# ---- block 1 ----
Block 1, signal wires on met2:
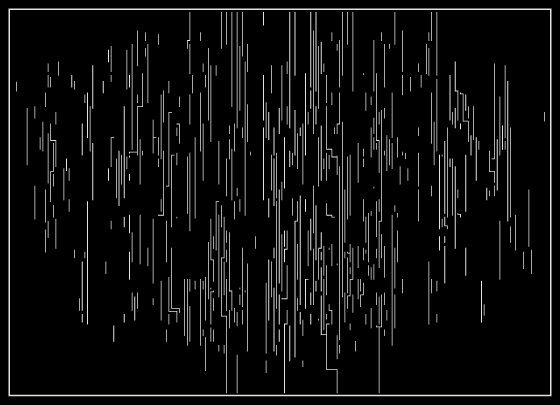

## src/rtl/spi_eeprom_streamer.sv

```systemverilog
`timescale 1ns/1ps
// spi_eeprom_streamer: SPI mode-0 sequential READ of an 8-bit-address EEPROM, streamed out over valid/ready
module spi_eeprom_streamer #(
  parameter int SCK_HALF       = 2,
  parameter int CS_HIGH_CYCLES = 4
) (
  input  logic       clk,
  input  logic       rst_n,
  input  logic       start,
  input  logic [7:0] start_addr,
  input  logic       stop,
  output logic [7:0] byte_data,
  output logic [7:0] byte_addr,
  output logic       byte_valid,
  input  logic       byte_ready,
  output logic       busy,
  output logic       spi_cs_n,
  output logic       spi_sck,
  output logic       spi_copi,
  input  logic       spi_cipo
);
  typedef enum logic [2:0] {IDLE, CMD, ADDR, DATA, HOLD, CS_HIGH} state_t;
  localparam logic [3:0] HM = 4'(SCK_HALF - 1);
  localparam logic [3:0] CM = 4'(CS_HIGH_CYCLES - 1);
  state_t state, state_d;
  logic [3:0] cnt, cnt_d;
  logic [2:0] bitc, bitc_d;
  logic [7:0] sr, sr_d, rx, rx_d, addr, addr_d, data_d, baddr_d;
  logic valid_d, sck_d, cs_n_d, copi_d;
  logic shifting, tick, rise, fall, last, accept, load;
  assign busy     = state != IDLE;
  assign shifting = state inside {CMD, ADDR, DATA};
  assign tick     = cnt == HM;
  assign rise     = shifting & ~spi_sck & tick;
  assign fall     = shifting & spi_sck & tick;
  assign last     = fall & (bitc == 3'd7);
  assign accept   = byte_valid & byte_ready;
  assign load     = (state == DATA && last && (!byte_valid || accept)) || (state == HOLD && accept);
  always_comb begin
    state_d = state;
    cnt_d   = cnt;
    bitc_d  = bitc;
    sr_d    = sr;
    rx_d    = rx;
    addr_d  = addr;
    data_d  = byte_data;
    baddr_d = byte_addr;
    valid_d = byte_valid;
    sck_d   = spi_sck;
    cs_n_d  = spi_cs_n;
    copi_d  = spi_copi;
    if (shifting) begin
      cnt_d = tick ? 4'd0 : cnt + 4'd1;
      sck_d = spi_sck ^ tick;
    end
    if (accept) valid_d = 1'b0;
    if (fall) bitc_d = bitc + 3'd1;
    if (fall && state != DATA) begin
      sr_d   = {sr[6:0], 1'b0};
      copi_d = sr[6];
    end
    if (rise && state == DATA) rx_d = {rx[6:0], spi_cipo};
    if (load) begin
      data_d  = rx;
      baddr_d = addr;
      valid_d = 1'b1;
      addr_d  = addr + 8'd1;
    end
    case (state)
      IDLE: if (start) begin
        state_d = CMD;
        cs_n_d  = 1'b0;
        addr_d  = start_addr;
        sr_d    = 8'h03;
        copi_d  = 1'b0;
        cnt_d   = 4'd0;
        bitc_d  = 3'd0;
        sck_d   = 1'b0;
      end
      CMD: if (last) begin
        state_d = ADDR;
        sr_d    = addr;
        copi_d  = addr[7];
      end
      ADDR: if (last) begin
        state_d = DATA;
        copi_d  = 1'b0;
      end
      DATA: if (last && !load) state_d = HOLD;
      HOLD: if (accept) begin
        state_d = DATA;
        cnt_d   = 4'd0;
      end
      CS_HIGH: begin
        cnt_d = cnt + 4'd1;
        if (cnt == CM) state_d = IDLE;
      end
      default: state_d = IDLE;
    endcase
    if (stop && state inside {CMD, ADDR, DATA, HOLD}) begin
      state_d = CS_HIGH;
      cs_n_d  = 1'b1;
      sck_d   = 1'b0;
      copi_d  = 1'b0;
      valid_d = 1'b0;
      cnt_d   = 4'd0;
      bitc_d  = 3'd0;
    end
  end
  always_ff @(posedge clk) begin
    if (!rst_n) begin
      state      <= IDLE;
      cnt        <= 4'd0;
      bitc       <= 3'd0;
      sr         <= 8'd0;
      rx         <= 8'd0;
      addr       <= 8'd0;
      byte_data  <= 8'd0;
      byte_addr  <= 8'd0;
      byte_valid <= 1'b0;
      spi_sck    <= 1'b0;
      spi_cs_n   <= 1'b1;
      spi_copi   <= 1'b0;
    end else begin
      state      <= state_d;
      cnt        <= cnt_d;
      bitc       <= bitc_d;
      sr         <= sr_d;
      rx         <= rx_d;
      addr       <= addr_d;
      byte_data  <= data_d;
      byte_addr  <= baddr_d;
      byte_valid <= valid_d;
      spi_sck    <= sck_d;
      spi_cs_n   <= cs_n_d;
      spi_copi   <= copi_d;
    end
  end
endmodule
```

## config.mk

```make
export PLATFORM = sky130hd
export DESIGN_NAME = spi_eeprom_streamer
export DESIGN_NICKNAME = d
export VERILOG_FILES = /design/src/rtl/spi_eeprom_streamer.sv
export SDC_FILE = /design/constraint.sdc
export NUM_CORES = 1
export LEC_CHECK = 0
export CORE_ASPECT_RATIO = 0.7
export CORE_MARGIN = 2
export CORE_UTILIZATION = 45
export DETAILED_ROUTE_END_ITERATION = 16
export DONT_BUFFER_PORTS = 1
export MAX_ROUTING_LAYER = met4
export SLEW_MARGIN = 20
export SYNTH_ARGS = -nofsm -noshare
export SYNTH_HDL_FRONTEND = slang
export SYNTH_SLANG_ARGS = --single-unit
```

## constraint.sdc

```tcl
create_clock -name clk -period 3.2 [get_ports clk]
set_input_delay 0.64 -clock clk [delete_from_list [all_inputs] [get_ports clk]]
set_output_delay 0.64 -clock clk [all_outputs]
set_load 0.005 [all_outputs]
```

# ---- block 2 ----
### config.mk
export PLATFORM = sky130hd
export DESIGN_NAME = ahb3lite_slave_arbiter
export DESIGN_NICKNAME = d
export VERILOG_FILES = /design/src/rtl/ahb3lite_slave_arbiter.sv
export SDC_FILE = /design/constraint.sdc
export NUM_CORES = 1
export LEC_CHECK = 0
export ABC_AREA = 1
export CAP_MARGIN = 20
export CELL_PAD_IN_SITES_DETAIL_PLACEMENT = 0
export CELL_PAD_IN_SITES_GLOBAL_PLACEMENT = 1
export CORE_MARGIN = 1
export CORE_UTILIZATION = 34
export CTS_CLUSTER_DIAMETER = 80
export DETAILED_ROUTE_END_ITERATION = 10
export HOLD_SLACK_MARGIN = 0.06
export PLACE_DENSITY_LB_ADDON = 0.08
export RECOVER_POWER = 100
export SYNTH_ARGS = -nofsm -noshare
export SYNTH_HDL_FRONTEND = slang
export SYNTH_SLANG_ARGS = --single-unit
### constraint.sdc
create_clock -name HCLK -period 4.9 [get_ports HCLK]
set_input_delay 1.225 -clock HCLK [delete_from_list [all_inputs] [get_ports HCLK]]
set_output_delay 1.225 -clock HCLK [all_outputs]
set_load 0.005 [all_outputs]
### src/rtl/ahb3lite_slave_arbiter.sv
// ---------------------------------------------------------------------------
// ahb3lite_slave_arbiter
//
// Per-slave-port arbiter. Chooses which master owns the address phase of one
// slave port and remembers which master owns the following data phase so the
// interconnect can route HRDATA/HREADY/HRESP back to it.
//
// Winner selection is highest mst_priority among valid (requesting, NONSEQ)
// masters, with round-robin among equal priorities starting after the last
// granted master. Fixed-length bursts and locked sequences are never broken.
//
// Ports:
//   HCLK           clock, rising edge
//   HRESET         synchronous active-high reset
//   mst_req        per-master request (decoded HSEL for this slave)
//   mst_priority   per-master priority, larger value wins
//   mst_HTRANS     per-master HTRANS
//   mst_HBURST     per-master HBURST
//   mst_HMASTLOCK  per-master lock indicator
//   HREADY         slave-port HREADYOUT
//   grant          one-hot address-phase owner, all-zero when nobody owns
//   grant_id       index of address-phase owner, holds when grant is zero
//   data_owner     index of the master in the data phase
//   data_valid     data phase belongs to a real NONSEQ/SEQ transfer
// ---------------------------------------------------------------------------
module ahb3lite_slave_arbiter #(
    parameter int MASTERS     = 3,
    parameter int MASTER_BITS = (MASTERS == 1) ? 1 : $clog2(MASTERS)
) (
    input  logic                   HCLK,
    input  logic                   HRESET,
    input  logic                   mst_req       [MASTERS],
    input  logic [MASTER_BITS-1:0] mst_priority  [MASTERS],
    input  logic [1:0]             mst_HTRANS    [MASTERS],
    input  logic [2:0]             mst_HBURST    [MASTERS],
    input  logic                   mst_HMASTLOCK [MASTERS],
    input  logic                   HREADY,
    output logic [MASTERS-1:0]     grant,
    output logic [MASTER_BITS-1:0] grant_id,
    output logic [MASTER_BITS-1:0] data_owner,
    output logic                   data_valid
);

    localparam logic [1:0] HTRANS_IDLE   = 2'd0;
    localparam logic [1:0] HTRANS_BUSY   = 2'd1;
    localparam logic [1:0] HTRANS_NONSEQ = 2'd2;
    localparam logic [1:0] HTRANS_SEQ    = 2'd3;

    typedef enum logic [1:0] {
        ST_IDLE  = 2'd0,
        ST_OWN   = 2'd1,
        ST_BURST = 2'd2,
        ST_LOCK  = 2'd3
    } state_t;

    // Number of SEQ beats that follow the NONSEQ of a fixed-length burst.
    function automatic logic [3:0] burst_seq_beats(input logic [2:0] hburst);
        logic [3:0] beats;
        case (hburst)
            3'd2, 3'd3: beats = 4'd3;   // WRAP4 / INCR4
            3'd4, 3'd5: beats = 4'd7;   // WRAP8 / INCR8
            3'd6, 3'd7: beats = 4'd15;  // WRAP16 / INCR16
            default:    beats = 4'd0;   // SINGLE / INCR
        endcase
        return beats;
    endfunction

    state_t                 state_r;
    logic [MASTERS-1:0]     grant_r;
    logic [MASTER_BITS-1:0] grant_id_r;
    logic [MASTER_BITS-1:0] last_id_r;
    logic [3:0]             beat_cnt_r;
    logic                   first_beat_r;
    logic [MASTER_BITS-1:0] data_owner_r;
    logic                   data_valid_r;

    logic [MASTERS-1:0]     valid_s;
    logic [1:0]             own_trans_s;
    logic                   own_req_s;
    logic                   own_lock_s;
    logic                   arb_point_s;
    logic                   win_found_s;
    logic [MASTER_BITS-1:0] win_id_s;
    logic [MASTER_BITS-1:0] win_prio_s;
    logic [MASTERS-1:0]     win_onehot_s;
    logic [MASTER_BITS-1:0] rr_idx_s;

    assign grant      = grant_r;
    assign grant_id   = grant_id_r;
    assign data_owner = data_owner_r;
    assign data_valid = data_valid_r;

    // Valid requesters: addressing this slave with a NONSEQ transfer.
    always_comb begin
        valid_s = '0;
        for (int i = 0; i < MASTERS; i++) begin
            valid_s[i] = mst_req[i] && (mst_HTRANS[i] == HTRANS_NONSEQ);
        end
    end

    // Current owner's bus signals, indexed by the registered grant id.
    always_comb begin
        own_trans_s = mst_HTRANS[grant_id_r];
        own_req_s   = mst_req[grant_id_r];
        own_lock_s  = mst_HMASTLOCK[grant_id_r];
    end

    // Priority winner; walking in round-robin order from last_id+1 with a
    // strict greater-than keeps the first tied master met in that order.
    always_comb begin
        win_found_s  = 1'b0;
        win_id_s     = '0;
        win_prio_s   = '0;
        win_onehot_s = '0;
        rr_idx_s     = (last_id_r == MASTER_BITS'(MASTERS - 1)) ? '0 : last_id_r + 1'b1;
        for (int k = 0; k < MASTERS; k++) begin
            if (valid_s[rr_idx_s] && (!win_found_s || (mst_priority[rr_idx_s] > win_prio_s))) begin
                win_found_s            = 1'b1;
                win_id_s               = rr_idx_s;
                win_prio_s             = mst_priority[rr_idx_s];
                win_onehot_s           = '0;
                win_onehot_s[rr_idx_s] = 1'b1;
            end else begin
                // keep the current candidate
            end
            rr_idx_s = (rr_idx_s == MASTER_BITS'(MASTERS - 1)) ? '0 : rr_idx_s + 1'b1;
        end
    end

    // Arbitration point decode (qualified by HREADY in the state register).
    // In BURST the NONSEQ that opens the burst is flagged by first_beat_r so
    // it is not mistaken for an early termination.
    always_comb begin
        arb_point_s = 1'b0;
        case (state_r)
            ST_IDLE: begin
                arb_point_s = 1'b1;
            end
            ST_OWN: begin
                arb_point_s = !own_req_s ||
                              !((own_trans_s == HTRANS_SEQ) || (own_trans_s == HTRANS_BUSY));
            end
            ST_BURST: begin
                if (!own_req_s) begin
                    arb_point_s = 1'b1;
                end else if (first_beat_r) begin
                    arb_point_s = (own_trans_s == HTRANS_IDLE);
                end else if ((own_trans_s == HTRANS_IDLE) || (own_trans_s == HTRANS_NONSEQ)) begin
                    arb_point_s = 1'b1;
                end else begin
                    // last SEQ beat completes when the count is about to reach zero
                    arb_point_s = (own_trans_s == HTRANS_SEQ) && (beat_cnt_r <= 4'd1);
                end
            end
            ST_LOCK: begin
                arb_point_s = !own_req_s || !own_lock_s;
            end
            default: begin
                arb_point_s = 1'b1;
            end
        endcase
    end

    // Arbitration state machine: state, grant, grant id, round-robin pointer
    // and burst beat counter. Wait states freeze everything.
    always_ff @(posedge HCLK) begin
        if (HRESET) begin
            state_r      <= ST_IDLE;
            grant_r      <= '0;
            grant_id_r   <= '0;
            last_id_r    <= MASTER_BITS'(MASTERS - 1);
            beat_cnt_r   <= 4'd0;
            first_beat_r <= 1'b0;
        end else if (HREADY) begin
            if (arb_point_s) begin
                if (win_found_s) begin
                    grant_r    <= win_onehot_s;
                    grant_id_r <= win_id_s;
                    last_id_r  <= win_id_s;
                    if (mst_HMASTLOCK[win_id_s]) begin
                        state_r      <= ST_LOCK;
                        beat_cnt_r   <= 4'd0;
                        first_beat_r <= 1'b0;
                    end else if (burst_seq_beats(mst_HBURST[win_id_s]) != 4'd0) begin
                        state_r      <= ST_BURST;
                        beat_cnt_r   <= burst_seq_beats(mst_HBURST[win_id_s]);
                        first_beat_r <= 1'b1;
                    end else begin
                        state_r      <= ST_OWN;
                        beat_cnt_r   <= 4'd0;
                        first_beat_r <= 1'b0;
                    end
                end else begin
                    // nobody left: release the port, grant_id keeps its value
                    state_r      <= ST_IDLE;
                    grant_r      <= '0;
                    beat_cnt_r   <= 4'd0;
                    first_beat_r <= 1'b0;
                end
            end else if (state_r == ST_BURST) begin
                if (first_beat_r) begin
                    if (own_trans_s == HTRANS_NONSEQ) begin
                        first_beat_r <= 1'b0;
                    end else begin
                        first_beat_r <= first_beat_r;
                    end
                end else if (own_trans_s == HTRANS_SEQ) begin
                    beat_cnt_r <= beat_cnt_r - 4'd1;
                end else begin
                    beat_cnt_r <= beat_cnt_r;  // BUSY does not consume a beat
                end
            end else begin
                state_r <= state_r;
            end
        end else begin
            state_r <= state_r;
        end
    end

    // Data-phase tracking: the address phase owned on this edge becomes the
    // data phase from the next one.
    always_ff @(posedge HCLK) begin
        if (HRESET) begin
            data_owner_r <= '0;
            data_valid_r <= 1'b0;
        end else if (HREADY) begin
            data_owner_r <= grant_id_r;
            data_valid_r <= (|grant_r) &&
                            ((own_trans_s == HTRANS_NONSEQ) || (own_trans_s == HTRANS_SEQ));
        end else begin
            data_owner_r <= data_owner_r;
            data_valid_r <= data_valid_r;
        end
    end

endmodule

# ---- block 3 ----
<file path="src/rtl/tour_reverser.sv">
// Tour order register file with in-place 2-opt segment reversal.
// A swap request is accepted from IDLE. A legal request with res=1 reverses
// positions i+1..j, exchanging one element pair per cycle. A legal request with
// res=0 finishes at once. An illegal request only raises err.
// Optional build macro TOUR_PERM_CHECK_EN adds the sticky perm_err output. It is
// set when the sum of all tour entries no longer matches a reference sum that
// is updated on init writes.
module tour_reverser #(
  parameter int unsigned N    = 16,
  parameter int unsigned IW   = 4,
  parameter int unsigned CNTW = 16
) (
  input  logic            clk,
  input  logic            rst,
  input  logic            init_en,
  input  logic [IW-1:0]   init_addr,
  input  logic [IW-1:0]   init_data,
  input  logic [IW-1:0]   rd_addr,
  output logic [IW-1:0]   rd_data,
  input  logic            swap_valid,
  output logic            swap_ready,
  input  logic [IW-1:0]   swap_i,
  input  logic [IW-1:0]   swap_j,
  input  logic            swap_res,
  output logic            busy,
  output logic            done,
  output logic            err,
`ifdef TOUR_PERM_CHECK_EN
  output logic            perm_err,
`endif
  output logic [CNTW-1:0] swap_count
);

  typedef enum logic [1:0] {StIdle, StSwap, StDone} state_e;

  state_e          r_state, w_state_d;
  logic [IW-1:0]   r_tour [N];
  // Pointers carry one extra bit so that i+1 == N cannot wrap to 0.
  logic [IW:0]     r_lo, r_hi;
  logic            r_err;
  logic [CNTW-1:0] r_count;

  logic            w_accept, w_legal, w_init_wr, w_lo_lt_hi;
  logic [IW:0]     w_i_ext, w_j_ext;

  assign w_i_ext    = {1'b0, swap_i};
  assign w_j_ext    = {1'b0, swap_j};
  assign w_accept   = swap_valid && swap_ready;
  assign w_legal    = (w_i_ext < w_j_ext) && (w_j_ext < (IW+1)'(N));
  // Init writes lose to a request that is accepted on the same edge.
  assign w_init_wr  = (r_state == StIdle) && !w_accept && init_en;
  assign w_lo_lt_hi = r_lo < r_hi;

  assign rd_data    = r_tour[rd_addr];
  assign swap_ready = (r_state == StIdle);
  assign busy       = (r_state == StSwap) || (r_state == StDone);
  assign done       = (r_state == StDone);
  assign err        = r_err;
  assign swap_count = r_count;

  // State register.
  always_ff @(posedge clk or negedge rst) begin
    if (!rst) r_state <= StIdle;
    else      r_state <= w_state_d;
  end

  // Next-state logic.
  always_comb begin
    w_state_d = r_state;
    case (r_state)
      StIdle: if (w_accept && w_legal) w_state_d = swap_res ? StSwap : StDone;
      StSwap: if (!w_lo_lt_hi) w_state_d = StDone;
      StDone: w_state_d = StIdle;
      default: w_state_d = StIdle;
    endcase
  end

  // Tour contents, reversal pointers, error pulse and applied-swap counter.
  always_ff @(posedge clk or negedge rst) begin
    if (!rst) begin
      for (int k = 0; k < N; k++) r_tour[k] <= IW'(k);
      r_lo    <= '0;
      r_hi    <= '0;
      r_err   <= 1'b0;
      r_count <= '0;
    end else begin
      r_err <= w_accept && !w_legal;
      case (r_state)
        StIdle: begin
          if (w_accept && w_legal && swap_res) begin
            r_lo <= w_i_ext + (IW+1)'(1);
            r_hi <= w_j_ext;
          end else if (w_init_wr) begin
            r_tour[init_addr] <= init_data;
          end
        end
        StSwap: begin
          if (w_lo_lt_hi) begin
            r_tour[r_lo[IW-1:0]] <= r_tour[r_hi[IW-1:0]];
            r_tour[r_hi[IW-1:0]] <= r_tour[r_lo[IW-1:0]];
            r_lo <= r_lo + (IW+1)'(1);
            r_hi <= r_hi - (IW+1)'(1);
          end else begin
            r_count <= r_count + CNTW'(1);
          end
        end
        default: ;
      endcase
    end
  end

`ifdef TOUR_PERM_CHECK_EN
  localparam int unsigned SW = IW + $clog2(N) + 1;

  logic [SW-1:0] r_ref_sum, w_sum;
  logic          r_perm_err;

  // Sum of all entries; a reversal must leave it unchanged.
  always_comb begin
    w_sum = '0;
    for (int k = 0; k < N; k++) w_sum = w_sum + SW'(r_tour[k]);
  end

  // Reference sum tracks init writes; a mismatch in DONE latches perm_err.
  always_ff @(posedge clk or negedge rst) begin
    if (!rst) begin
      r_ref_sum  <= SW'(N * (N - 1) / 2);
      r_perm_err <= 1'b0;
    end else begin
      if (w_init_wr) r_ref_sum <= r_ref_sum - SW'(r_tour[init_addr]) + SW'(init_data);
      if ((r_state == StDone) && (w_sum != r_ref_sum)) r_perm_err <= 1'b1;
    end
  end

  assign perm_err = r_perm_err;
`endif

endmodule

</file>
<file path="config.mk">
export PLATFORM = sky130hd
export DESIGN_NAME = tour_reverser
export DESIGN_NICKNAME = d
export VERILOG_FILES = /design/src/rtl/tour_reverser.sv
export SDC_FILE = /design/constraint.sdc
export NUM_CORES = 1
export LEC_CHECK = 0
export CORE_MARGIN = 2
export CORE_UTILIZATION = 35
export DETAILED_ROUTE_END_ITERATION = 12
export HOLD_SLACK_MARGIN = 0.05
export MAX_ROUTING_LAYER = met4
export PLACE_DENSITY = 0.49
export SYNTH_ARGS = -nofsm -noshare
export SYNTH_HDL_FRONTEND = slang
export SYNTH_SLANG_ARGS = --single-unit
</file>
<file path="constraint.sdc">
create_clock -name clk -period 5.2 [get_ports clk]
set_input_delay 1.04 -clock clk [delete_from_list [all_inputs] [get_ports clk]]
set_output_delay 1.04 -clock clk [all_outputs]
set_load 0.01 [all_outputs]
</file>
Block 2, the metal 1 layer:
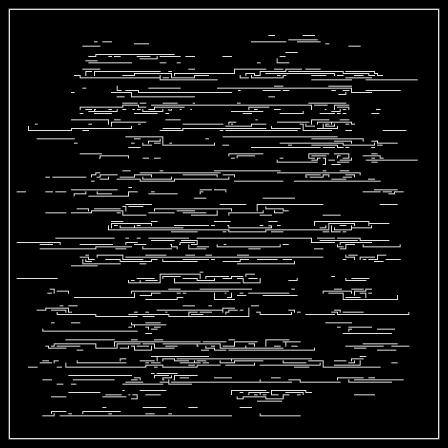
wire length on this layer: 2190 um
main direction: horizontal
share of all routed wire: 51%
nets with wire on the layer: 296

Block 2, routing congestion map:
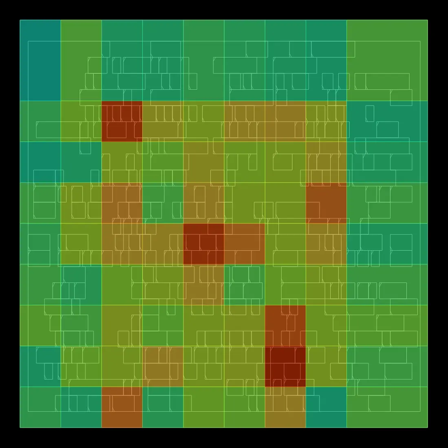
share of the core filled with cells: 53.47%
post-DR wirelength/cell: 12.24 um
global-route total usage across every layer: 19.40%
routing usage on met2: 29.61%

==> run summary, block 2 <==
Implementation summary

The count of inserted antenna diode cells is 0. The register area share after synthesis is 21.07%. The gate family responsible for the most delay along the worst path is simple AND/OR/NAND/NOR gates. The run finished with clean final reports. In this run, power in combinational logic comes to 1150 uW. By instance count, the cell type seen most on the critical path is nand2_1.

Per the layout area report, the register area comes to 320.3 sq um. Among logic cells in the layout, the one with the most instances is nand2_1. The number of fill cells is 456. The CTS buffer count is 3. The power density over the cells is 688.4 nW/um^2. The area of the die is 4742 sq um.

The synthesis run shows the most used standard cells to be 62 x nand2_1, 33 x inv_1, 24 x nor2_1. Per the detail_route report, vias per standard cell equal 4.946. The clock-cell share of area is 2.484%. The timing report gives the worst reg2reg path a setup slack of 0.77 ns. The area of the placeable core is 4144 sq um. The clock drives 16 sinks. The worst hold path passes through 2 cells.
## block 2: registers in the layout, indices dropped and copies added, names as in the netlist
signal and cells:
first_beat_r 1, grant_id 2, grant 3, data_owner 2, beat_cnt_r 4, state_r 2, last_id_r 1, data_valid 1
## block 2: logic make-up (layout without fill, tap and decap cells)
logic type / count (synthesis) / in the layout / share of synthesized area [%]
and+or+nand+nor: 132 / 132 / 41.81
AOI/OAI and AO/OA: 49 / 49 / 19.75
buffers and inverters: 42 / 98 / 11.85
DFF: 16 / 16 / 21.07
adders and majority gates: 6 / 6 / 4.938
xor gates and xnor gates: 1 / 1 / 0.5762
Block 3, routing congestion map:
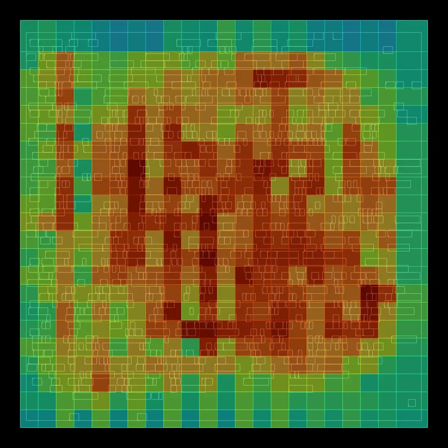
met3 routing resource usage after global routing: 5.699%
post-DR wirelength/cell: 28.26 um
global-route total usage across every layer: 30.84%
layer with the highest usage: met2

==> run summary, block 3 <==
Implementation summary

The run finished with clean final reports. The area of the placeable core is 22780 sq um. Buffers outside the clock tree occupy 6.694% of the routed design's cell area. The category of the worst setup path capture point is an output port. The largest stage delay on the critical path is 1.02 ns.

The number of antenna violations at the first check in global routing is 0. The highest supply drop recorded on VDD is 296.5 uV. The number of flops mapped to enable cells by yosys is 0.

The mean cell area of the mapped netlist is 8.666 sq um. The combinational cell power is 3500 uW. The source of the worst register-to-register timing path is r_hi[0]. Wires add up to 36.06 mm. The worst register-to-register path ends at r_tour[57]. Sorting the synthesized cells by area gives the leading types as dfrtp_1 19%, dfstp_2 10%, mux4_2 7.2%, mux2i_1 6.2%, nand2_1 4.4%.

The largest register by flop count is r_tour. The clock skew after layout is 0.01875 ns. The worst hold slack is 0.4756 ns. The library cells used most frequently in the layout, excluding fill and tap cells, are 97 x nand2_1, 93 x nor2_1, 60 x dfrtp_1, 57 x a21oi_1, 51 x mux2i_1. The last timing report of the flow puts the setup violation total at 0. As reported, the later end of the worst-skew pair has a clock insertion delay of 0.37 ns.
## block 3: routing by layer
| layer | wire, um | global-route usage [%] |
|---|---|---|
| met5 | 0 | - |
| met4 | 1699 | 13.59 |
| met3 | 3254 | 5.699 |
| met2 | 15970 | 45.78 |
| met1 | 15140 | 41.08 |
## block 3: per-stage QoR
stage                     setup WS, ns  util (%)
final                           0.6592     40.21
after global routing            0.6248     40.21
after CTS                       0.6723     40.21
after detailed placement        0.6761     38.90
after global placement          0.7081     38.90
after floorplan                  1.382         -
Block 1, sequential cells grouped by signal name:
Bar = 20 um. Other sequential cells in the stronger grey, the rest of the logic in the fainter grey.
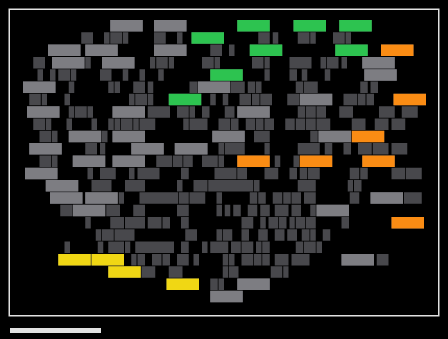
legend:
  green:
    signal: `byte_addr`
    sequential_cells: 8
  orange:
    signal: `sr`
    sequential_cells: 7
    where: middle right
  yellow:
    signal: `cnt`
    sequential_cells: 4
    where: lower left
not coloured: 34

Notes on 'signal wires on met2' of block 1 above:
nets with wire on the layer: 239
wire length on this layer: 2450 um
total number of vias: 2063
routing usage on met2: 28.93%
total detailed-routing wirelength: 5.777 mm

==> run summary, block 1 <==
Implementation summary

The clock passes through at most 2 buffers. The vias per cell is 5.576. The clock buffer instance count of the final layout is 5. The commonest register cell is dfxtp_1.

The tree is rooted in a clkbuf_8. The flow measured a signed area growth from synthesis to layout of 4.843%. Counting plain and timing-repair buffers in the layout gives 3. The main area contributors are dfxtp_1 41%, nand2_1 9.2%, a21boi_0 4.1%, mux2i_1 3.1%, a21boi_1 2.9%. In the routed design, unresolved DRC markers number 0. The startpoint identified for the worst hold timing path is rst_n.

Looking at the reg2reg group, the worst path starts from cnt[0]. The finished design was reported to have a net count of 313. The placed instance count is 362.

The top fanout value on the critical path is 19. The run finished with clean final reports. Sequential cells placed in the final layout were counted as 53. After synthesis, the largest family of logic cells by area is simple AND/OR/NAND/NOR gates. The synthesis area per yosys is 2584 sq um. Per the OpenROAD floorplan log, the area of the core is 5640 sq um.

Along the worst hold path, the cell count comes to 1. The register area share after synthesis is 41.07%. The non-clock buffer area fraction after layout is 0.8314%. The post-synth count of flops with an enable pin is 0. The layout report gives the multi-input gate share of total cell area as 52.33%. Across the whole layout, storage elements account for 1061 sq um.

The most common library cell in the layout ignoring fill and taps is nand2_1. The total number of tap cells is 75. Looking at the setup timing report, the critical path kind is flip-flop to flip-flop. The CTS tree is done. The number of distinct library cells after synthesis is 50.

The worst-case vdd ir drop is 213.9 uV. The actual slew at the worst max-slew pin is 0.7086 ns. In the synthesized netlist, the cells that appear most often are 63 x nand2_1, 53 x dfxtp_1, 14 x a21boi_0, 14 x nor2_1, 13 x a21oi_1.

The cell resize tally after clock tree synthesis is 0. Per STA, the endpoint of the critical path is addr[0].
block 1: critical path: cells and delay by family, from the launching register on:
family	cells	cell delay [ns]
AND/OR/NAND/NOR	2	0.76
AND-OR/OR-AND	2	0.59
flip-flops	1	0.42
adder cells (fa/ha/maj)	1	0.29
XOR/XNOR	1	0.21
block 1: power breakdown:
part           switching (uW)  total [uW]  internal [uW]
clock                     243         403            160
sequential               23.6         701            677
combinational            58.1         102           44.1
block 1: metal layers:
metal  vias up  track usage, %  wire length (um)
met2        47           28.93              2445
met1       965           27.59              2973
met3         5           4.241               310
met5         -               -                 0
li1       1046               -                 -
met4         0           5.435                48

# ---- block 4 ----
Block 4, the metal 4 layer:
Bar = 20 um.
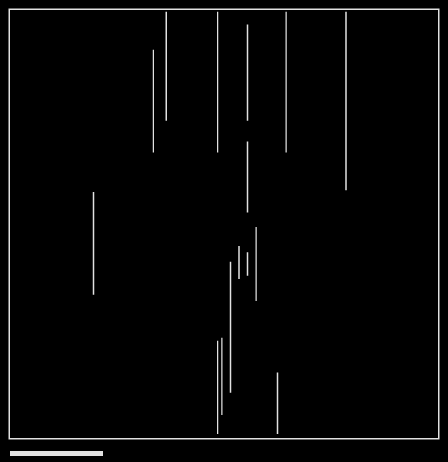

### config.mk
export PLATFORM = sky130hd
export DESIGN_NAME = gsim_sweep_ctrl
export DESIGN_NICKNAME = d
export VERILOG_FILES = /design/src/rtl/gsim_pkg.sv /design/src/rtl/gsim_sweep_ctrl.sv
export SDC_FILE = /design/constraint.sdc
export NUM_CORES = 1
export LEC_CHECK = 0
export ABC_CLOCK_PERIOD_IN_PS = 2200
export CAP_MARGIN = 25
export CORE_MARGIN = 1.5
export CORE_UTILIZATION = 40
export DETAILED_ROUTE_END_ITERATION = 10
export PLACE_DENSITY = 0.8
export SYNTH_ARGS = -nofsm -noshare
export SYNTH_HDL_FRONTEND = slang
export SYNTH_SLANG_ARGS = --single-unit
### constraint.sdc
create_clock -name clk -period 2.2 [get_ports clk]
set_input_delay 0.33 -clock clk [delete_from_list [all_inputs] [get_ports clk]]
set_output_delay 0.33 -clock clk [all_outputs]
set_load 0.05 [all_outputs]
### src/rtl/gsim_pkg.sv
// Shared definitions for the Gauss-Seidel sweep sequencer: default sizes,
// settle threshold and the controller state encoding.
package gsim_pkg;

    localparam int N_DEF      = 16;
    localparam int IDX_W_DEF  = 4;
    localparam int DW_DEF     = 32;
    localparam int ITER_W_DEF = 10;

    localparam logic [31:0] TOL_DEF = 32'h0000_0100;

    typedef enum logic [2:0] {
        S_IDLE,
        S_LOAD,
        S_ISSUE,
        S_WAIT,
        S_SWEEP_END,
        S_OUT
    } state_t;

endpackage

### src/rtl/gsim_sweep_ctrl.sv
// Gauss-Seidel sequencer: loads b, issues one row update at a time through the
// shared datapath, tracks convergence per sweep and streams x out in order.
module gsim_sweep_ctrl
    import gsim_pkg::*;
#(
    parameter int              N        = N_DEF,
    parameter int              IDX_W    = IDX_W_DEF,
    parameter int              DW       = DW_DEF,
    parameter int              ITER_W   = ITER_W_DEF,
    parameter int              MAX_ITER = 512,
    parameter int              MIN_ITER = 1,
    parameter logic [DW-1:0]   TOL      = DW'(TOL_DEF)
) (
    input  logic              clk,
    input  logic              reset,
    input  logic              in_en,
    input  logic [15:0]       b_in,
    output logic              b_wr_en,
    output logic [IDX_W-1:0]  b_wr_addr,
    output logic [15:0]       b_wr_data,
    output logic              x_clr,
    output logic              dp_start,
    output logic [IDX_W-1:0]  dp_row,
    input  logic              dp_done,
    input  logic [DW-1:0]     dp_delta,
    output logic              x_wr_en,
    output logic [IDX_W-1:0]  x_rd_addr,
    input  logic [DW-1:0]     x_rd_data,
    output logic              out_valid,
    output logic [DW-1:0]     x_out,
    output logic              busy,
    output logic              converged,
    output logic [ITER_W-1:0] iter_count
);

    localparam logic [IDX_W-1:0]  LAST  = IDX_W'(N - 1);
    localparam logic [ITER_W-1:0] MAX_I = ITER_W'(MAX_ITER);
    localparam logic [ITER_W-1:0] MIN_I = ITER_W'(MIN_ITER);

    state_t              r_state;
    logic [IDX_W-1:0]    r_load_cnt;
    logic [IDX_W-1:0]    r_row;
    logic [IDX_W-1:0]    r_out_k;
    logic                r_dirty;
    logic                r_conv;
    logic [ITER_W-1:0]   r_iter;
    logic                r_out_valid;
    logic [DW-1:0]       r_x_out;

    logic                w_load_ok;
    logic [ITER_W-1:0]   w_iter_nxt;

    // Samples are accepted only while idle or loading; reset masks a held in_en.
    assign w_load_ok  = reset && in_en && (r_state == S_IDLE || r_state == S_LOAD);
    assign w_iter_nxt = r_iter + ITER_W'(1);

    assign b_wr_en    = w_load_ok;
    assign b_wr_addr  = (w_load_ok && r_state == S_LOAD) ? r_load_cnt : '0;
    assign b_wr_data  = w_load_ok ? b_in : '0;
    assign x_clr      = w_load_ok && (r_state == S_IDLE);
    assign dp_start   = (r_state == S_ISSUE);
    assign dp_row     = r_row;
    assign x_wr_en    = (r_state == S_WAIT) && dp_done;
    assign x_rd_addr  = r_out_k;
    assign out_valid  = r_out_valid;
    assign x_out      = r_x_out;
    assign busy       = (r_state != S_IDLE);
    assign converged  = r_conv;
    assign iter_count = r_iter;

    always_ff @(posedge clk or negedge reset) begin
        if (!reset) begin
            r_state     <= S_IDLE;
            r_load_cnt  <= '0;
            r_row       <= '0;
            r_out_k     <= '0;
            r_dirty     <= 1'b0;
            r_conv      <= 1'b0;
            r_iter      <= '0;
            r_out_valid <= 1'b0;
            r_x_out     <= '0;
        end else begin
            r_out_valid <= 1'b0;
            case (r_state)
                S_IDLE: begin
                    if (in_en) begin
                        r_conv     <= 1'b0;
                        r_iter     <= '0;
                        r_load_cnt <= IDX_W'(1);
                        r_state    <= S_LOAD;
                    end
                end
                S_LOAD: begin
                    if (in_en) begin
                        r_load_cnt <= r_load_cnt + IDX_W'(1);
                        if (r_load_cnt == LAST) begin
                            r_row   <= '0;
                            r_dirty <= 1'b0;
                            r_state <= S_ISSUE;
                        end
                    end
                end
                S_ISSUE: begin
                    r_state <= S_WAIT;
                end
                S_WAIT: begin
                    // Next row is issued only after this write-back, keeping GS order.
                    if (dp_done) begin
                        r_dirty <= r_dirty | (dp_delta > TOL);
                        if (r_row == LAST) begin
                            r_state <= S_SWEEP_END;
                        end else begin
                            r_row   <= r_row + IDX_W'(1);
                            r_state <= S_ISSUE;
                        end
                    end
                end
                S_SWEEP_END: begin
                    r_iter <= w_iter_nxt;
                    if (w_iter_nxt >= MIN_I && !r_dirty) begin
                        r_conv  <= 1'b1;
                        r_out_k <= '0;
                        r_state <= S_OUT;
                    end else if (w_iter_nxt == MAX_I) begin
                        r_conv  <= 1'b0;
                        r_out_k <= '0;
                        r_state <= S_OUT;
                    end else begin
                        r_dirty <= 1'b0;
                        r_row   <= '0;
                        r_state <= S_ISSUE;
                    end
                end
                S_OUT: begin
                    r_out_valid <= 1'b1;
                    r_x_out     <= x_rd_data;
                    if (r_out_k == LAST) begin
                        r_out_k <= '0;
                        r_state <= S_IDLE;
                    end else begin
                        r_out_k <= r_out_k + IDX_W'(1);
                    end
                end
                default: r_state <= S_IDLE;
            endcase
        end
    end

endmodule

# ---- block 5 ----
File: config.mk
export PLATFORM = sky130hd
export DESIGN_NAME = regfile_mp
export DESIGN_NICKNAME = d
export VERILOG_FILES = /design/src/rtl/regfile_mp.sv
export SDC_FILE = /design/constraint.sdc
export NUM_CORES = 2
export LEC_CHECK = 0
export ABC_AREA = 1
export CORE_MARGIN = 2
export CORE_UTILIZATION = 35
export DETAILED_ROUTE_END_ITERATION = 6
export HOLD_SLACK_MARGIN = 0.12
export PLACE_DENSITY = 0.55
export SETUP_SLACK_MARGIN = 0.4
export SLEW_MARGIN = 5
export SYNTH_ARGS = -nofsm -noshare
export SYNTH_HDL_FRONTEND = slang
export SYNTH_SLANG_ARGS = --single-unit
File: constraint.sdc
create_clock -name clk -period 4.1 [get_ports clk]
set_clock_uncertainty 0.15 [all_clocks]
set_input_delay 1.23 -clock clk [delete_from_list [all_inputs] [get_ports clk]]
set_output_delay 1.23 -clock clk [all_outputs]
set_load 0.05 [all_outputs]
File: src/rtl/regfile_mp.sv
// Multi-port integer register file with write-to-read bypass, per-register busy scoreboard
// and a sequential clear sweep that runs after reset or on request.
module regfile_mp #(
    parameter int unsigned XLEN     = 32,
    parameter int unsigned NREGS    = 32,
    parameter int unsigned NRD      = 2,
    parameter int unsigned NWR      = 2,
    parameter int unsigned ZERO_REG = 1,
    localparam int unsigned AW      = (NREGS > 1) ? $clog2(NREGS) : 1
) (
    input  logic                 clk,
    input  logic                 rst,
    input  logic                 clr_req_i,
    output logic                 ready_o,
    input  logic [NWR-1:0]       wr_en_i,
    input  logic [NWR*AW-1:0]    wr_addr_i,
    input  logic [NWR*XLEN-1:0]  wr_data_i,
    input  logic                 sb_set_i,
    input  logic [AW-1:0]        sb_addr_i,
    input  logic [NRD-1:0]       rd_en_i,
    input  logic [NRD*AW-1:0]    rd_addr_i,
    output logic [NRD*XLEN-1:0]  rd_data_o,
    output logic [NRD-1:0]       rd_busy_o
);

    localparam logic [0:0] CLEAR = 1'b0;
    localparam logic [0:0] RUN   = 1'b1;

    logic [0:0]    state_q, state_d;
    logic [AW-1:0] clr_ptr_q, clr_ptr_d;

    logic [XLEN-1:0] regs_q [NREGS];
    logic [NREGS-1:0] busy_q;

    // Out-of-range addresses and the hardwired zero register are never stored or read.
    function automatic logic addr_ok(input logic [AW-1:0] a);
        return (32'(a) < NREGS) && !((ZERO_REG != 0) && (a == '0));
    endfunction

    always_ff @(posedge clk) begin
        if (rst) begin
            state_q   <= CLEAR;
            clr_ptr_q <= '0;
        end else begin
            state_q   <= state_d;
            clr_ptr_q <= clr_ptr_d;
        end
    end

    always_comb begin
        state_d   = state_q;
        clr_ptr_d = clr_ptr_q;
        case (state_q)
            CLEAR: begin
                clr_ptr_d = clr_ptr_q + AW'(1);
                if (clr_ptr_q == AW'(NREGS - 1)) begin
                    state_d   = RUN;
                    clr_ptr_d = '0;
                end
            end
            default: begin
                if (clr_req_i) begin
                    state_d   = CLEAR;
                    clr_ptr_d = '0;
                end
            end
        endcase
    end

    assign ready_o = (state_q == RUN);

    // Later write ports and sb_set are applied last so they take priority.
    always_ff @(posedge clk) begin
        if (!rst) begin
            if (state_q == CLEAR) begin
                regs_q[clr_ptr_q] <= '0;
                busy_q[clr_ptr_q] <= 1'b0;
            end else if (!clr_req_i) begin
                for (int unsigned i = 0; i < NWR; i++) begin
                    if (wr_en_i[i] && addr_ok(wr_addr_i[i*AW +: AW])) begin
                        regs_q[wr_addr_i[i*AW +: AW]] <= wr_data_i[i*XLEN +: XLEN];
                        busy_q[wr_addr_i[i*AW +: AW]] <= 1'b0;
                    end
                end
                if (sb_set_i && addr_ok(sb_addr_i)) begin
                    busy_q[sb_addr_i] <= 1'b1;
                end
            end
        end
    end

    always_comb begin
        logic [AW-1:0] ra;
        ra        = '0;
        rd_data_o = '0;
        rd_busy_o = '0;
        for (int unsigned j = 0; j < NRD; j++) begin
            ra = rd_addr_i[j*AW +: AW];
            if (rd_en_i[j] && ready_o && addr_ok(ra)) begin
                rd_data_o[j*XLEN +: XLEN] = regs_q[ra];
                rd_busy_o[j]              = busy_q[ra];
                for (int unsigned i = 0; i < NWR; i++) begin
                    if (wr_en_i[i] && (wr_addr_i[i*AW +: AW] == ra)) begin
                        rd_data_o[j*XLEN +: XLEN] = wr_data_i[i*XLEN +: XLEN];
                        rd_busy_o[j]              = 1'b0;
                    end
                end
            end
        end
    end

endmodule

# ---- block 6 ----
`src/rtl/mem_port_arbiter.sv`:
```
// -----------------------------------------------------------------------------
// mem_port_arbiter
//
// Purpose: lets two requesters share a single-port synchronous memory.
// Requester 0 is the fetch unit. Requester 1 is the push/pop/load/store unit.
//
// The block runs a three-state FSM: IDLE, ACCESS and RDWAIT. Every output is
// driven from a flop.
//  - A write takes 2 cycles: the IDLE sample cycle, then ACCESS.
//  - A read takes 3 cycles: the IDLE sample, ACCESS, then RDWAIT. rvalid is
//    high in the following IDLE cycle.
//
// Optional feature (macro MEM_ARB_ROUND_ROBIN_EN):
//  - defined   : a tie goes to the requester that was not granted most
//                recently.
//  - undefined : a tie always goes to r0 (fixed priority). No pointer state
//                is built.
//
// Ports:
//  clk, rstn            clock; asynchronous active-low reset
//  rN_req/we/addr/wdata request from requester N (N = 0, 1)
//  rN_gnt               one-cycle pulse: request N accepted (high in ACCESS)
//  rN_rvalid            one-cycle pulse: rdata holds requester N's read data
//  rdata                shared read data; holds until the next read completes
//  mem_addr/data_in     memory address and write data
//  mem_r_en/w_en        memory read / write strobes (high in ACCESS)
//  mem_data_out         memory read data, valid the cycle after mem_r_en
//  dbg_state            current FSM state (IDLE=0, ACCESS=1, RDWAIT=2)
//
// Handshake: a requester raises rN_req together with we/addr/wdata. It holds
// all of them stable until it sees rN_gnt. rN_req is looked at only in IDLE,
// so a req still high in IDLE after its gnt counts as a new request.
// Nothing is queued while the FSM is busy.
// -----------------------------------------------------------------------------
module mem_port_arbiter #(
  parameter int ADDR_LEN = 8,
  parameter int DATA_LEN = 8
) (
  input  logic                clk,
  input  logic                rstn,
  input  logic                r0_req,
  input  logic                r0_we,
  input  logic [ADDR_LEN-1:0] r0_addr,
  input  logic [DATA_LEN-1:0] r0_wdata,
  output logic                r0_gnt,
  output logic                r0_rvalid,
  input  logic                r1_req,
  input  logic                r1_we,
  input  logic [ADDR_LEN-1:0] r1_addr,
  input  logic [DATA_LEN-1:0] r1_wdata,
  output logic                r1_gnt,
  output logic                r1_rvalid,
  output logic [DATA_LEN-1:0] rdata,
  output logic [ADDR_LEN-1:0] mem_addr,
  output logic [DATA_LEN-1:0] mem_data_in,
  output logic                mem_r_en,
  output logic                mem_w_en,
  input  logic [DATA_LEN-1:0] mem_data_out,
  output logic [1:0]          dbg_state
);

  typedef enum logic [1:0] {
    IDLE   = 2'd0,
    ACCESS = 2'd1,
    RDWAIT = 2'd2
  } state_e;

  state_e              state_q, state_d;
  logic                r0_gnt_q, r0_gnt_d;
  logic                r1_gnt_q, r1_gnt_d;
  logic                r0_rvalid_q, r0_rvalid_d;
  logic                r1_rvalid_q, r1_rvalid_d;
  logic [DATA_LEN-1:0] rdata_q, rdata_d;
  logic [ADDR_LEN-1:0] mem_addr_q, mem_addr_d;
  logic [DATA_LEN-1:0] mem_data_in_q, mem_data_in_d;
  logic                mem_r_en_q, mem_r_en_d;
  logic                mem_w_en_q, mem_w_en_d;
  // owner_q remembers which requester started the transaction in flight, so
  // that RDWAIT can route rvalid back to it (1 = r1).
  logic                owner_q, owner_d;

  logic                pick_r1;
  logic                pick_we;
  logic [DATA_LEN-1:0] pick_wdata;

`ifdef MEM_ARB_ROUND_ROBIN_EN
  // last_r1_q is 1 when r1 was the most recent grant. Reset sets it to 1 so
  // that r0 wins the first tie.
  logic last_r1_q, last_r1_d;

  assign pick_r1 = r1_req & (~r0_req | ~last_r1_q);
`else
  assign pick_r1 = r1_req & ~r0_req;
`endif

  assign pick_we    = pick_r1 ? r1_we    : r0_we;
  assign pick_wdata = pick_r1 ? r1_wdata : r0_wdata;

  always_comb begin
    state_d       = state_q;
    r0_gnt_d      = 1'b0;
    r1_gnt_d      = 1'b0;
    r0_rvalid_d   = 1'b0;
    r1_rvalid_d   = 1'b0;
    mem_r_en_d    = 1'b0;
    mem_w_en_d    = 1'b0;
    rdata_d       = rdata_q;
    mem_addr_d    = mem_addr_q;
    mem_data_in_d = mem_data_in_q;
    owner_d       = owner_q;
`ifdef MEM_ARB_ROUND_ROBIN_EN
    last_r1_d     = last_r1_q;
`endif
    case (state_q)
      IDLE: begin
        if (r0_req || r1_req) begin
          owner_d    = pick_r1;
          r0_gnt_d   = ~pick_r1;
          r1_gnt_d   = pick_r1;
          mem_addr_d = pick_r1 ? r1_addr : r0_addr;
          mem_w_en_d = pick_we;
          mem_r_en_d = ~pick_we;
          // On a read, the write-data bus keeps its previous value.
          if (pick_we) begin
            mem_data_in_d = pick_wdata;
          end
`ifdef MEM_ARB_ROUND_ROBIN_EN
          last_r1_d = pick_r1;
`endif
          state_d = ACCESS;
        end
      end
      ACCESS: begin
        // mem_r_en_q is high only while a read is in ACCESS.
        state_d = mem_r_en_q ? RDWAIT : IDLE;
      end
      RDWAIT: begin
        rdata_d     = mem_data_out;
        r0_rvalid_d = ~owner_q;
        r1_rvalid_d = owner_q;
        state_d     = IDLE;
      end
      default: begin
        state_d = IDLE;
      end
    endcase
  end

  always_ff @(posedge clk or negedge rstn) begin
    if (!rstn) begin
      state_q       <= IDLE;
      r0_gnt_q      <= 1'b0;
      r1_gnt_q      <= 1'b0;
      r0_rvalid_q   <= 1'b0;
      r1_rvalid_q   <= 1'b0;
      rdata_q       <= '0;
      mem_addr_q    <= '0;
      mem_data_in_q <= '0;
      mem_r_en_q    <= 1'b0;
      mem_w_en_q    <= 1'b0;
      owner_q       <= 1'b0;
`ifdef MEM_ARB_ROUND_ROBIN_EN
      last_r1_q     <= 1'b1;
`endif
    end else begin
      state_q       <= state_d;
      r0_gnt_q      <= r0_gnt_d;
      r1_gnt_q      <= r1_gnt_d;
      r0_rvalid_q   <= r0_rvalid_d;
      r1_rvalid_q   <= r1_rvalid_d;
      rdata_q       <= rdata_d;
      mem_addr_q    <= mem_addr_d;
      mem_data_in_q <= mem_data_in_d;
      mem_r_en_q    <= mem_r_en_d;
      mem_w_en_q    <= mem_w_en_d;
      owner_q       <= owner_d;
`ifdef MEM_ARB_ROUND_ROBIN_EN
      last_r1_q     <= last_r1_d;
`endif
    end
  end

  assign r0_gnt      = r0_gnt_q;
  assign r1_gnt      = r1_gnt_q;
  assign r0_rvalid   = r0_rvalid_q;
  assign r1_rvalid   = r1_rvalid_q;
  assign rdata       = rdata_q;
  assign mem_addr    = mem_addr_q;
  assign mem_data_in = mem_data_in_q;
  assign mem_r_en    = mem_r_en_q;
  assign mem_w_en    = mem_w_en_q;
  assign dbg_state   = state_q;

endmodule

```
`config.mk`:
```
export PLATFORM = sky130hd
export DESIGN_NAME = mem_port_arbiter
export DESIGN_NICKNAME = d
export VERILOG_FILES = /design/src/rtl/mem_port_arbiter.sv
export SDC_FILE = /design/constraint.sdc
export NUM_CORES = 1
export LEC_CHECK = 0
export CORE_MARGIN = 2
export CORE_UTILIZATION = 35
export DETAILED_ROUTE_END_ITERATION = 8
export PLACE_DENSITY_LB_ADDON = 0.1
export SYNTH_ARGS = -nofsm -noshare
export SYNTH_HDL_FRONTEND = slang
export SYNTH_SLANG_ARGS = --single-unit
```
`constraint.sdc`:
```
create_clock -name clk -period 1.45 [get_ports clk]
set_input_delay 0.435 -clock clk [delete_from_list [all_inputs] [get_ports clk]]
set_output_delay 0.435 -clock clk [all_outputs]
set_load 0.02 [all_outputs]
```
# ---- block 7 ----
`src/rtl/cdb_broadcast_queue_if.sv`:
```
// Signal bundle between the FU completion side and the CDB broadcast side of
// cdb_broadcast_queue. The queue itself connects through the slave modport.
interface cdb_broadcast_queue_if #(
  parameter int NUM_FU     = 4,
  parameter int DATA_WIDTH = 32,
  parameter int TAG_WIDTH  = 7,
  parameter int DEPTH      = 8
);
  localparam int CNT_W = $clog2(DEPTH) + 1;

  logic [NUM_FU-1:0]            fu_done;
  logic [NUM_FU-1:0]            fu_issue;
  logic [NUM_FU*DATA_WIDTH-1:0] fu_result;
  logic [NUM_FU*TAG_WIDTH-1:0]  fu_tag;
  logic [NUM_FU-1:0]            fu_queued;
  logic                         cdb_valid;
  logic [DATA_WIDTH-1:0]        cdb_data;
  logic [TAG_WIDTH-1:0]         cdb_tag;
  logic                         cdb_ready;
  logic                         full;
  logic                         empty;
  logic [CNT_W-1:0]             count;

  modport slave (
    input  fu_done, fu_issue, fu_result, fu_tag, cdb_ready,
    output fu_queued, cdb_valid, cdb_data, cdb_tag, full, empty, count
  );

  modport master (
    output fu_done, fu_issue, fu_result, fu_tag, cdb_ready,
    input  fu_queued, cdb_valid, cdb_data, cdb_tag, full, empty, count
  );
endinterface

```
`src/rtl/cdb_broadcast_queue.sv`:
```
// Round-robin collector of FU results into a circular FIFO whose head is
// broadcast on the CDB. All outputs come straight from registers.
module cdb_broadcast_queue #(
  parameter int NUM_FU     = 4,
  parameter int DATA_WIDTH = 32,
  parameter int TAG_WIDTH  = 7,
  parameter int DEPTH      = 8
) (
  input  logic                 clk,
  input  logic                 rst,
  cdb_broadcast_queue_if.slave bus
);
  localparam int PTR_W = $clog2(DEPTH);
  localparam int CNT_W = PTR_W + 1;
  localparam int FU_W  = (NUM_FU > 1) ? $clog2(NUM_FU) : 1;
  localparam int ENT_W = TAG_WIDTH + DATA_WIDTH;

  // Index base+k wrapped into 0..NUM_FU-1 (NUM_FU need not be a power of two).
  function automatic logic [FU_W-1:0] rr_index(input logic [FU_W-1:0] base, input int k);
    return FU_W'((int'(base) + k) % NUM_FU);
  endfunction

  logic [ENT_W-1:0]  mem_q [DEPTH];
  logic [PTR_W-1:0]  wr_ptr_q, wr_ptr_d;
  logic [PTR_W-1:0]  rd_ptr_q, rd_ptr_d;
  logic [CNT_W-1:0]  count_q, count_d;
  logic              full_q, full_d;
  logic              empty_q, empty_d;
  logic              valid_q, valid_d;
  logic [ENT_W-1:0]  head_q, head_d;
  logic [FU_W-1:0]   rr_q, rr_d;
  logic [NUM_FU-1:0] taken_q, taken_d;
  logic [NUM_FU-1:0] queued_q, queued_d;

  logic [NUM_FU-1:0] cand_s;
  logic              found_s;
  logic [FU_W-1:0]   win_s;
  logic              push_s;
  logic              pop_s;
  logic [ENT_W-1:0]  win_entry_s;

  assign cand_s = bus.fu_done & ~taken_q & ~bus.fu_issue;

  // Round-robin search: walking from the far end means the last hit is the
  // candidate closest to rr_q.
  always_comb begin
    found_s = 1'b0;
    win_s   = '0;
    for (int k = NUM_FU - 1; k >= 0; k--) begin
      win_s   = cand_s[rr_index(rr_q, k)] ? rr_index(rr_q, k) : win_s;
      found_s = found_s | cand_s[rr_index(rr_q, k)];
    end
  end

  // Next-state logic for pointers, count, flags and the registered head.
  always_comb begin
    push_s      = found_s & ~full_q;
    pop_s       = valid_q & bus.cdb_ready;
    win_entry_s = {bus.fu_tag[win_s*TAG_WIDTH +: TAG_WIDTH],
                   bus.fu_result[win_s*DATA_WIDTH +: DATA_WIDTH]};

    wr_ptr_d = push_s ? (wr_ptr_q + PTR_W'(1)) : wr_ptr_q;
    rd_ptr_d = pop_s  ? (rd_ptr_q + PTR_W'(1)) : rd_ptr_q;
    rr_d     = push_s ? rr_index(win_s, 1) : rr_q;

    for (int i = 0; i < NUM_FU; i++) begin
      queued_d[i] = push_s && (win_s == FU_W'(i));
      taken_d[i]  = queued_d[i] | (taken_q[i] & ~bus.fu_issue[i]);
    end

    case ({push_s, pop_s})
      2'b10:   count_d = count_q + CNT_W'(1);
      2'b01:   count_d = count_q - CNT_W'(1);
      default: count_d = count_q;
    endcase

    full_d  = (count_d == CNT_W'(DEPTH));
    empty_d = (count_d == '0);
    valid_d = ~empty_d;

    // The new head can be the entry written this very cycle.
    if (empty_d) begin
      head_d = '0;
    end else if (push_s && (rd_ptr_d == wr_ptr_q)) begin
      head_d = win_entry_s;
    end else begin
      head_d = mem_q[rd_ptr_d];
    end
  end

  // State registers and storage.
  always_ff @(posedge clk) begin
    if (rst) begin
      for (int i = 0; i < DEPTH; i++) begin
        mem_q[i] <= '0;
      end
      wr_ptr_q <= '0;
      rd_ptr_q <= '0;
      count_q  <= '0;
      full_q   <= 1'b0;
      empty_q  <= 1'b1;
      valid_q  <= 1'b0;
      head_q   <= '0;
      rr_q     <= '0;
      taken_q  <= '0;
      queued_q <= '0;
    end else begin
      if (push_s) begin
        mem_q[wr_ptr_q] <= win_entry_s;
      end
      wr_ptr_q <= wr_ptr_d;
      rd_ptr_q <= rd_ptr_d;
      count_q  <= count_d;
      full_q   <= full_d;
      empty_q  <= empty_d;
      valid_q  <= valid_d;
      head_q   <= head_d;
      rr_q     <= rr_d;
      taken_q  <= taken_d;
      queued_q <= queued_d;
    end
  end

  assign bus.fu_queued = queued_q;
  assign bus.cdb_valid = valid_q;
  assign bus.cdb_data  = head_q[DATA_WIDTH-1:0];
  assign bus.cdb_tag   = head_q[ENT_W-1 -: TAG_WIDTH];
  assign bus.full      = full_q;
  assign bus.empty     = empty_q;
  assign bus.count     = count_q;
endmodule

```
`src/flat_wrapper.sv`:
```
// flat-port wrapper written by rule: the top's interface ports become plain ports
module cdb_broadcast_queue_flat 
#(
  parameter int NUM_FU     = 4,
  parameter int DATA_WIDTH = 32,
  parameter int TAG_WIDTH  = 7,
  parameter int DEPTH      = 8
)
  (clk, rst, bus_fu_done, bus_fu_issue, bus_fu_result, bus_fu_tag, bus_cdb_ready, bus_fu_queued, bus_cdb_valid, bus_cdb_data, bus_cdb_tag, bus_full, bus_empty, bus_count);
  cdb_broadcast_queue_if #(.NUM_FU(NUM_FU), .DATA_WIDTH(DATA_WIDTH), .TAG_WIDTH(TAG_WIDTH), .DEPTH(DEPTH)) bus_i ();
  input  logic clk;
  input  logic rst;
  input wire logic [$bits(bus_i.fu_done)-1:0] bus_fu_done;
  input wire logic [$bits(bus_i.fu_issue)-1:0] bus_fu_issue;
  input wire logic [$bits(bus_i.fu_result)-1:0] bus_fu_result;
  input wire logic [$bits(bus_i.fu_tag)-1:0] bus_fu_tag;
  input wire logic [$bits(bus_i.cdb_ready)-1:0] bus_cdb_ready;
  output wire logic [$bits(bus_i.fu_queued)-1:0] bus_fu_queued;
  output wire logic [$bits(bus_i.cdb_valid)-1:0] bus_cdb_valid;
  output wire logic [$bits(bus_i.cdb_data)-1:0] bus_cdb_data;
  output wire logic [$bits(bus_i.cdb_tag)-1:0] bus_cdb_tag;
  output wire logic [$bits(bus_i.full)-1:0] bus_full;
  output wire logic [$bits(bus_i.empty)-1:0] bus_empty;
  output wire logic [$bits(bus_i.count)-1:0] bus_count;
  assign bus_i.fu_done = bus_fu_done;
  assign bus_i.fu_issue = bus_fu_issue;
  assign bus_i.fu_result = bus_fu_result;
  assign bus_i.fu_tag = bus_fu_tag;
  assign bus_i.cdb_ready = bus_cdb_ready;
  assign bus_fu_queued = bus_i.fu_queued;
  assign bus_cdb_valid = bus_i.cdb_valid;
  assign bus_cdb_data = bus_i.cdb_data;
  assign bus_cdb_tag = bus_i.cdb_tag;
  assign bus_full = bus_i.full;
  assign bus_empty = bus_i.empty;
  assign bus_count = bus_i.count;
  cdb_broadcast_queue #(.NUM_FU(NUM_FU), .DATA_WIDTH(DATA_WIDTH), .TAG_WIDTH(TAG_WIDTH), .DEPTH(DEPTH)) u_core (.clk(clk), .rst(rst), .bus(bus_i));
endmodule
```
`config.mk`:
```
export PLATFORM = sky130hd
export DESIGN_NAME = cdb_broadcast_queue_flat
export DESIGN_NICKNAME = d
export VERILOG_FILES = /design/src/rtl/cdb_broadcast_queue_if.sv /design/src/rtl/cdb_broadcast_queue.sv /design/src/flat_wrapper.sv
export SDC_FILE = /design/constraint.sdc
export NUM_CORES = 1
export LEC_CHECK = 0
export CAP_MARGIN = 10
export CELL_PAD_IN_SITES_DETAIL_PLACEMENT = 0
export CELL_PAD_IN_SITES_GLOBAL_PLACEMENT = 2
export CORE_MARGIN = 2
export CORE_UTILIZATION = 33
export DETAILED_ROUTE_END_ITERATION = 8
export PLACE_DENSITY = 0.75
export SYNTH_ARGS = -nofsm -noshare
export SYNTH_HDL_FRONTEND = slang
export SYNTH_SLANG_ARGS = --single-unit
```
`constraint.sdc`:
```
create_clock -name clk -period 3.6 [get_ports clk]
set_input_delay 0.72 -clock clk [delete_from_list [all_inputs] [get_ports clk]]
set_output_delay 0.72 -clock clk [all_outputs]
set_load 0.005 [all_outputs]
```
Block 6, routing congestion map:
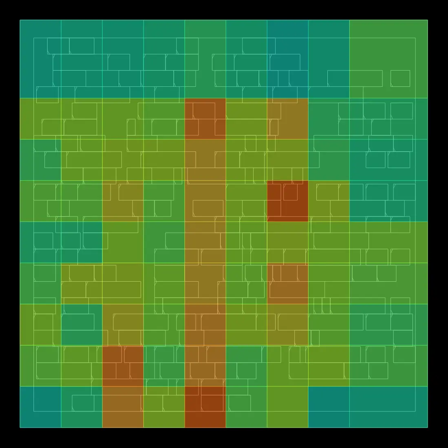
share of the core filled with cells: 61.21%
grt met1 use: 15.54%
routing usage on met2: 26.21%
met3 routing resource usage after global routing: 6.579%
post-DR wirelength/cell: 13.54 um

==> run summary, block 6 <==
Implementation summary

Across all stage logs, warnings added up to 27. Measured in cells, the most critical reg-to-reg path has a length of 5. The run finished with clean final reports. The detailed router reports a met3 wire length of 300 um. The pin closest to its max-slew limit shows a slew of 0.4430 ns.

Each instance of the synthesized netlist takes up on average 15.23 sq um. Traced cell by cell, the critical path runs through dlygate4sd2_1. Per the detail_route log, met2 wirelength is 1.639 mm. CTS placed an instance of clkbuf_8 at the clock tree root.

The biggest area consumer among synthesized cells is dfrtp_1. The capture point of the critical path was reported as mem_data_in[4]. Yosys reported a register bit count of 33. The overall fraction of global-route tracks in use is 14.94%. Ranked by total cell area, the synthesized netlist is headed by dfrtp_1 57%, mux2_2 25%, mux2_4 8.3%, buf_12 1.4%, nor2_1 1.3%. The area of the placeable core is 4000 sq um. The category of the worst setup path launch point is a flip-flop.

By count the netlist is led by 33 x dfrtp_1, 32 x mux2_2, 8 x mux2_4. The clock arrives with 0.005741 ns of skew. Per the GRT log, the top usage layer is met2. The floorplan core density is 36.16%. After layout, the worst path uses 98.41% of the clock period. Timing analysis after detailed placement gives a worst setup slack of -0.5988 ns. For this run, asynchronously set or reset flops after synthesis account for 100.0%.
[block 6: area by class of cell]
cell class | instances | area (sq um)
Multi-Input combinational cell | 57 | 605.6
Inverter | 2 | 7.507
Timing Repair Buffer | 89 | 865.8
Tap cell | 50 | 62.56
Clock buffer | 8 | 80.08
Fill cell | 334 | 1551
Sequential cell | 33 | 827.0
[block 6: kinds of logic after synthesis]
kind of cell	Yosys count	synth area share, %
mux	40	33.22
flops	33	57.09
simple gates	14	4.931
buf+inv	5	3.028
compound gates	3	1.730
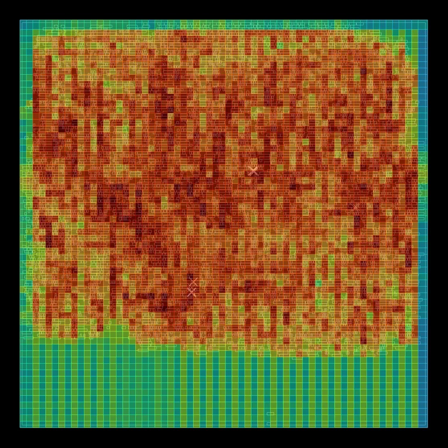
Block 5: routing congestion map
routing usage on met2: 53.07%
global-route total usage across every layer: 37.42%
share of the core filled with cells: 47.62%
met3 routing resource usage after global routing: 13.05%

==> run summary, block 5 <==
Implementation summary

The violation tally from detailed-route iteration zero is 14390. The routed wire length is 380.9 mm. The clock sink total is 1062.

In the post-route analysis, the smallest setup slack over all paths is -0.3713 ns. Yosys reported a register bit count of 1062. The checks that failed: DRC, setup timing.

The biggest area consumer among synthesized cells is edfxtp_1. The highest routing layer actually used is met5. The number of fill cells is 17650.

The finished design was reported to have a net count of 9294. For this run, the number of standard cells in the final layout without fillers is 11790. Clock latency on the worst-skew pair, taken at its later pin, is 0.79 ns. The first-pass iteration count of the detailed router is 7. The number of remaining DRC errors is 28.

The category of the worst setup path launch point is an input pin. 164 I/O pins were placed. The run finished, with violations left. The worst min-delay path startpoint is clr_ptr_q[0]. The flip-flop count of the largest register after layout is 1024. The power report puts the leakage power at 0.03584 uW.

The first global-routing pass estimated 513.6 mm of wire. The parity-gate share of the synthesized area counting xor and xnor cells is 0.03986%. In the setup report, the worst path falls into the class input pin to output port. For this run the top cell type by instance count after synthesis was nand2_1.

The number of cells reported by Yosys stat comes to 8718. The growth of design area from synthesis to finish is 35.37%. The count of warning messages emitted by the tools is 33. The routed metal-1 wirelength is 134.2 mm. Per the detail_route report, vias per standard cell equal 6.372.

The most critical hold endpoint after final layout shows a slack of 0.4043 ns. The number of failing setup endpoints in the final timing report is 66. For the sequential group, total power comes out at 11900 uW.

Buffers outside the clock tree occupy 18.10% of the routed design's cell area. The number of distinct library cells after synthesis is 40.
block 5: what timing repair did:
action | 4_1_cts | 5_1_grt
gates resized | 524 | 404
endpoints found under the hold margin | 0 | 0
endpoints found under the setup margin | 67 | 129
gates cloned | 41 | 35
setup buffers | 57 | 48
hold buffers | 0 | 0
pin swaps | 122 | 237
block 5: critical path: stages:
cell and delay (ns):
buf_16 0.14, buf_4 0.19, buf_12 0.29, buf_4 0.26
nand3_1 0.13, nand3_1 0.09, nand3_1 0.12, nand2_2 0.13
nand2_2 0.08, a21oi_4 0.17, buf_12 0.15
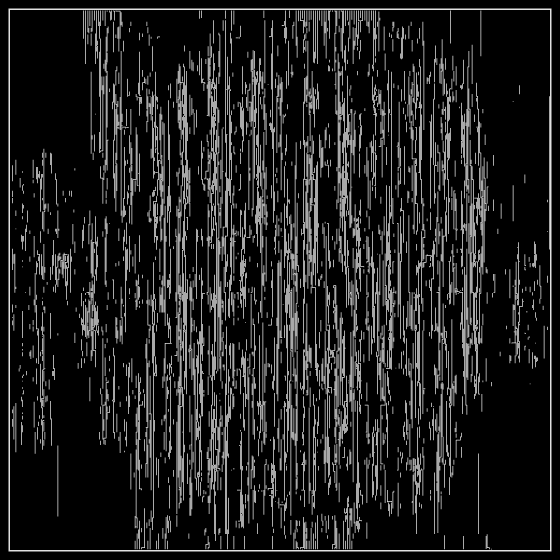
Block 7: signal wires on met2
share of all routed wire: 46%
wire length on this layer: 23.0 mm
nets with wire on the layer: 1514
main direction: vertical
longest straight run: 83.1 um
total detailed-routing wirelength: 49.49 mm
routing usage on met2: 30.43%
total number of vias: 12440

==> run summary, block 7 <==
Implementation summary

The largest registers in the layout are u_core.mem_q: 312 flops, u_core.head_q: 39 flops. The critical path is of the input pin to flip-flop type. The dominant power group in this design is registers.

The floorplan step defined a die boundary enclosing 53530 sq um. The tightest min-delay check is of the flip-flop to flip-flop type. The power report attributes to the clock group a share of 31.2%. The growth of design area from synthesis to finish is 29.01%. For reference, the critical path is launched at bus_fu_done[1]. nor2_1 is the most common cell in the netlist. The initialized floorplan defines 83 standard-cell rows. The register area share after synthesis is 62.20%.

The total non-filler cell area in the finished layout is 22010 sq um. The multi-input combinational cells in the finished layout cover a total of 5889 sq um. The script logs the mean routed wire length per placed instance as 20.12 um. Per the timing report, the biggest fanout along the worst path comes to 19. The width of the chip is 231.4 um. The flow ran to the end, and the final reports show no timing, DRC or antenna violations. The worst min-delay path startpoint is u_core.rd_ptr_q[1]. The hold path depth is 2.

Pin placement for this block handled 217 I/O pins. For the pin with the worst max-slew slack, the measured transition is 0.6587 ns. The category of the worst setup path capture point is a flip-flop. The number of global-route vias before repair is 12810.

The switching component of the power was reported as 3869 uW. The share of the core filled with cells in the final layout is 42.98%. In the layout the commonest cells are 334 x nor2_1, 312 x edfxtp_1, 216 x clkdlybuf4s50_1, 201 x nand2_1, 125 x a21oi_1. The standard cell area after detailed placement is 20710 sq um. The script logs the ratio of routed vias to standard cells as 5.057.

Counting buffers and inverters, the worst setup path is 15 cells deep. Hold-check failures listed in the final report amount to 0. The gate family responsible for the most delay along the worst path is buffers and inverters.
==> block 7: routing by layer <==
layer / routed length [um] / GRT usage [%] / vias up / share of wire, %
li1: - / - / 5894 / -
met1: 22760 / 25.36 / 6162 / 46
met2: 22960 / 30.43 / 323 / 46
met3: 2943 / 3.396 / 60 / 5.9
met4: 823 / 3.992 / 0 / 1.7
met5: 0 / 0 / - / 0
==> block 7: cell type report <==
type                    instances  share of cell area, %
clock inverters                15                 0.7846
clock buffers                  57                  5.117
multi-input cells            1019                  26.76
flip-flops and latches        374                  48.21
repair buffers                309                  15.16
well taps                     680                  3.866
inverters                       6                 0.1023
Block 4, routing congestion map:
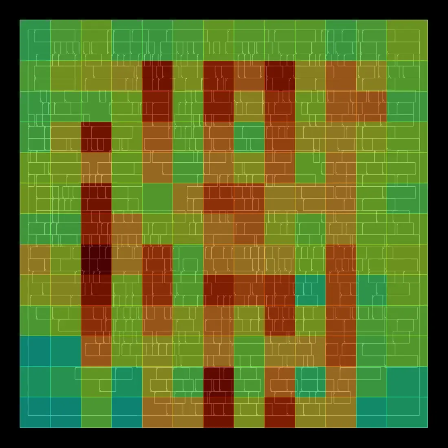
share of the core filled with cells: 70.15%
post-DR wirelength/cell: 15.03 um
global-route total usage across every layer: 23.77%
routing usage on met2: 41.30%

## Picture notes: 'the metal 4 layer' of block 4
longest straight run: 38.1 um
wire length on this layer: 304 um
nets with wire on the layer: 13
share of all routed wire: 3.1%

==> run summary, block 4 <==
Implementation summary

The run finished with clean final reports. The remaining number of nets flagged by the antenna check after routing is 0. After detailed placement, the design holds a cell count of 628. The final critical-path setup slack is 0.1026 ns. The number of cell instances after yosys synthesis is 376. CTS reports a maximum clock tree buffer depth of 2.

Per the cell usage report, the commonest logic cells after layout are 134 x clkdlybuf4s50_1, 127 x nand2_1, 55 x dfrtp_1, 28 x o21ai_0, 26 x and3_1. The commonest register cell after synthesis is dfrtp_1. The combined flip-flop and latch cell area is 1508 sq um. The number of instances in the synthesized netlist is 376. Per the detail_route report, vias per standard cell equal 5.207. The row count is 32. STA classifies the critical path endpoint as a flip-flop. The floorplan step set the die height to 92.00 um. In this run, the synthesized area fraction spent on and/or/nand/nor cells is recorded as 31.44%. Hold is met by 0.4762 ns. STA lists the maximum fanout along the critical path as 7. The parity-gate share of the synthesized area counting xor and xnor cells is 1.343%. Clock network power for this build is 1120 uW. The number of buffers inserted to repair setup after CTS is 1.

Overall power consumption after layout is estimated at 4010 uW. In this run, synthesis inferred 0 flip-flops with an integrated enable. The CTS buffer count is 9. Prior to clock tree synthesis, the placed netlist has a worst setup slack of -0.003512 ns. The source of the worst register-to-register timing path is iter_count[0]. The floorplan core density is 41.21%. Summed over all cells, the static leakage comes to 0.002333 uW. The routed wire length is 9.709 mm. Counting pins that exceed their max-slew limit in the final report gives 0. The estimated wirelength of the detail-placed design is 7.211 mm.

The critical path runs through a total of 8 cells. The relative slew slack is 55.14%. The detailed router placed 3364 vias in this run. For this run, the chip area from Yosys synthesis comes to 3168 sq um. For this run, the script counts the antenna cells in the layout as 0. STA reports a reg2reg setup slack of 0.10 ns. Gates resized during post-CTS repair numbered 1.

The floorplan step set the die width to 92.00 um. Listed in order, past its start point the critical path passes buf_4 -> and3_2 -> a31o_2 -> a21oi_2 -> o211a_1 -> o32ai_1 -> and2_4 -> a221o_1. Clock tree synthesis found a total of 60 sinks. Summing all multi-input logic gate instances after layout gives 1587 sq um. The clock skew after layout is 0.007818 ns. The worst-skew pair later-pin latency is 0.33 ns.
## block 4: layer usage
layer / GRT usage (%) / routed length [um]
met3: 4.892 / 643
met5: 0 / 0
met4: 10.38 / 303
met1: 28.32 / 3862
met2: 41.30 / 4899
## block 4: final cells by class
class	instances	area share [%]
Tap cell	102	2.367
Clock inverter	6	1.624
Inverter	5	0.3480
Multi-Input combinational cell	291	29.42
Sequential cell	60	27.96
Clock buffer	10	2.552
Timing Repair Buffer	172	35.73


==> layout pictures side by side <==
The metal 1 layer.
(a)
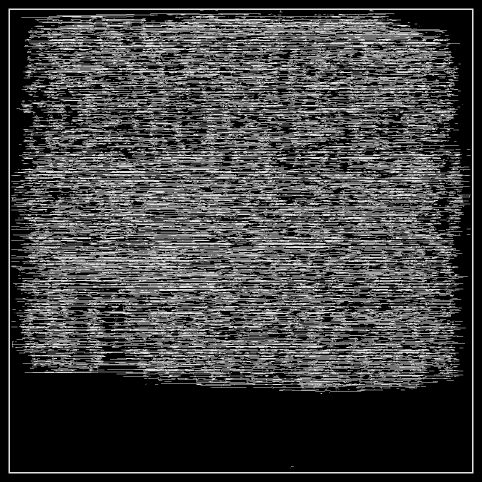
(b)
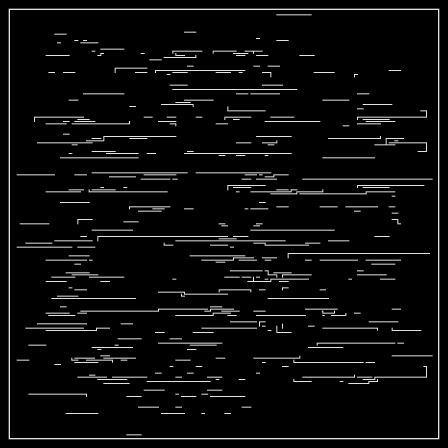
(c)
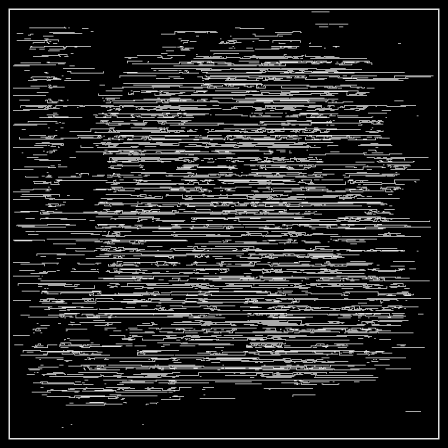
(d)
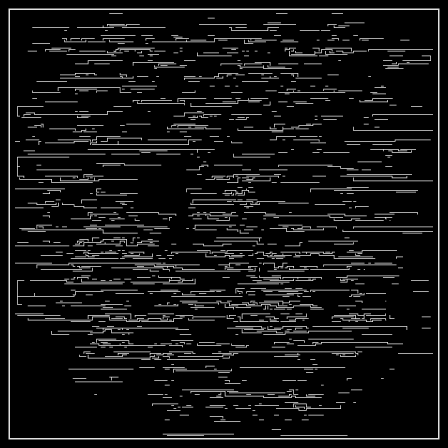
(e)
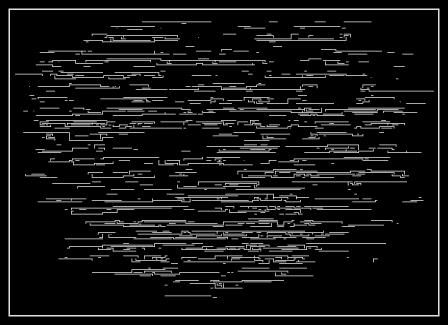
(f)
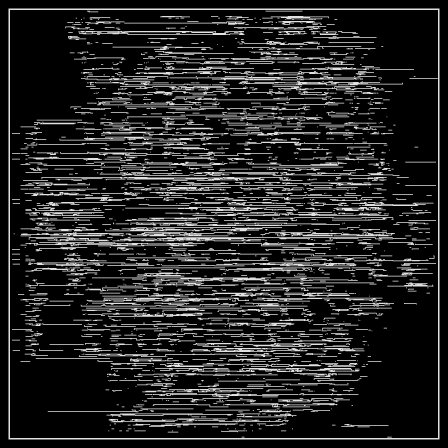
| picture | from |
|---|---|
| (c) | block 3 |
| (f) | block 7 |
| (b) | block 6 |
| (d) | block 4 |
| (a) | block 5 |
| (e) | block 1 |

Key to (d):
main direction: horizontal
wire length on this layer: 3860 um
share of all routed wire: 40%
longest straight run: 27.1 um


## Gallery

Signal wires on met2.
shot_01.png
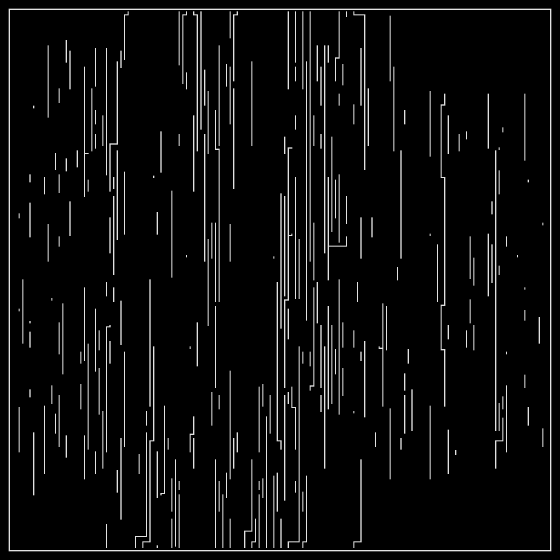
shot_02.png
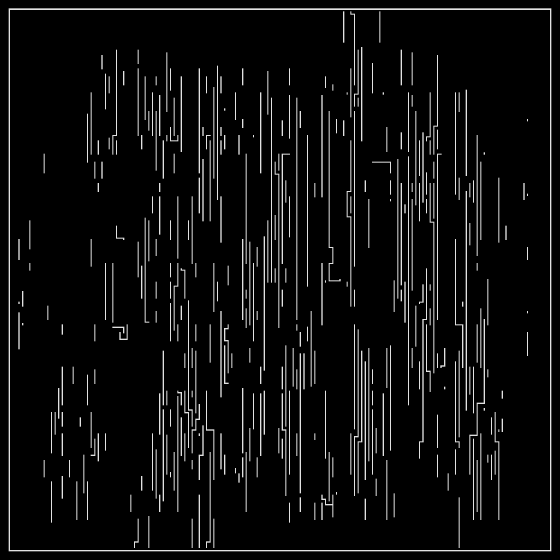
shot_03.png
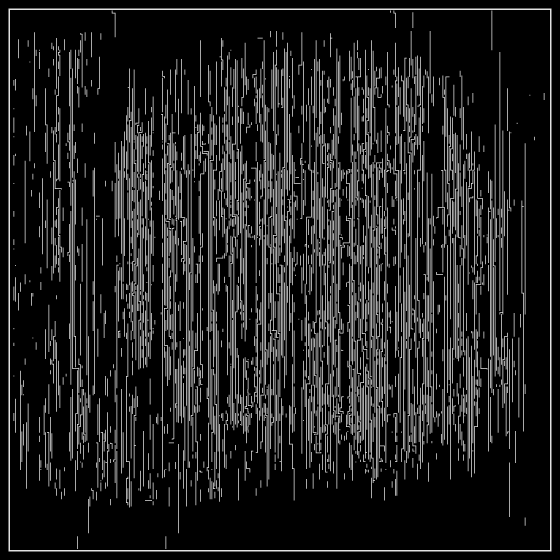
shot_04.png
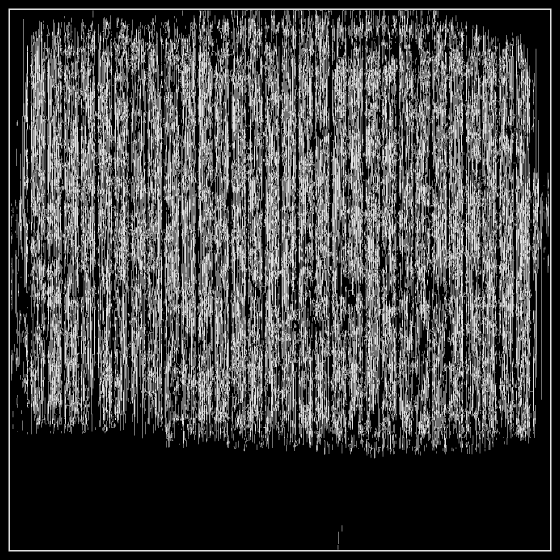
shot_05.png
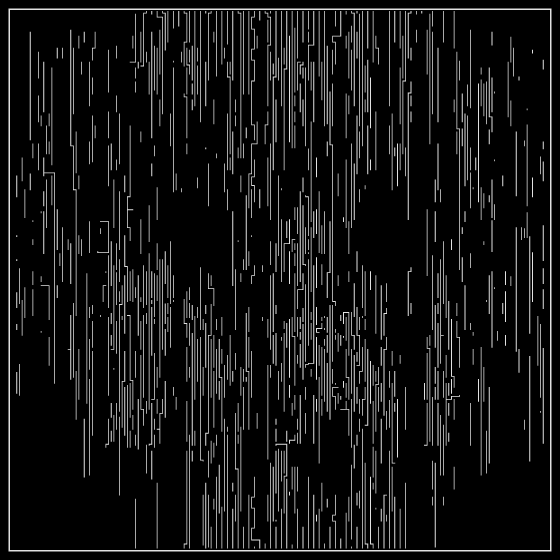
shot_03.png -> block 3
shot_01.png -> block 6
shot_02.png -> block 2
shot_05.png -> block 4
shot_04.png -> block 5

No activity file was given, so power comes from the tool's default toggle rates.
